==================== block 1
File: src/rtl/sd_spi_responder.sv
// SD card SPI-mode-0 responder: oversamples the SPI pins on CLKX4, frames 6-byte commands, returns R1 after NCR filler bytes.
// Optional build macro SD_CRC_CHECK_EN enables CRC7 checking of each command frame.
module sd_spi_responder #(
    parameter int          NCR       = 1,
    parameter logic [7:0]  IDLE_BYTE = 8'hFF
) (
    input  logic        CLKX4,
    input  logic        nRESET,
    input  logic        SCLK,
    input  logic        MOSI,
    input  logic        nSCS,
    output logic        MISO,
    output logic        MISO_oe,
    output logic [7:0]  RX_DATA,
    output logic        RX_STB,
    output logic        CMD_VALID,
    output logic [5:0]  CMD_INDEX,
    output logic [31:0] CMD_ARG,
    output logic        CMD_CRC_ERR,
    input  logic [7:0]  RESP_R1,
    output logic        BUSY
);

    // state     | meaning
    // ST_IDLE   | waiting for a byte of the form 01xxxxxx
    // ST_CMD    | collecting frame bytes 2-6
    // ST_GAP    | sending NCR filler bytes
    // ST_RESP   | R1 byte loaded, waiting for it to shift out
    localparam logic [1:0] ST_IDLE = 2'd0;
    localparam logic [1:0] ST_CMD  = 2'd1;
    localparam logic [1:0] ST_GAP  = 2'd2;
    localparam logic [1:0] ST_RESP = 2'd3;

    logic [1:0]  sclk_sync;
    logic [1:0]  mosi_sync;
    logic [1:0]  nscs_sync;
    logic        sclk_prev;
    logic        selected;
    logic        sclk_rise;
    logic        sclk_fall;

    logic [6:0]  rx_shift;
    logic [2:0]  bit_cnt;
    logic        byte_pend;
    logic        skip_fall;

    logic [7:0]  tx_shift;
    logic [1:0]  state;
    logic [2:0]  byte_idx;
    logic [5:0]  cmd_idx_r;
    logic [31:0] arg_shift;
    logic [3:0]  gap_cnt;
    logic [7:0]  r1_val;

    always_ff @(posedge CLKX4 or negedge nRESET) begin
        if (!nRESET) begin
            sclk_sync <= 2'b00;
            mosi_sync <= 2'b00;
            nscs_sync <= 2'b11;
            sclk_prev <= 1'b0;
        end else begin
            sclk_sync <= {sclk_sync[0], SCLK};
            mosi_sync <= {mosi_sync[0], MOSI};
            nscs_sync <= {nscs_sync[0], nSCS};
            sclk_prev <= sclk_sync[1];
        end
    end

    assign selected  = ~nscs_sync[1];
    assign sclk_rise = sclk_sync[1] & ~sclk_prev;
    assign sclk_fall = ~sclk_sync[1] & sclk_prev;
    assign MISO      = tx_shift[7];
    assign MISO_oe   = selected;

    // Deserialiser; byte_pend marks the cycle the framer consumes RX_DATA.
    always_ff @(posedge CLKX4 or negedge nRESET) begin
        if (!nRESET) begin
            rx_shift  <= '0;
            bit_cnt   <= '0;
            RX_DATA   <= '0;
            byte_pend <= 1'b0;
            RX_STB    <= 1'b0;
            skip_fall <= 1'b0;
        end else if (!selected) begin
            rx_shift  <= '0;
            bit_cnt   <= '0;
            byte_pend <= 1'b0;
            RX_STB    <= 1'b0;
            skip_fall <= 1'b0;
        end else begin
            RX_STB    <= byte_pend;
            byte_pend <= 1'b0;
            if (sclk_rise) begin
                rx_shift <= {rx_shift[5:0], mosi_sync[1]};
                bit_cnt  <= bit_cnt + 3'd1;
                if (bit_cnt == 3'd7) begin
                    RX_DATA   <= {rx_shift, mosi_sync[1]};
                    byte_pend <= 1'b1;
                    skip_fall <= 1'b1;
                end
            end else if (sclk_fall) begin
                skip_fall <= 1'b0;
            end
        end
    end

    // Framer and transmit path; the byte-boundary load replaces the skipped falling-edge shift.
    always_ff @(posedge CLKX4 or negedge nRESET) begin
        if (!nRESET) begin
            tx_shift  <= IDLE_BYTE;
            state     <= ST_IDLE;
            byte_idx  <= '0;
            cmd_idx_r <= '0;
            arg_shift <= '0;
            gap_cnt   <= '0;
            BUSY      <= 1'b0;
            CMD_VALID <= 1'b0;
            CMD_INDEX <= '0;
            CMD_ARG   <= '0;
        end else if (!selected) begin
            tx_shift  <= IDLE_BYTE;
            state     <= ST_IDLE;
            byte_idx  <= '0;
            gap_cnt   <= '0;
            BUSY      <= 1'b0;
            CMD_VALID <= 1'b0;
        end else begin
            CMD_VALID <= 1'b0;
            if (byte_pend) begin
                tx_shift <= IDLE_BYTE;
                case (state)
                    ST_IDLE: begin
                        if (RX_DATA[7:6] == 2'b01) begin
                            state     <= ST_CMD;
                            cmd_idx_r <= RX_DATA[5:0];
                            byte_idx  <= 3'd1;
                            BUSY      <= 1'b1;
                        end
                    end
                    ST_CMD: begin
                        if (byte_idx == 3'd5) begin
                            CMD_VALID <= 1'b1;
                            CMD_INDEX <= cmd_idx_r;
                            CMD_ARG   <= arg_shift;
                            gap_cnt   <= 4'(NCR);
                            state     <= ST_GAP;
                        end else begin
                            arg_shift <= {arg_shift[23:0], RX_DATA};
                            byte_idx  <= byte_idx + 3'd1;
                        end
                    end
                    ST_GAP: begin
                        if (gap_cnt == 4'd1) begin
                            tx_shift <= r1_val;
                            state    <= ST_RESP;
                        end
                        gap_cnt <= gap_cnt - 4'd1;
                    end
                    default: begin
                        state <= ST_IDLE;
                        BUSY  <= 1'b0;
                    end
                endcase
            end else if (sclk_fall && !skip_fall) begin
                tx_shift <= {tx_shift[6:0], 1'b1};
            end
        end
    end

`ifdef SD_CRC_CHECK_EN
    logic [6:0] crc_acc;
    logic       crc_fail;

    function automatic logic [6:0] crc7_byte(input logic [6:0] crc_in, input logic [7:0] data);
        logic [6:0] c;
        logic       fb;
        c = crc_in;
        for (int i = 7; i >= 0; i--) begin
            fb = c[6] ^ data[i];
            c  = {c[5:0], 1'b0};
            if (fb) c = c ^ 7'h09;
        end
        return c;
    endfunction

    assign crc_fail = (crc_acc != RX_DATA[7:1]) | ~RX_DATA[0];
    assign r1_val   = RESP_R1 | (CMD_CRC_ERR ? 8'h08 : 8'h00);

    always_ff @(posedge CLKX4 or negedge nRESET) begin
        if (!nRESET) begin
            crc_acc     <= '0;
            CMD_CRC_ERR <= 1'b0;
        end else if (selected && byte_pend) begin
            if (state == ST_IDLE && RX_DATA[7:6] == 2'b01) begin
                crc_acc <= crc7_byte(7'd0, RX_DATA);
            end else if (state == ST_CMD) begin
                if (byte_idx == 3'd5) CMD_CRC_ERR <= crc_fail;
                else                  crc_acc     <= crc7_byte(crc_acc, RX_DATA);
            end
        end
    end
`else
    assign CMD_CRC_ERR = 1'b0;
    assign r1_val      = RESP_R1;
`endif

endmodule

File: config.mk
export PLATFORM = sky130hd
export DESIGN_NAME = sd_spi_responder
export DESIGN_NICKNAME = d
export VERILOG_FILES = /design/src/rtl/sd_spi_responder.sv
export SDC_FILE = /design/constraint.sdc
export NUM_CORES = 1
export LEC_CHECK = 0
export CORE_ASPECT_RATIO = 0.5
export CORE_MARGIN = 1.5
export CORE_UTILIZATION = 31
export CTS_CLUSTER_SIZE = 10
export DETAILED_ROUTE_END_ITERATION = 10
export GPL_ROUTABILITY_DRIVEN = 0
export HOLD_SLACK_MARGIN = 0.08
export PLACE_DENSITY = 0.53
export SYNTH_ARGS = -nofsm -noshare
export SYNTH_HDL_FRONTEND = slang
export SYNTH_SLANG_ARGS = --single-unit
File: constraint.sdc
create_clock -name CLKX4 -period 1.8 [get_ports CLKX4]
set_input_delay 0.36 -clock CLKX4 [delete_from_list [all_inputs] [get_ports CLKX4]]
set_output_delay 0.36 -clock CLKX4 [all_outputs]
set_load 0.05 [all_outputs]
==================== block 2
$ cat src/rtl/vga_frame_capture.sv
// VGA frame capture: snoops a VGA pixel stream and, on request, writes one
// complete frame into a framebuffer as packed 8-bit RGB332 words.
//
// Ports:
//   vga_clk, reset          pixel clock, synchronous active-high reset
//   iHS, iVS                sync inputs, active low
//   iBLANK_n                high during active video
//   r_data/g_data/b_data    8-bit colour channels
//   capture_req, abort      arm a capture of the next frame / cancel it
//   wr_en, wr_addr, wr_data framebuffer write port (2-cycle latency)
//   busy, done, frame_err   status: armed/capturing, completion pulse,
//                           timing-error flag of the last completed frame
module vga_frame_capture #(
    parameter int H_ACTIVE = 640,
    parameter int V_ACTIVE = 480
) (
    input  logic        vga_clk,
    input  logic        reset,
    input  logic        iHS,
    input  logic        iVS,
    input  logic        iBLANK_n,
    input  logic [7:0]  r_data,
    input  logic [7:0]  g_data,
    input  logic [7:0]  b_data,
    input  logic        capture_req,
    input  logic        abort,
    output logic        wr_en,
    output logic [18:0] wr_addr,
    output logic [7:0]  wr_data,
    output logic        busy,
    output logic        done,
    output logic        frame_err
);

    localparam logic [18:0] TOTAL = 19'(H_ACTIVE * V_ACTIVE);
    localparam logic [15:0] H_CNT = 16'(H_ACTIVE);
    localparam logic [15:0] V_CNT = 16'(V_ACTIVE);

    typedef enum logic [1:0] {IDLE, ARM, CAPTURE, DONE} state_e;

    state_e      state_q;
    logic        unused_hs_q;
    logic        vs_q;
    logic        vs_prev_q;
    logic        blank_q;
    logic        blank_prev_q;
    logic [7:0]  pix_q;
    logic [18:0] addr_q;
    logic [15:0] line_cnt_q;
    logic [15:0] pix_cnt_q;
    logic        line_err_q;
    logic        ovf_q;
    logic        wr_en_q;
    logic [18:0] wr_addr_q;
    logic [7:0]  wr_data_q;
    logic        busy_q;
    logic        done_q;
    logic        frame_err_q;

    logic frame_start;
    logic unused_bits;

    // Edges are taken between the two registered copies of each input.
    assign frame_start = vs_prev_q & ~vs_q;

    // hsync is registered with the rest but nothing depends on it; the low
    // colour bits are dropped by the RGB332 packing.
    assign unused_bits = ^{r_data[4:0], g_data[4:0], b_data[5:0], unused_hs_q};

    always_ff @(posedge vga_clk) begin
        if (reset) begin
            state_q      <= IDLE;
            unused_hs_q  <= 1'b1;
            vs_q         <= 1'b1;
            vs_prev_q    <= 1'b1;
            blank_q      <= 1'b0;
            blank_prev_q <= 1'b0;
            pix_q        <= '0;
            addr_q       <= '0;
            line_cnt_q   <= '0;
            pix_cnt_q    <= '0;
            line_err_q   <= 1'b0;
            ovf_q        <= 1'b0;
            wr_en_q      <= 1'b0;
            wr_addr_q    <= '0;
            wr_data_q    <= '0;
            busy_q       <= 1'b0;
            done_q       <= 1'b0;
            frame_err_q  <= 1'b0;
        end else begin
            unused_hs_q  <= iHS;
            vs_q         <= iVS;
            vs_prev_q    <= vs_q;
            blank_q      <= iBLANK_n;
            blank_prev_q <= blank_q;
            pix_q        <= {r_data[7:5], g_data[7:5], b_data[7:6]};
            wr_en_q      <= 1'b0;
            done_q       <= 1'b0;

            unique case (state_q)
                IDLE: begin
                    if (capture_req && !abort) begin
                        state_q <= ARM;
                        busy_q  <= 1'b1;
                    end
                end
                ARM: begin
                    if (abort) begin
                        state_q <= IDLE;
                        busy_q  <= 1'b0;
                    end else if (frame_start) begin
                        state_q    <= CAPTURE;
                        addr_q     <= '0;
                        line_cnt_q <= '0;
                        pix_cnt_q  <= '0;
                        line_err_q <= 1'b0;
                        ovf_q      <= 1'b0;
                    end
                end
                CAPTURE: begin
                    if (abort) begin
                        state_q <= IDLE;
                        busy_q  <= 1'b0;
                    end else if (frame_start) begin
                        // Frame ends before any pixel of this cycle counts.
                        state_q     <= DONE;
                        busy_q      <= 1'b0;
                        done_q      <= 1'b1;
                        frame_err_q <= line_err_q | ovf_q |
                                       (line_cnt_q != V_CNT) |
                                       (addr_q != TOTAL);
                    end else if (blank_q) begin
                        if (addr_q < TOTAL) begin
                            wr_en_q   <= 1'b1;
                            wr_addr_q <= addr_q;
                            wr_data_q <= pix_q;
                            addr_q    <= addr_q + 19'd1;
                        end else begin
                            ovf_q <= 1'b1;
                        end
                        // Rising edge restarts the count at this pixel.
                        pix_cnt_q <= blank_prev_q ? pix_cnt_q + 16'd1
                                                  : 16'd1;
                    end else if (blank_prev_q) begin
                        if (pix_cnt_q != H_CNT) line_err_q <= 1'b1;
                        line_cnt_q <= line_cnt_q + 16'd1;
                    end
                end
                DONE: begin
                    state_q <= IDLE;
                end
                default: begin
                    state_q <= IDLE;
                end
            endcase
        end
    end

    assign wr_en     = wr_en_q;
    assign wr_addr   = wr_addr_q;
    assign wr_data   = wr_data_q;
    assign busy      = busy_q;
    assign done      = done_q;
    assign frame_err = frame_err_q;

endmodule
$ cat config.mk
export PLATFORM = sky130hd
export DESIGN_NAME = vga_frame_capture
export DESIGN_NICKNAME = d
export VERILOG_FILES = /design/src/rtl/vga_frame_capture.sv
export SDC_FILE = /design/constraint.sdc
export NUM_CORES = 1
export LEC_CHECK = 0
export ABC_AREA = 1
export CAP_MARGIN = 10
export CORE_MARGIN = 2
export CORE_UTILIZATION = 56
export DETAILED_ROUTE_END_ITERATION = 16
export HOLD_SLACK_MARGIN = 0.06
export MAX_ROUTING_LAYER = met4
export PLACE_DENSITY = 0.8
export SLEW_MARGIN = 20
export SYNTH_ARGS = -nofsm -noshare
export SYNTH_HDL_FRONTEND = slang
export SYNTH_SLANG_ARGS = --single-unit
$ cat constraint.sdc
create_clock -name vga_clk -period 1.95 [get_ports vga_clk]
set_input_delay 0.585 -clock vga_clk [delete_from_list [all_inputs] [get_ports vga_clk]]
set_output_delay 0.585 -clock vga_clk [all_outputs]
set_load 0.01 [all_outputs]
Block 1, routed metal, one colour a layer:
Two of the layers only.
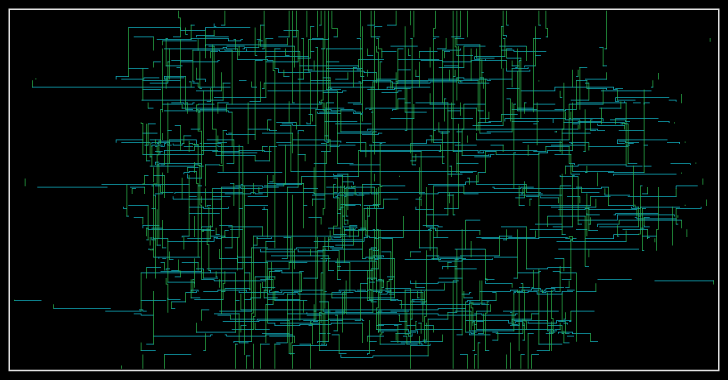
Key: cyan = met1 [wire length 4920 µm]; green = met2 [wire length 4290 µm]
wire per inst: 14.7 µm
total track usage: 0.125

==> impl_summary.log, block 1 <==
[report] implementation figures
INFO  metric post_drt_via_cell_ratio = about 4.5
INFO  metric timing.setup.tns = 0 ns
INFO  metric grt_max_degree = around 49
INFO  metric post_cts_hold_buffer_count = 1
INFO  metric post_synth_adder_cell_area = 0.0225
INFO  metric outcome = complete, no violations
INFO  metric worstSetupPathType = reg -> out
INFO  metric placed_cells = slightly above 600
INFO  metric num_io_pins = 65
INFO  metric synthesis.area_per_instance = 14.1 µm²
INFO  metric antenna_cells = 0
INFO  metric synth_chip_area = 5000 µm²
INFO  metric design_power_total = a little under 7000 µW
INFO  metric setup_viol = 0
INFO  metric met2_usage = 0.182
INFO  metric synth_simple_gate_area_share = 0.0676
INFO  metric postSynthNetCount = 377
INFO  metric minimum_hold_slack = approximately 0.32 ns
INFO  metric synth.top_cells.by_count = sky130_fd_sc_hd__dfrtp_1 (113), sky130_fd_sc_hd__mux2_2 (75), sky130_fd_sc_hd__nand2_1 (29)
INFO  metric final_layout_size_suffix_gt1_frac = 0.455
INFO  metric grt_util_met3 = 0.0358
INFO  metric crit_path_time_final = approximately 1.7 ns
INFO  metric r2r_slack = approximately 0.12 ns
INFO  metric stdcell_count = about 660
## block 1: cell usage in the layout, fill, tap and decap left out, drive strengths merged, types with 9 or more instances in the layout
cell and count:
dfrtp 113, nor2 9, dfstp 10, mux2 86, a21oi 16, buf 70
nand2 30, clkbuf 17, clkdlybuf4s50 11, ha 9, o21ai 12, inv 11
## block 1: sequential cells by signal, summed over array words and instances, names as in the netlist
signal / count
bit_cnt: 3
byte_idx: 3
BUSY: 1
tx_shift: 8
rx_shift: 7
state: 2
skip_fall: 1
nscs_sync: 2
CMD_VALID: 1
mosi_sync: 2
byte_pend: 1
cmd_idx_r: 6
gap_cnt: 4
CMD_INDEX: 6
RX_DATA: 8
sclk_sync: 2
sclk_prev: 1
CMD_ARG: 32
arg_shift: 32
RX_STB: 1
## block 1: final cells by class
class | instances | area, µm²
Timing Repair Buffer | 82 | 733
Tap cell | 204 | 255
Sequential cell | 123 | 3090
Fill cell | 1440 | 9140
Clock buffer | 17 | 425
Multi-Input combinational cell | 207 | 1750
Inverter | 9 | 33.8
Clock inverter | 15 | 150
## block 1: where the power goes
group	internal [µW]	switching, µW	total, µW
Clock	2030	1260	3300
Sequential	2850	50.5	2900
Combinational	216	315	531
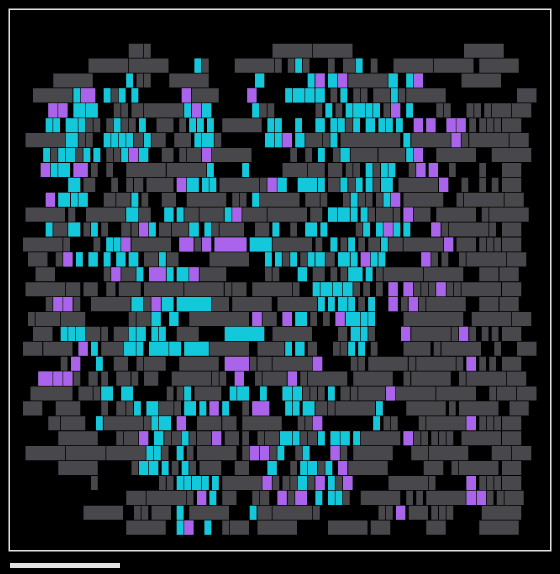
Block 2: logic cells by family
Bar = 20 µm.
Key: cyan = NAND gates [cells 243, most used nand2_1]; purple = inverting AOI/OAI gates [cells 91, most used a21oi_1, where spread over the die]

==> impl_summary.log, block 2 <==
[report] implementation figures
INFO  metric cts.clk_slew.worst_paths = ~0.10 ns
INFO  metric die_area = slightly below 10000 µm²
INFO  metric minimum_hold_slack = between 0.4 and 0.5 ns
INFO  metric worst_path_max_delay_cell = sky130_fd_sc_hd__clkdlybuf4s50_1
INFO  metric max-slew-margin-rel = 0.743
INFO  metric timing.setup.tns = 0 ns
INFO  metric worst_slack = 0.0945 ns
INFO  metric placed_cells = approximately 900
INFO  metric postSynthNetCount = 784
INFO  metric layout.nonclk_buf_frac = 0.125
INFO  metric worst_reg_to_reg_cells = 11
INFO  metric timing_worst_slew_pin_value = ~0.38 ns
INFO  metric cts-root-to-sink-buffers = 2
INFO  metric outcome = complete, no violations
INFO  metric sequential_cell_total = between 90 and 100
INFO  metric hpwl = roughly 9000 µm
INFO  metric setup.worst_path.end_class = output port
INFO  metric area_of_all_placed_cells_without_fillers = ~6000 µm²
INFO  metric rows = 34
INFO  metric worstSetupPathType = reg -> out
INFO  metric n_all_inverters = between 70 and 80
INFO  metric first_global_vias = about 4.7k
INFO  metric irDropWorstVdd = 747 µV
INFO  metric layout_top_cell_excl_fill_tap = sky130_fd_sc_hd__nand2_1
INFO  metric required = around 1.4 ns
block 2: repair_timing:
| action | in CTS | in global routing |
|---|---|---|
| endpoints found under the setup margin | 0 | 74 |
| buffers inserted | 0 | 3 |
| gates resized | 0 | 10 |
block 2: report_power, final:
part	leakage, µW	total (µW)	internal [µW]	switching [µW]
clock network	0.000120	1620	863	753
logic	0.00143	2240	901	1340
registers	0.000794	2210	2120	89.5
total	0.00234	6070	3890	2180
block 2: kinds of logic (layout without fill, tap and decap cells):
| kind of cell | Yosys count | count (layout) |
|---|---|---|
| xor gates and xnor gates | 6 | 6 |
| adders and majority gates | 11 | 11 |
| buffers and inverters | 105 | 174 |
| and+or+nand+nor | 430 | 430 |
| DFF | 98 | 98 |
| AOI/OAI and AO/OA | 92 | 92 |
block 2: routing by layer:
layer | vias up | wire [µm]
met2 | 215 | 6030
li1 | 2509 | -
met3 | 38 | 881
met1 | 2307 | 5260
met4 | 0 | 339
met5 | - | 0
block 2: worst min path at each step:
stage | from | to | slack [ns]
detailed placement | busy | busy | 0.44
floorplan | vs_q | vs_prev_q | 0.43
CTS | busy | busy | 0.46
finish | busy | busy | 0.46
global route | busy | busy | 0.48
global placement | busy | busy | 0.44

## Gallery

Sequential cells grouped by signal name.
panel A
Bar = 20 µm. Other sequential cells in the stronger grey, the rest of the logic in the fainter grey.
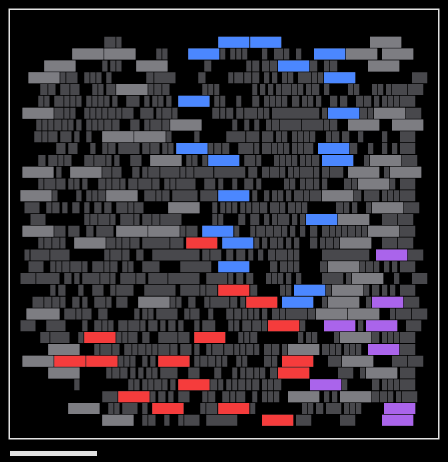
panel B
Bar = 50 µm. Other sequential cells in the stronger grey, the rest of the logic in the fainter grey.
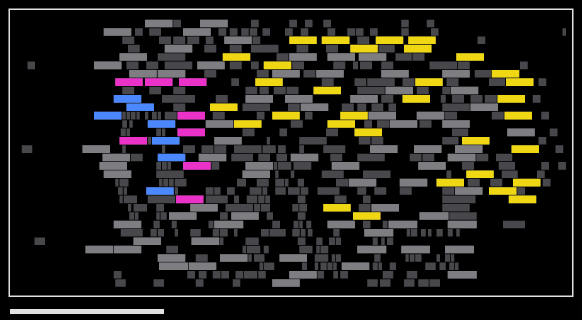
block 1: panel B
block 2: panel A
Of these, largest die: panel B
Of these, most cells: panel A


==================== block 3
## config.mk

```make
export PLATFORM = sky130hd
export DESIGN_NAME = uart_p_arbiter
export DESIGN_NICKNAME = d
export VERILOG_FILES = /design/src/rtl/uart_arb_pkg.sv /design/src/rtl/rr_pick.sv /design/src/rtl/uart_p_arbiter.sv
export SDC_FILE = /design/constraint.sdc
export NUM_CORES = 1
export LEC_CHECK = 0
export CAP_MARGIN = 20
export CORE_MARGIN = 2
export CORE_UTILIZATION = 40
export CTS_BUF_LIST = sky130_fd_sc_hd__clkbuf_8
export CTS_CLUSTER_SIZE = 28
export DETAILED_ROUTE_END_ITERATION = 16
export HOLD_SLACK_MARGIN = 0.08
export PLACE_DENSITY = 0.92
export SYNTH_ARGS = -nofsm -noshare
export SYNTH_HDL_FRONTEND = slang
export SYNTH_HIERARCHICAL = 1
export SYNTH_SLANG_ARGS = --single-unit
```

## constraint.sdc

```tcl
create_clock -name clk -period 4.8 [get_ports clk]
set_input_delay 0.96 -clock clk [delete_from_list [all_inputs] [get_ports clk]]
set_output_delay 0.96 -clock clk [all_outputs]
set_load 0.02 [all_outputs]
```

## src/rtl/uart_arb_pkg.sv

```systemverilog
// Shared definitions for the UART register-port arbiter: FSM encoding and
// the UART peripheral register map.
package uart_arb_pkg;

    typedef enum logic [1:0] {
        ST_IDLE  = 2'd0,
        ST_ISSUE = 2'd1,
        ST_RESP  = 2'd2
    } arb_state_e;

    localparam logic [3:0] UART_ADDR_RX_EMPTY = 4'd0;
    localparam logic [3:0] UART_ADDR_RD_STB   = 4'd1;
    localparam logic [3:0] UART_ADDR_RX_DATA  = 4'd2;
    localparam logic [3:0] UART_ADDR_TX_DATA  = 4'd3;
    localparam logic [3:0] UART_ADDR_TX_COUNT = 4'd4;
    localparam logic [3:0] UART_ADDR_TX_FULL  = 4'd5;

endpackage

```

## src/rtl/rr_pick.sv

```systemverilog
// Combinational round-robin picker: first set request at or above rr_ptr_i,
// wrapping past NREQ-1; returns a one-hot grant and its index.
module rr_pick #(
    parameter int NREQ = 3,
    parameter int IDXW = $clog2(NREQ)
) (
    input  logic [NREQ-1:0] req_i,
    input  logic [IDXW-1:0] rr_ptr_i,
    output logic [NREQ-1:0] gnt_o,
    output logic [IDXW-1:0] gnt_idx_o
);

    logic            found;
    int              cand;
    logic [IDXW-1:0] cand_idx;

    always_comb begin
        gnt_o     = '0;
        gnt_idx_o = '0;
        found     = 1'b0;
        cand      = 0;
        cand_idx  = '0;
        for (int i = 0; i < NREQ; i++) begin
            cand = int'(rr_ptr_i) + i;
            if (cand >= NREQ) cand = cand - NREQ;
            cand_idx = IDXW'(cand);
            if (!found && req_i[cand_idx]) begin
                found           = 1'b1;
                gnt_o[cand_idx] = 1'b1;
                gnt_idx_o       = cand_idx;
            end
        end
    end

endmodule

```

## src/rtl/uart_p_arbiter.sv

```systemverilog
// Round-robin arbiter sharing the UART register port; 3-cycle transactions.
// Define UART_ARB_LOCK_EN to let a requester hold the grant for up to MAX_BURST transactions.
module uart_p_arbiter
    import uart_arb_pkg::*;
#(
    parameter int NREQ      = 3,
    parameter int MAX_BURST = 8
) (
    input  logic               clk,
    input  logic               rst,
    input  logic [NREQ-1:0]    req,
    input  logic [NREQ-1:0]    req_we,
    input  logic [4*NREQ-1:0]  req_addr,
    input  logic [32*NREQ-1:0] req_wdata,
    input  logic [NREQ-1:0]    req_lock,
    output logic [NREQ-1:0]    ack,
    output logic [31:0]        rdata,
    output logic               p_wea,
    output logic [3:0]         p_addra,
    output logic [31:0]        p_dina,
    input  logic [31:0]        p_douta
);

    localparam int IDXW = $clog2(NREQ);

    arb_state_e      state_q, state_d;
    logic [IDXW-1:0] gnt_idx_q, gnt_idx_d;
    logic [IDXW-1:0] rr_ptr_q, rr_ptr_d;
    logic            we_q, we_d;
    logic [3:0]      addr_q, addr_d;
    logic [31:0]     wdata_q, wdata_d;

    logic [NREQ-1:0] pick_gnt;
    logic [IDXW-1:0] pick_idx;
    logic [IDXW-1:0] cap_idx;
    logic [IDXW-1:0] next_ptr;

    rr_pick #(
        .NREQ (NREQ),
        .IDXW (IDXW)
    ) u_pick (
        .req_i     (req),
        .rr_ptr_i  (rr_ptr_q),
        .gnt_o     (pick_gnt),
        .gnt_idx_o (pick_idx)
    );

    // A fresh grant captures from the picker; a locked re-issue recaptures the holder.
    assign cap_idx  = (state_q == ST_IDLE) ? pick_idx : gnt_idx_q;
    assign next_ptr = (gnt_idx_q == IDXW'(NREQ - 1)) ? '0 : gnt_idx_q + 1'b1;

`ifdef UART_ARB_LOCK_EN
    localparam int BURSTW = $clog2(MAX_BURST) + 1;
    logic [BURSTW-1:0] burst_q, burst_d;
    logic              lock_hold;

    assign lock_hold = req_lock[gnt_idx_q] && req[gnt_idx_q]
                       && (burst_q < BURSTW'(MAX_BURST - 1));
`else
    logic unused_lock;
    assign unused_lock = ^{req_lock, MAX_BURST[0]};
`endif

    always_comb begin
        state_d   = state_q;
        gnt_idx_d = gnt_idx_q;
        rr_ptr_d  = rr_ptr_q;
        we_d      = we_q;
        addr_d    = addr_q;
        wdata_d   = wdata_q;
`ifdef UART_ARB_LOCK_EN
        burst_d   = burst_q;
`endif
        ack       = '0;
        rdata     = '0;
        p_wea     = 1'b0;
        p_addra   = '0;
        p_dina    = '0;
        case (state_q)
            ST_IDLE: begin
                if (|pick_gnt) begin
                    state_d   = ST_ISSUE;
                    gnt_idx_d = pick_idx;
                    we_d      = req_we[cap_idx];
                    addr_d    = req_addr[int'(cap_idx)*4 +: 4];
                    wdata_d   = req_wdata[int'(cap_idx)*32 +: 32];
`ifdef UART_ARB_LOCK_EN
                    burst_d   = '0;
`endif
                end
            end
            ST_ISSUE: begin
                p_wea   = we_q;
                p_addra = addr_q;
                p_dina  = wdata_q;
                state_d = ST_RESP;
            end
            ST_RESP: begin
                ack[gnt_idx_q] = 1'b1;
                rdata          = p_douta;
`ifdef UART_ARB_LOCK_EN
                if (lock_hold) begin
                    state_d = ST_ISSUE;
                    we_d    = req_we[cap_idx];
                    addr_d  = req_addr[int'(cap_idx)*4 +: 4];
                    wdata_d = req_wdata[int'(cap_idx)*32 +: 32];
                    burst_d = burst_q + 1'b1;
                end else begin
                    state_d  = ST_IDLE;
                    rr_ptr_d = next_ptr;
                end
`else
                state_d  = ST_IDLE;
                rr_ptr_d = next_ptr;
`endif
            end
            default: state_d = ST_IDLE;
        endcase
    end

    always_ff @(posedge clk) begin
        if (rst) begin
            state_q   <= ST_IDLE;
            gnt_idx_q <= '0;
            rr_ptr_q  <= '0;
            we_q      <= 1'b0;
            addr_q    <= '0;
            wdata_q   <= '0;
`ifdef UART_ARB_LOCK_EN
            burst_q   <= '0;
`endif
        end else begin
            state_q   <= state_d;
            gnt_idx_q <= gnt_idx_d;
            rr_ptr_q  <= rr_ptr_d;
            we_q      <= we_d;
            addr_q    <= addr_d;
            wdata_q   <= wdata_d;
`ifdef UART_ARB_LOCK_EN
            burst_q   <= burst_d;
`endif
        end
    end

endmodule

```

==================== block 4
==> config.mk <==
export PLATFORM = sky130hd
export DESIGN_NAME = fp_add_sum_normalizer_flat
export DESIGN_NICKNAME = d
export VERILOG_FILES = /design/src/rtl/fp_add_sum_normalizer_if.sv /design/src/rtl/fp_add_sum_normalizer.sv /design/src/flat_wrapper.sv
export SDC_FILE = /design/constraint.sdc
export NUM_CORES = 1
export LEC_CHECK = 0
export CORE_UTILIZATION = 52
export DETAILED_ROUTE_END_ITERATION = 6
export PLACE_DENSITY_LB_ADDON = 0.1
export SYNTH_ARGS = -nofsm -noshare
export SYNTH_HDL_FRONTEND = slang
export SYNTH_SLANG_ARGS = --single-unit
==> constraint.sdc <==
create_clock -name clk -period 4.8 [get_ports clk]
set_input_delay 1.2 -clock clk [delete_from_list [all_inputs] [get_ports clk]]
set_output_delay 1.2 -clock clk [all_outputs]
set_load 0.01 [all_outputs]
==> src/rtl/fp_add_sum_normalizer_if.sv <==
// rtl/fp_add_sum_normalizer_if.sv - operand/result handshake bundle for the FP add sum normalizer
interface fp_add_sum_normalizer_if #(
    parameter int EXP_W  = 8,
    parameter int MANT_W = 23
);
    logic                    in_valid;
    logic                    in_ready;
    logic                    sign_big;
    logic                    sign_little;
    logic [EXP_W-1:0]        exp_in;
    logic [MANT_W:0]         sig_big;
    logic [MANT_W:0]         sig_little;
    logic                    out_valid;
    logic                    out_ready;
    logic [EXP_W+MANT_W:0]   result;
    logic                    busy;

    modport master (
        output in_valid, sign_big, sign_little, exp_in, sig_big, sig_little, out_ready,
        input  in_ready, out_valid, result, busy
    );

    modport slave (
        input  in_valid, sign_big, sign_little, exp_in, sig_big, sig_little, out_ready,
        output in_ready, out_valid, result, busy
    );
endinterface

==> src/rtl/fp_add_sum_normalizer.sv <==
// rtl/fp_add_sum_normalizer.sv - significand add/sub and renormalize to IEEE single (FAST_NORM_EN: one-cycle LZC normalize)
module fp_add_sum_normalizer #(
    parameter int EXP_W  = 8,
    parameter int MANT_W = 23
) (
    input logic                     clk,
    input logic                     rst_n,
    fp_add_sum_normalizer_if.slave  bus
);
    localparam int SIG_W = MANT_W + 1;
    localparam int RES_W = 1 + EXP_W + MANT_W;
    localparam logic [EXP_W-1:0] EXP_MAX = '1;
    localparam logic [EXP_W-1:0] EXP_ONE = EXP_W'(1);

    typedef enum logic [1:0] {S_IDLE, S_ADD, S_NORM, S_DONE} state_t;

    state_t              state_q, state_d;
    logic                sign_q, sub_q, special_q, load;
    logic [SIG_W-1:0]    sig_big_q, sig_little_q;
    logic [SIG_W-1:0]    sum_q, sum_d, norm_sum;
    logic [EXP_W-1:0]    exp_q, exp_d, norm_exp, inc_exp;
    logic [RES_W-1:0]    result_q, result_d;
    logic [SIG_W:0]      add_sum;

    // Exponent field collapses to zero whenever the integer bit is clear (denormal).
    function automatic logic [RES_W-1:0] pack(input logic s, input logic [EXP_W-1:0] e,
                                              input logic [SIG_W-1:0] m);
        pack = {s, (m[MANT_W] ? e : {EXP_W{1'b0}}), m[MANT_W-1:0]};
    endfunction

`ifdef FAST_NORM_EN
    int lz, lim, sft;

    function automatic int lzc(input logic [SIG_W-1:0] v);
        lzc = SIG_W;
        for (int i = 0; i < SIG_W; i++)
            if (v[i]) lzc = SIG_W - 1 - i;
    endfunction
`endif

    always_comb begin
        state_d  = state_q;
        sum_d    = sum_q;
        exp_d    = exp_q;
        result_d = result_q;
        load     = 1'b0;
        add_sum  = '0;
        inc_exp  = '0;
        norm_sum = sum_q;
        norm_exp = exp_q;
`ifdef FAST_NORM_EN
        lz  = 0;
        lim = 0;
        sft = 0;
`endif
        case (state_q)
            S_IDLE: begin
                if (bus.in_valid) begin
                    load    = 1'b1;
                    exp_d   = (bus.exp_in == '0) ? EXP_ONE : bus.exp_in;
                    state_d = S_ADD;
                end
            end
            S_ADD: begin
                add_sum = sub_q ? ({1'b0, sig_big_q} - {1'b0, sig_little_q})
                                : ({1'b0, sig_big_q} + {1'b0, sig_little_q});
                inc_exp = exp_q + EXP_ONE;
                state_d = S_DONE;
                if (special_q) begin
                    result_d = {sign_q, EXP_MAX, sig_big_q[MANT_W-1:0]};
                end else if (add_sum == '0) begin
                    result_d = '0;
                end else if (add_sum[SIG_W]) begin
                    // Carry out: truncating right shift; saturating to Inf clears the fraction.
                    result_d = {sign_q, inc_exp,
                                (inc_exp == EXP_MAX) ? {MANT_W{1'b0}} : add_sum[MANT_W:1]};
                end else if (add_sum[MANT_W]) begin
                    result_d = pack(sign_q, exp_q, add_sum[MANT_W:0]);
                end else begin
                    sum_d   = add_sum[MANT_W:0];
                    state_d = S_NORM;
                end
            end
            S_NORM: begin
`ifdef FAST_NORM_EN
                lz       = lzc(sum_q);
                lim      = int'(exp_q) - 1;
                sft      = (lz < lim) ? lz : lim;
                norm_sum = sum_q << sft;
                norm_exp = exp_q - EXP_W'(sft);
                result_d = pack(sign_q, norm_exp, norm_sum);
                state_d  = S_DONE;
`else
                if (!sum_q[MANT_W] && (exp_q > EXP_ONE)) begin
                    norm_sum = sum_q << 1;
                    norm_exp = exp_q - EXP_ONE;
                end
                sum_d = norm_sum;
                exp_d = norm_exp;
                if (norm_sum[MANT_W] || (norm_exp == EXP_ONE)) begin
                    result_d = pack(sign_q, norm_exp, norm_sum);
                    state_d  = S_DONE;
                end
`endif
            end
            S_DONE: begin
                if (bus.out_ready) state_d = S_IDLE;
            end
            default: state_d = S_IDLE;
        endcase
    end

    always_ff @(posedge clk or negedge rst_n) begin
        if (!rst_n) begin
            state_q      <= S_IDLE;
            sign_q       <= 1'b0;
            sub_q        <= 1'b0;
            special_q    <= 1'b0;
            sig_big_q    <= '0;
            sig_little_q <= '0;
            sum_q        <= '0;
            exp_q        <= '0;
            result_q     <= '0;
        end else begin
            state_q  <= state_d;
            sum_q    <= sum_d;
            exp_q    <= exp_d;
            result_q <= result_d;
            if (load) begin
                sign_q       <= bus.sign_big;
                sub_q        <= bus.sign_big ^ bus.sign_little;
                special_q    <= (bus.exp_in == EXP_MAX);
                sig_big_q    <= bus.sig_big;
                sig_little_q <= bus.sig_little;
            end
        end
    end

    assign bus.in_ready  = (state_q == S_IDLE);
    assign bus.busy      = (state_q != S_IDLE);
    assign bus.out_valid = (state_q == S_DONE);
    assign bus.result    = result_q;
endmodule
==> src/flat_wrapper.sv <==
// flat-port wrapper written by rule: the top's interface ports become plain ports
module fp_add_sum_normalizer_flat 
#(
    parameter int EXP_W  = 8,
    parameter int MANT_W = 23
)
  (clk, rst_n, bus_in_valid, bus_sign_big, bus_sign_little, bus_exp_in, bus_sig_big, bus_sig_little, bus_out_ready, bus_in_ready, bus_out_valid, bus_result, bus_busy);
  fp_add_sum_normalizer_if #(.EXP_W(EXP_W), .MANT_W(MANT_W)) bus_i ();
  input logic clk;
  input logic rst_n;
  input wire logic [$bits(bus_i.in_valid)-1:0] bus_in_valid;
  input wire logic [$bits(bus_i.sign_big)-1:0] bus_sign_big;
  input wire logic [$bits(bus_i.sign_little)-1:0] bus_sign_little;
  input wire logic [$bits(bus_i.exp_in)-1:0] bus_exp_in;
  input wire logic [$bits(bus_i.sig_big)-1:0] bus_sig_big;
  input wire logic [$bits(bus_i.sig_little)-1:0] bus_sig_little;
  input wire logic [$bits(bus_i.out_ready)-1:0] bus_out_ready;
  output wire logic [$bits(bus_i.in_ready)-1:0] bus_in_ready;
  output wire logic [$bits(bus_i.out_valid)-1:0] bus_out_valid;
  output wire logic [$bits(bus_i.result)-1:0] bus_result;
  output wire logic [$bits(bus_i.busy)-1:0] bus_busy;
  assign bus_i.in_valid = bus_in_valid;
  assign bus_i.sign_big = bus_sign_big;
  assign bus_i.sign_little = bus_sign_little;
  assign bus_i.exp_in = bus_exp_in;
  assign bus_i.sig_big = bus_sig_big;
  assign bus_i.sig_little = bus_sig_little;
  assign bus_i.out_ready = bus_out_ready;
  assign bus_in_ready = bus_i.in_ready;
  assign bus_out_valid = bus_i.out_valid;
  assign bus_result = bus_i.result;
  assign bus_busy = bus_i.busy;
  fp_add_sum_normalizer #(.EXP_W(EXP_W), .MANT_W(MANT_W)) u_core (.clk(clk), .rst_n(rst_n), .bus(bus_i));
endmodule
==================== block 5
<file path="src/rtl/trace_pkg.sv">
// Shared types and helpers for the result-bus trace buffer.
// Contents: capture FSM state enum, default widths, pointer-width helper.
package trace_pkg;

    localparam int unsigned DEFAULT_DATA_W = 32;
    localparam int unsigned DEFAULT_DEPTH  = 16;
    localparam int unsigned DEFAULT_TS_W   = 16;

    typedef enum logic [1:0] {
        IDLE    = 2'd0,
        CAPTURE = 2'd1,
        FROZEN  = 2'd2
    } trace_state_e;

    // Pointer width for a power-of-two FIFO; never narrower than one bit.
    function automatic int unsigned ptr_w(input int unsigned depth);
        return (depth > 1) ? $clog2(depth) : 1;
    endfunction

endpackage

</file>
<file path="src/rtl/wb_trace_buffer_if.sv">
// Result-bus capture and host read port of the trace buffer.
//   res_valid/res_data : datapath result bus (into the buffer)
//   rd_ready           : host accepts the head entry (into the buffer)
//   rd_valid/rd_data   : head entry presented to the host (out of the buffer)
//   rd_ts              : head entry timestamp, zero unless WB_TRACE_TS_EN
// modport master: datapath/host side; modport slave: trace buffer side.
interface wb_trace_buffer_if
    import trace_pkg::*;
#(
    parameter int unsigned DATA_W = DEFAULT_DATA_W,
    parameter int unsigned TS_W   = DEFAULT_TS_W
);

    logic              res_valid;
    logic [DATA_W-1:0] res_data;
    logic              rd_ready;
    logic              rd_valid;
    logic [DATA_W-1:0] rd_data;
    logic [TS_W-1:0]   rd_ts;

    modport master (
        output res_valid, res_data, rd_ready,
        input  rd_valid, rd_data, rd_ts
    );

    modport slave (
        input  res_valid, res_data, rd_ready,
        output rd_valid, rd_data, rd_ts
    );

endinterface

</file>
<file path="src/rtl/trace_fifo_mem.sv">
// FIFO storage for the trace buffer with a registered head entry.
// Ports:
//   clk, rst_n  : clock, async active-low reset
//   push, pop   : write wr_data / retire head (caller guarantees legality)
//   wr_data     : entry to store
//   head        : registered head entry, stable until popped
//   head_valid  : registered, 1 when count != 0
//   count       : entries held, 0..DEPTH
module trace_fifo_mem
    import trace_pkg::*;
#(
    parameter  int unsigned DEPTH   = DEFAULT_DEPTH,
    parameter  int unsigned ENTRY_W = DEFAULT_DATA_W,
    localparam int unsigned CNT_W   = $clog2(DEPTH) + 1
) (
    input  logic               clk,
    input  logic               rst_n,
    input  logic               push,
    input  logic               pop,
    input  logic [ENTRY_W-1:0] wr_data,
    output logic [ENTRY_W-1:0] head,
    output logic               head_valid,
    output logic [CNT_W-1:0]   count
);

    localparam int unsigned PTR_W = ptr_w(DEPTH);

    logic [ENTRY_W-1:0] mem [DEPTH];
    logic [PTR_W-1:0]   wr_ptr;
    logic [PTR_W-1:0]   rd_ptr;
    logic [PTR_W-1:0]   rd_ptr_inc;
    logic [CNT_W-1:0]   count_nxt;
    logic [ENTRY_W-1:0] head_nxt;

    // Power-of-two depth: pointers wrap naturally.
    assign rd_ptr_inc = rd_ptr + PTR_W'(1);

    // Storage array, no reset needed.
    always_ff @(posedge clk) begin
        if (push) begin
            mem[wr_ptr] <= wr_data;
        end
    end

    // Next count and next head entry.
    always_comb begin
        count_nxt = count;
        head_nxt  = head;
        if (push && !pop) begin
            count_nxt = count + CNT_W'(1);
        end else if (!push && pop) begin
            count_nxt = count - CNT_W'(1);
        end
        // The pushed word becomes head when it lands in an empty (or emptying) FIFO,
        // since it is not yet in the array when the head is reloaded.
        if (push && ((count == CNT_W'(0)) || ((count == CNT_W'(1)) && pop))) begin
            head_nxt = wr_data;
        end else if (pop && (count > CNT_W'(1))) begin
            head_nxt = mem[rd_ptr_inc];
        end
    end

    // Pointers, count and registered head.
    always_ff @(posedge clk or negedge rst_n) begin
        if (!rst_n) begin
            wr_ptr     <= '0;
            rd_ptr     <= '0;
            count      <= '0;
            head       <= '0;
            head_valid <= 1'b0;
        end else begin
            if (push) begin
                wr_ptr <= wr_ptr + PTR_W'(1);
            end
            if (pop) begin
                rd_ptr <= rd_ptr_inc;
            end
            count      <= count_nxt;
            head       <= head_nxt;
            head_valid <= (count_nxt != CNT_W'(0));
        end
    end

endmodule

</file>
<file path="src/rtl/wb_trace_buffer.sv">
// Hardware trace of the datapath result bus: valid results are captured into a
// FIFO while armed and drained by the host over a valid/ready port.
// Optional feature macro: WB_TRACE_TS_EN (store a free-running timestamp per entry).
// Ports:
//   clk, rst_n    : clock, async active-low reset
//   arm, disarm   : enter CAPTURE (clears overflow and timestamp) / return to IDLE
//   stop_on_full  : 1 freezes capture when a push finds the FIFO full
//   bus           : result bus and host read port (wb_trace_buffer_if.slave)
//   count         : entries held, 0..DEPTH
//   overflow      : sticky, a valid result was dropped
//   busy          : 1 while in CAPTURE
module wb_trace_buffer
    import trace_pkg::*;
#(
    parameter  int unsigned DATA_W = DEFAULT_DATA_W,
    parameter  int unsigned DEPTH  = DEFAULT_DEPTH,
    parameter  int unsigned TS_W   = DEFAULT_TS_W,
    localparam int unsigned CNT_W  = $clog2(DEPTH) + 1
) (
    input  logic               clk,
    input  logic               rst_n,
    input  logic               arm,
    input  logic               disarm,
    input  logic               stop_on_full,
    wb_trace_buffer_if.slave   bus,
    output logic [CNT_W-1:0]   count,
    output logic               overflow,
    output logic               busy
);

`ifdef WB_TRACE_TS_EN
    localparam int unsigned ENTRY_W = TS_W + DATA_W;
`else
    localparam int unsigned ENTRY_W = DATA_W;
`endif

    trace_state_e       state;
    trace_state_e       state_nxt;
    logic               overflow_nxt;
    logic               head_valid;
    logic               full;
    logic               pop;
    logic               attempt;
    logic               push;
    logic               drop;
    logic [ENTRY_W-1:0] wr_entry;
    logic [ENTRY_W-1:0] head;

    // Push/drop decision: a full FIFO still accepts when the head leaves this cycle.
    assign full    = (count == CNT_W'(DEPTH));
    assign pop     = head_valid & bus.rd_ready;
    assign attempt = (state == CAPTURE) & bus.res_valid;
    assign push    = attempt & (~full | pop);
    assign drop    = attempt & full & ~pop;

    // Next state and overflow; disarm has the final say.
    always_comb begin
        state_nxt    = state;
        overflow_nxt = overflow;
        if (arm) begin
            overflow_nxt = 1'b0;
        end
        if (drop) begin
            overflow_nxt = 1'b1;
        end
        case (state)
            IDLE:    if (arm) state_nxt = CAPTURE;
            CAPTURE: if (drop && stop_on_full) state_nxt = FROZEN;
            FROZEN:  if (arm) state_nxt = CAPTURE;
            default: state_nxt = IDLE;
        endcase
        if (disarm) begin
            state_nxt = IDLE;
        end
    end

    // State register and registered status outputs.
    always_ff @(posedge clk or negedge rst_n) begin
        if (!rst_n) begin
            state    <= IDLE;
            overflow <= 1'b0;
            busy     <= 1'b0;
        end else begin
            state    <= state_nxt;
            overflow <= overflow_nxt;
            busy     <= (state_nxt == CAPTURE);
        end
    end

`ifdef WB_TRACE_TS_EN
    logic [TS_W-1:0] ts;

    // Free-running timestamp, restarted by arm.
    always_ff @(posedge clk or negedge rst_n) begin
        if (!rst_n) begin
            ts <= '0;
        end else if (arm) begin
            ts <= '0;
        end else begin
            ts <= ts + TS_W'(1);
        end
    end

    assign wr_entry    = {ts, bus.res_data};
    assign bus.rd_data = head[DATA_W-1:0];
    assign bus.rd_ts   = head[ENTRY_W-1:DATA_W];
`else
    assign wr_entry    = bus.res_data;
    assign bus.rd_data = head;
    assign bus.rd_ts   = TS_W'(0);
`endif

    assign bus.rd_valid = head_valid;

    trace_fifo_mem #(
        .DEPTH   (DEPTH),
        .ENTRY_W (ENTRY_W)
    ) u_fifo (
        .clk        (clk),
        .rst_n      (rst_n),
        .push       (push),
        .pop        (pop),
        .wr_data    (wr_entry),
        .head       (head),
        .head_valid (head_valid),
        .count      (count)
    );

endmodule

</file>
<file path="src/flat_wrapper.sv">
// flat-port wrapper written by rule: the top's interface ports become plain ports
module wb_trace_buffer_flat import trace_pkg::*;
#(
    parameter  int unsigned DATA_W = DEFAULT_DATA_W,
    parameter  int unsigned DEPTH  = DEFAULT_DEPTH,
    parameter  int unsigned TS_W   = DEFAULT_TS_W,
    localparam int unsigned CNT_W  = $clog2(DEPTH) + 1
)
  (clk, rst_n, arm, disarm, stop_on_full, count, overflow, busy, bus_res_valid, bus_res_data, bus_rd_ready, bus_rd_valid, bus_rd_data, bus_rd_ts);
  wb_trace_buffer_if #(.DATA_W(DATA_W), .TS_W(TS_W)) bus_i ();
  input  logic clk;
  input  logic rst_n;
  input  logic arm;
  input  logic disarm;
  input  logic stop_on_full;
  output logic [CNT_W-1:0] count;
  output logic overflow;
  output logic busy;
  input wire logic [$bits(bus_i.res_valid)-1:0] bus_res_valid;
  input wire logic [$bits(bus_i.res_data)-1:0] bus_res_data;
  input wire logic [$bits(bus_i.rd_ready)-1:0] bus_rd_ready;
  output wire logic [$bits(bus_i.rd_valid)-1:0] bus_rd_valid;
  output wire logic [$bits(bus_i.rd_data)-1:0] bus_rd_data;
  output wire logic [$bits(bus_i.rd_ts)-1:0] bus_rd_ts;
  assign bus_i.res_valid = bus_res_valid;
  assign bus_i.res_data = bus_res_data;
  assign bus_i.rd_ready = bus_rd_ready;
  assign bus_rd_valid = bus_i.rd_valid;
  assign bus_rd_data = bus_i.rd_data;
  assign bus_rd_ts = bus_i.rd_ts;
  wb_trace_buffer #(.DATA_W(DATA_W), .DEPTH(DEPTH), .TS_W(TS_W)) u_core (.clk(clk), .rst_n(rst_n), .arm(arm), .disarm(disarm), .stop_on_full(stop_on_full), .bus(bus_i), .count(count), .overflow(overflow), .busy(busy));
endmodule
</file>
<file path="config.mk">
export PLATFORM = sky130hd
export DESIGN_NAME = wb_trace_buffer_flat
export DESIGN_NICKNAME = d
export VERILOG_FILES = /design/src/rtl/trace_pkg.sv /design/src/rtl/wb_trace_buffer_if.sv /design/src/rtl/trace_fifo_mem.sv /design/src/rtl/wb_trace_buffer.sv /design/src/flat_wrapper.sv
export SDC_FILE = /design/constraint.sdc
export NUM_CORES = 1
export LEC_CHECK = 0
export CORE_UTILIZATION = 53
export CTS_CLUSTER_DIAMETER = 200
export CTS_CLUSTER_SIZE = 8
export DETAILED_ROUTE_END_ITERATION = 8
export GPL_TIMING_DRIVEN = 1
export PLACE_DENSITY_LB_ADDON = 0.3
export SETUP_SLACK_MARGIN = 0.4
export SKIP_CTS_REPAIR_TIMING = 1
export SLEW_MARGIN = 30
export SYNTH_ARGS = -nofsm -noshare
export SYNTH_HDL_FRONTEND = slang
export SYNTH_SLANG_ARGS = --single-unit
</file>
<file path="constraint.sdc">
create_clock -name clk -period 3.46 [get_ports clk]
set_clock_uncertainty 0.15 [all_clocks]
set_input_delay 1.038 -clock clk [delete_from_list [all_inputs] [get_ports clk]]
set_output_delay 1.038 -clock clk [all_outputs]
set_load 0.01 [all_outputs]
</file>
==================== block 6
### src/rtl/enc_pkg.sv
// Shared definitions for the one-hot serial encoder: default widths, FSM
// state encoding and the one-hot to binary index helper.
package enc_pkg;

  localparam int WIDTH_DEF = 8;
  localparam int IDX_W_DEF = $clog2(WIDTH_DEF);
  // Widest vector the index helper can encode.
  localparam int MAX_WIDTH = 32;

  typedef enum logic {
    IDLE = 1'b0,
    SCAN = 1'b1
  } state_t;

  // OR-encoder: returns the bit position of a one-hot vector (0 for all-zero).
  // Result is meaningless for vectors with more than one bit set.
  function automatic int unsigned onehot_to_idx(input logic [MAX_WIDTH-1:0] onehot);
    int unsigned idx;
    idx = 0;
    for (int unsigned i = 0; i < MAX_WIDTH; i++) begin
      if (onehot[i]) idx = idx | i;
    end
    return idx;
  endfunction

endpackage

### src/rtl/prio_idx_find.sv
// Combinational priority finder: index of the lowest (or highest) set bit of
// vec, plus a flag telling whether vec has exactly one bit set.
module prio_idx_find
  import enc_pkg::*;
#(
  parameter int WIDTH     = WIDTH_DEF,
  parameter int IDX_W     = $clog2(WIDTH),
  parameter bit LSB_FIRST = 1'b1
) (
  input  logic [WIDTH-1:0] vec,
  output logic [IDX_W-1:0] idx,
  output logic             single
);

  logic [WIDTH-1:0] src;
  logic [WIDTH-1:0] iso;
  logic [IDX_W-1:0] pos;

  // Highest-first is handled by bit-reversing the input, isolating its lowest
  // set bit, and mirroring the index back (~pos == WIDTH-1-pos for 2^n widths).
  always_comb begin
    src = vec;
    if (!LSB_FIRST) begin
      for (int i = 0; i < WIDTH; i++) src[i] = vec[WIDTH-1-i];
    end
    iso    = src & (~src + WIDTH'(1));
    pos    = IDX_W'(onehot_to_idx(MAX_WIDTH'(iso)));
    idx    = LSB_FIRST ? pos : ~pos;
    single = (vec != '0) && ((vec & (vec - WIDTH'(1))) == '0);
  end

endmodule

### src/rtl/onehot_serial_encoder.sv
// Serialises a request/flag vector into one binary index per set bit.
// Vector in via valid/ready, indices out via valid/ready; all outputs are
// decoded from registers only.
module onehot_serial_encoder
  import enc_pkg::*;
#(
  parameter int WIDTH     = WIDTH_DEF,
  parameter int IDX_W     = $clog2(WIDTH),
  parameter bit LSB_FIRST = 1'b1
) (
  input  logic             clk,
  input  logic             rst_n,
  input  logic             in_valid,
  output logic             in_ready,
  input  logic [WIDTH-1:0] in_vec,
  output logic             out_valid,
  input  logic             out_ready,
  output logic [IDX_W-1:0] out_idx,
  output logic             out_last,
  output logic             zero_err,
  output logic             busy
);

  state_t           state_q, state_d;
  logic [WIDTH-1:0] pending_q, pending_d;
  logic             zero_err_q, zero_err_d;
  logic [IDX_W-1:0] sel_idx;
  logic             sel_single;
  logic             scan_valid;

  prio_idx_find #(
    .WIDTH    (WIDTH),
    .IDX_W    (IDX_W),
    .LSB_FIRST(LSB_FIRST)
  ) u_find (
    .vec   (pending_q),
    .idx   (sel_idx),
    .single(sel_single)
  );

  // A zero-pending SCAN is unreachable; it never presents a beat.
  assign scan_valid = (state_q == SCAN) && (pending_q != '0);

  assign in_ready  = (state_q == IDLE);
  assign busy      = (state_q == SCAN);
  assign out_valid = scan_valid;
  // Index forced to 0 when idle so a highest-first finder does not show WIDTH-1.
  assign out_idx   = scan_valid ? sel_idx : '0;
  assign out_last  = scan_valid & sel_single;
  assign zero_err  = zero_err_q;

  // Next-state logic: accept a vector in IDLE, retire one set bit per
  // output handshake in SCAN.
  always_comb begin
    // NOTE: every variable gets a default first so no path leaves it unassigned (no latch).
    state_d    = state_q;
    pending_d  = pending_q;
    zero_err_d = 1'b0;
    case (state_q)
      IDLE: begin
        if (in_valid) begin
          if (in_vec != '0) begin
            pending_d = in_vec;
            state_d   = SCAN;
          end else begin
            zero_err_d = 1'b1;
          end
        end
      end
      SCAN: begin
        if (pending_q == '0) begin
          state_d = IDLE;
        end else if (out_ready) begin
          pending_d[sel_idx] = 1'b0;
          if (sel_single) state_d = IDLE;
        end
      end
      default: state_d = IDLE;
    endcase
  end

  // State, pending vector and error pulse registers with synchronous reset.
  always_ff @(posedge clk) begin
    // NOTE: reset is sampled on the clock edge here, so rst_n is not in the sensitivity list.
    if (!rst_n) begin
      state_q    <= IDLE;
      pending_q  <= '0;
      zero_err_q <= 1'b0;
    end else begin
      // NOTE: non-blocking assignments so every register updates from pre-edge values.
      state_q    <= state_d;
      pending_q  <= pending_d;
      zero_err_q <= zero_err_d;
    end
  end

endmodule

### config.mk
export PLATFORM = sky130hd
export DESIGN_NAME = onehot_serial_encoder
export DESIGN_NICKNAME = d
export VERILOG_FILES = /design/src/rtl/enc_pkg.sv /design/src/rtl/prio_idx_find.sv /design/src/rtl/onehot_serial_encoder.sv
export SDC_FILE = /design/constraint.sdc
export NUM_CORES = 1
export LEC_CHECK = 0
export CAP_MARGIN = 20
export CORE_ASPECT_RATIO = 1.1
export CORE_MARGIN = 10
export CORE_UTILIZATION = 41
export CTS_CLUSTER_SIZE = 12
export DETAILED_ROUTE_END_ITERATION = 16
export GPL_ROUTABILITY_DRIVEN = 0
export PLACE_DENSITY = 0.78
export SLEW_MARGIN = 20
export SYNTH_ARGS = -nofsm -noshare
export SYNTH_HDL_FRONTEND = slang
export SYNTH_HIERARCHICAL = 1
export SYNTH_SLANG_ARGS = --single-unit
### constraint.sdc
create_clock -name clk -period 2.15 [get_ports clk]
set_input_delay 0.43 -clock clk [delete_from_list [all_inputs] [get_ports clk]]
set_output_delay 0.43 -clock clk [all_outputs]
set_load 0.01 [all_outputs]
Block 6, logic cells by family:
Bar = 20 µm.
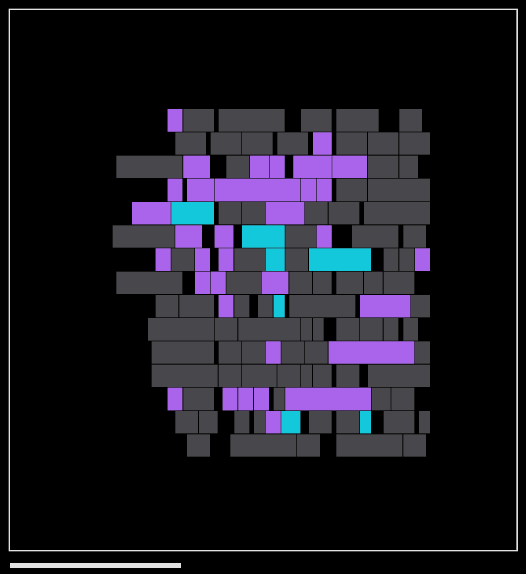
Key: cyan = NAND gates [cells 7, where centre]; purple = inverting AOI/OAI gates [cells 34, most used a21oi_1]

==> impl_summary.log, block 6 <==
[report] implementation figures
INFO  metric outcome = complete, but fails checks
INFO  metric violated_checks = setup timing
INFO  metric final_hold_viol_count = 0
INFO  metric post_synth_ao_oa_area_fraction = 0.332
INFO  metric fillers = approximately 93
INFO  metric r2r_start = pending_q[4]
INFO  metric post_synth_num_cell_types = 25
INFO  metric wl_met2 = approximately 1300 µm
INFO  metric nets = around 140
INFO  metric final-seq-area = between 200 and 250 µm²
INFO  metric worst_slack = -0.428 ns
INFO  metric count_of_input_and_output_buffers = 19
INFO  metric num_io_pins = 20
INFO  metric area_growth_syn_to_layout = 76.1%
INFO  metric cts.clk_slew.worst_paths = ~0.090 ns
INFO  metric top_layer_used = met4
INFO  metric part_of_the_yosys_area_used_for_sequential_elements = 0.287
INFO  metric finalClockPeriodUsage = 1.20
INFO  metric drt_wl_total = between 2000 and 3000 µm
INFO  metric ys_seq_elements = 10
INFO  metric post_drt_via_cell_ratio = about 6.1
INFO  metric post-synth-top-area-fraction = 0.287
INFO  metric setup_viol = 10
INFO  metric preCtsSetupSlack = -0.552 ns
INFO  metric cp_num_buf_inv = 1
INFO  metric drv_cap = 0
block 6: area by class of cell:
class	count	share of cell area
Sequential cell	10	0.168
Clock buffer	4	0.0296
Multi-Input combinational cell	67	0.497
Tap cell	17	0.0173
Inverter	3	0.00917
Timing Repair Buffer	42	0.278
block 6: placed cells by master, fill, tap and decap left out, types with 4 or more instances in the layout:
master                             n
sky130_fd_sc_hd__clkdlybuf4s50_1  14
sky130_fd_sc_hd__dfxtp_2           5
sky130_fd_sc_hd__and2_1            4
sky130_fd_sc_hd__o21ai_0           9
sky130_fd_sc_hd__dfxtp_1           5
sky130_fd_sc_hd__nor4_4            4
sky130_fd_sc_hd__nor3_1            4
sky130_fd_sc_hd__a21oi_1          10
sky130_fd_sc_hd__buf_4            23
block 6: final timing paths:
path	to	slack [ns]	cells past startpoint
max reg2reg	pending_q[1]	-0.14	8
min reg2reg	pending_q[7]	0.64	2
min	pending_q[7]	0.64	2
max	out_last	-0.43	6
block 6: flip-flops by register name, summed over array words and instances, names as in the netlist:
register / flops
busy: 1
pending_q: 8
zero_err: 1
block 6: what timing repair did:
action,4_1_cts,5_1_grt
gates resized,31,9
setup endpoints to repair,11,13
buffers inserted,6,3
pin swaps,11,11
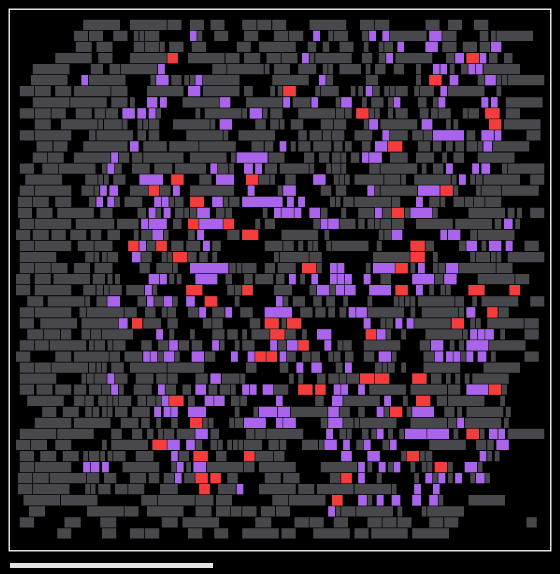
Block 4: logic cells by family
Bar = 50 µm.
Key: purple = inverting AOI/OAI gates [cells 249, most used a21oi_1]; red = AND-OR and OR-AND gates [cells 61]
most common library cell in the layout ignoring fill and taps: sky130_fd_sc_hd__nor2_1
Final Non-Filler Cells: 1401

==> impl_summary.log, block 4 <==
[report] implementation figures
INFO  metric drt_iter0_markers = between 900 and 1k
INFO  metric final_hold_viol_count = 0
INFO  metric grt_antenna_before_repair = 1
INFO  metric final_max_slew_viol_count = 0
INFO  metric cp_num_buf_inv = 2
INFO  metric postRouteAntennaNets = 0
INFO  metric top_logic_kind = AND-OR/OR-AND gates
INFO  metric wl_met1 = about 12000 µm
INFO  metric crit_path_time_final = between 4 and 5 ns
INFO  metric synth_simple_gate_area_share = 0.196
INFO  metric tritoncts.num_buffers = 17
INFO  metric synth_area_leader_cell = sky130_fd_sc_hd__dfrtp_1
INFO  metric required = between 5 and 6 ns
INFO  metric grt_max_degree = roughly 65
INFO  metric ys_async_sr_fraction = 1.00
INFO  metric outcome = complete, no violations
INFO  metric met3_wire_len = around 2000 µm
INFO  metric post-route-util = 0.673
[block 4: per-stage QoR]
stage,hold WS (ns),instance area [µm²]
after floorplan,0.474,8900
after global placement,0.458,10500
after detailed placement,0.455,10500
after CTS,0.468,11100
after global routing,0.484,11200
final,0.465,11200
[block 4: cell type report]
| class | count | area, µm² |
|---|---|---|
| multi-input cells | 822 | 5650 |
| fillers | 1404 | 5450 |
| flip-flops and latches | 117 | 2930 |
| repair buffers | 176 | 1610 |
| clock buffers | 18 | 439 |
| well taps | 220 | 275 |
| clock inverters | 14 | 154 |
| inverters | 34 | 128 |
[block 4: worst min-delay path, cell delays in order, from the launching register on]
cell and delay [ns]:
sky130_fd_sc_hd__dfrtp_1 0.34, sky130_fd_sc_hd__nand2_1 0.05, sky130_fd_sc_hd__nand2_1 0.04
[block 4: flip-flops by register name, indices dropped and copies added, names as in the netlist]
register and count:
u_core.sig_big_q 24, u_core.sig_little_q 24, u_core.state_q 2, u_core.sum_q 24, u_core.bus.result 32, u_core.sub_q 1
u_core.exp_q 8, u_core.special_q 1, u_core.sign_q 1
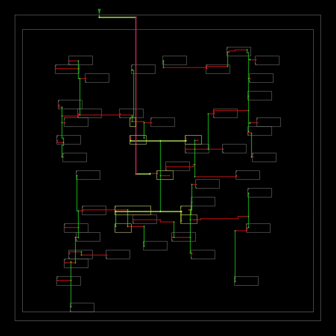
Block 3: the clock network
count of clock-net buffers in the final layout: 5
CTS Buf Count: 5
Setup Skew: 0.0124 ns
Late-Pin Clk Latency: 0.30 ns

==> impl_summary.log, block 3 <==
[report] implementation figures
INFO  metric outcome = complete, no violations
INFO  metric cts_resized = 0
INFO  metric gpl.final_weighted_congestion = around 0.90
INFO  metric synth_area_leader_cell = sky130_fd_sc_hd__dfxtp_1
INFO  metric final-seq-area = 861 µm²
INFO  metric preCtsSetupSlack = between 0.7 and 0.8 ns
INFO  metric top_logic_kind = simple AND/OR/NAND/NOR gates
INFO  metric top_layer_used = met4
INFO  metric stage_log_warnings = 32
INFO  metric sequential_cell_total = about 43
INFO  metric route.vias.total = just under 4k
INFO  metric cp_num_buf_inv = 2
INFO  metric clk_share = 0.0204
INFO  metric cts.clk_slew.worst_paths = roughly 0.080 ns
## block 3: per-stage QoR
| stage | instances | hold WS (ns) |
|---|---|---|
| 3_3_place_gp | 721 | 0.482 |
| 4_1_cts | 729 | 0.499 |
| 2_1_floorplan | 438 | 0.472 |
| 6_report | 730 | 0.495 |
| 3_5_place_dp | 721 | 0.486 |
| 5_1_grt | 730 | 0.514 |
## block 3: cell usage in the layout (no fill, tap or decap), drive strengths merged
cell type        n
o31a             1
nand2           40
o22ai            2
nor2b            5
nor2            44
clkbuf           5
or2              2
clkdlybuf4s50  219
nand4bb          1
or3b             1
a32o             1
a22oi            1
and3            37
o21a             1
and2            69
a211oi           1
nor3             2
a21boi          38
or4b             1
nand2b           2
inv              5
ha               4
nor3b            2
bufinv           1
a21oi            7
clkinv           2
dfxtp           43
a2bb2oi          1
buf              6
a311oi          38
mux2i            5
a31oi            1
o21ai           40
## block 3: sequential cells by signal, summed over array words and instances, names as in the netlist
signal and count:
state_q 2, rr_ptr_q 2, addr_q 4, we_q 1
wdata_q 32, gnt_idx_q 2
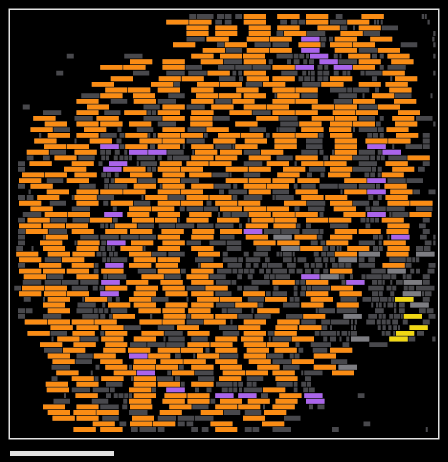
Block 5: sequential cells grouped by signal name
Bar = 50 µm. Other sequential cells in the stronger grey, the rest of the logic in the fainter grey.
Key: purple = `u_core.u_fifo.head` [flops 32, where spread over the die]; orange = `u_core.u_fifo.mem` [flops 512, where spread over the die]; yellow = `u_core.u_fifo.count` [flops 5, where lower right]
flop share of the area: 0.633

==> impl_summary.log, block 5 <==
[report] implementation figures
INFO  metric outcome = complete, no violations
INFO  metric cp_num_buf_inv = 1
INFO  metric grtUsageTotal = 0.236
INFO  metric die_width = approximately 210 µm
INFO  metric num_io_pins = approximately 95
INFO  metric postSynthCellCount = ~1.1k
INFO  metric required = 2.27 ns
INFO  metric setup.worst_path.end_class = output port
INFO  metric slowest_delay = 0.61 ns
INFO  metric drt_pre_antenna_iters = 5
INFO  metric groute.layer.met1.usage = 0.343
INFO  metric synth.cellmix.xorXnorShare = 0.00472
INFO  metric post_synth_num_cell_types = around 50
INFO  metric synth_chip_area = between 20000 and 25000 µm²
INFO  metric post-synth-top-area-fraction = 0.699
INFO  metric dominantRegCellSynth = sky130_fd_sc_hd__edfxtp_1
INFO  metric post_place_instance_area = approximately 24000 µm²
INFO  metric post_synth_adder_cell_area = 0.00512
INFO  metric final_layout_top_logic_cells = sky130_fd_sc_hd__edfxtp_1 (512), sky130_fd_sc_hd__mux4_2 (128), sky130_fd_sc_hd__clkbuf_16 (85)
INFO  metric count_of_input_and_output_buffers = about 78
INFO  metric largest_registers = u_core.u_fifo.mem (512), u_core.u_fifo.head (32), u_core.u_fifo.count (5)
INFO  metric wl_met1 = 20100 µm
INFO  metric post_drt_via_cell_ratio = about 6.2
INFO  metric rsz0062_at_grt = no
INFO  metric post-route-util = 0.642
INFO  metric ys.warnings.count = 0
INFO  metric final_layout_size_suffix_gt1_frac = 0.247
INFO  metric timing.rr.end = u_core.u_fifo.head[9]
INFO  metric grt_remaining_overflow = 0
INFO  metric worst_slack = between 0.5 and 0.6 ns
-- block 5: worst min path at each step --
stage	to	slack (ns)	startpoint	cells past startpoint
finish	u_core.u_fifo.count[3]	0.31	rst_n	1
global route	u_core.u_fifo.count[3]	0.34	rst_n	1
CTS	u_core.u_fifo.count[4]	0.30	rst_n	1
detailed placement	u_core.state[1]	0.38	u_core.state[1]	1
global placement	u_core.state[1]	0.36	u_core.state[1]	1
floorplan	u_core.state[1]	0.33	u_core.state[1]	1
-- block 5: layout make-up --
| type | count | area [µm²] | share of cell area |
|---|---|---|---|
| repair buffers | 139 | 1550 | 0.0589 |
| clock inverters | 3 | 26.3 | 0.00100 |
| well taps | 532 | 666 | 0.0253 |
| clock buffers | 136 | 2320 | 0.0882 |
| inverters | 5 | 18.8 | 0.000714 |
| multi-input cells | 440 | 5070 | 0.193 |
| flip-flops and latches | 562 | 16600 | 0.633 |


## Gallery

Ports around the boundary.
Pins as bars across the die edge, other pins in grey.
image #1
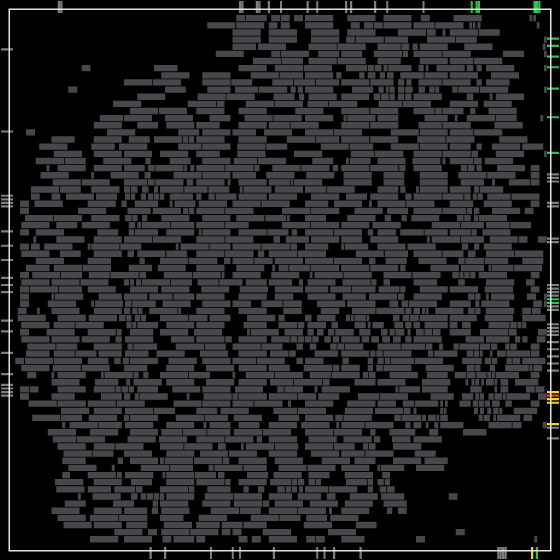
image #2
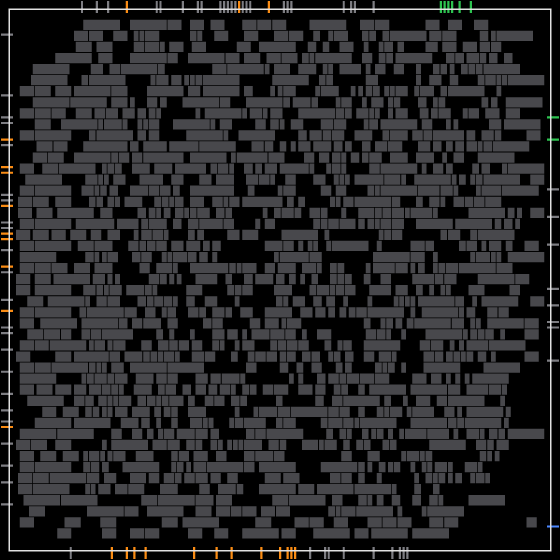
image #3
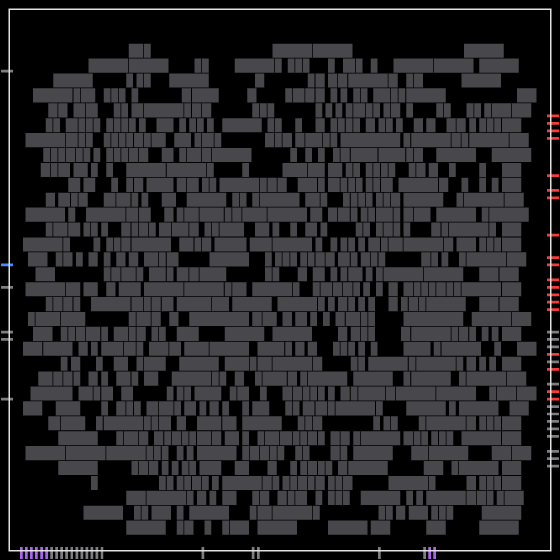
image #4
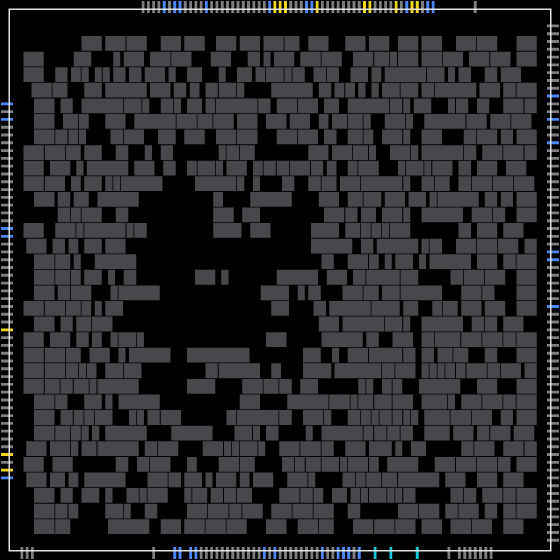
image #5
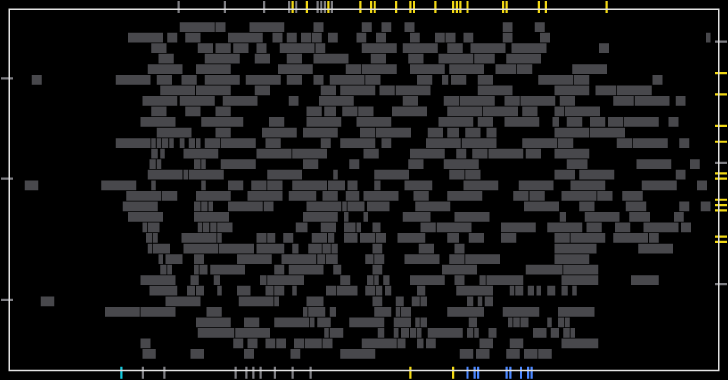
image #6
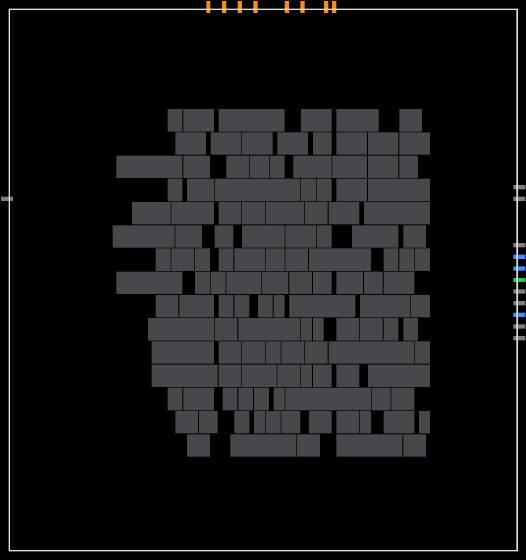
The one with the most pins is image #4.
For block 5, see image #1.
For block 4, see image #2.
For block 6, see image #6.
For block 3, see image #4.
For block 2, see image #3.
For block 1, see image #5.

Key to image #3:
Key: red = `wr_addr` [pins 19, direction output, edge right]; blue = `frame_err` [pins 1, direction output, edge left]; purple = `b_data` [pins 8, direction input, edge bottom]


==> notes/layouts.md <==
Pictures saved along the way, in no particular order.

Routed metal, one colour a layer.
Two of the layers only.
picture 1
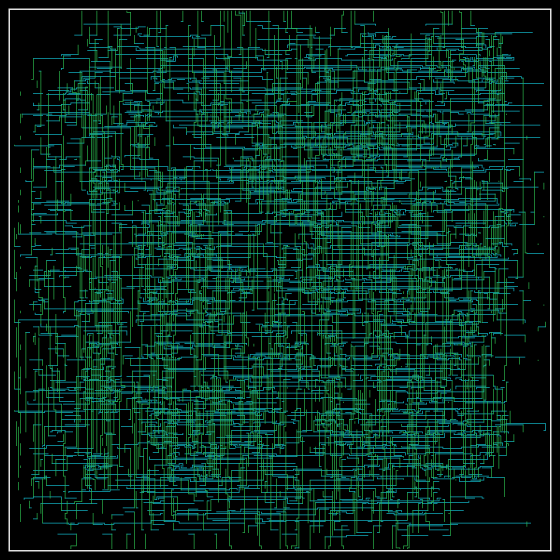
picture 2
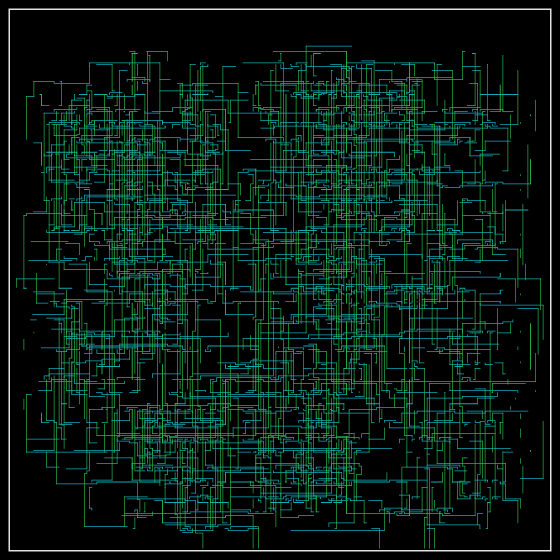
picture 3
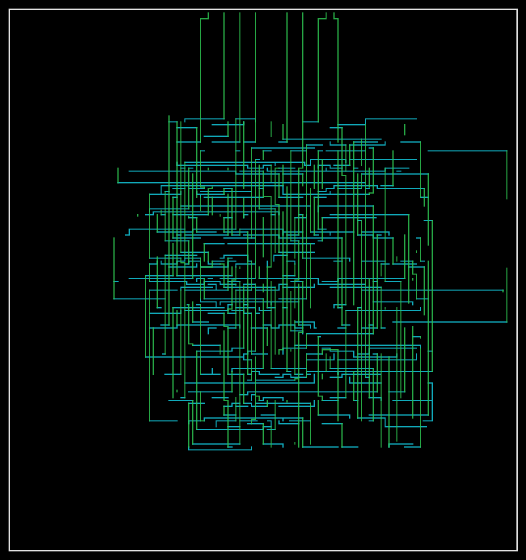
picture 4
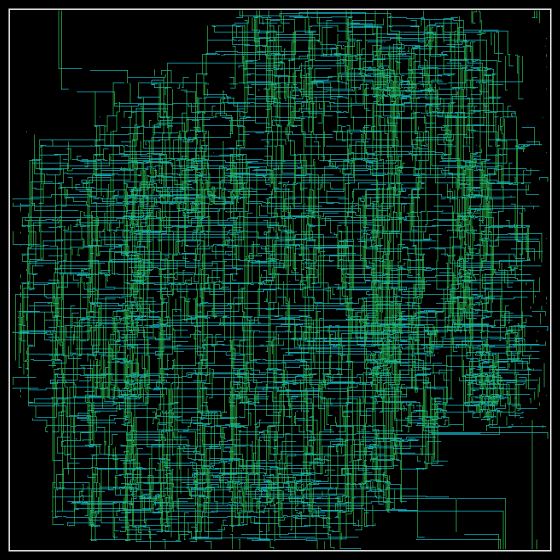
picture 5
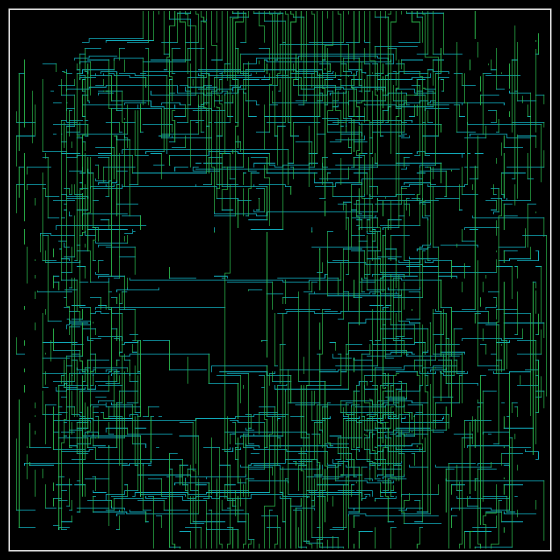
| from | picture |
|---|---|
| block 4 | picture 1 |
| block 2 | picture 2 |
| block 5 | picture 4 |
| block 3 | picture 5 |
| block 6 | picture 3 |
Of these, least wire: picture 3

Power and IR drop assume default switching activity.
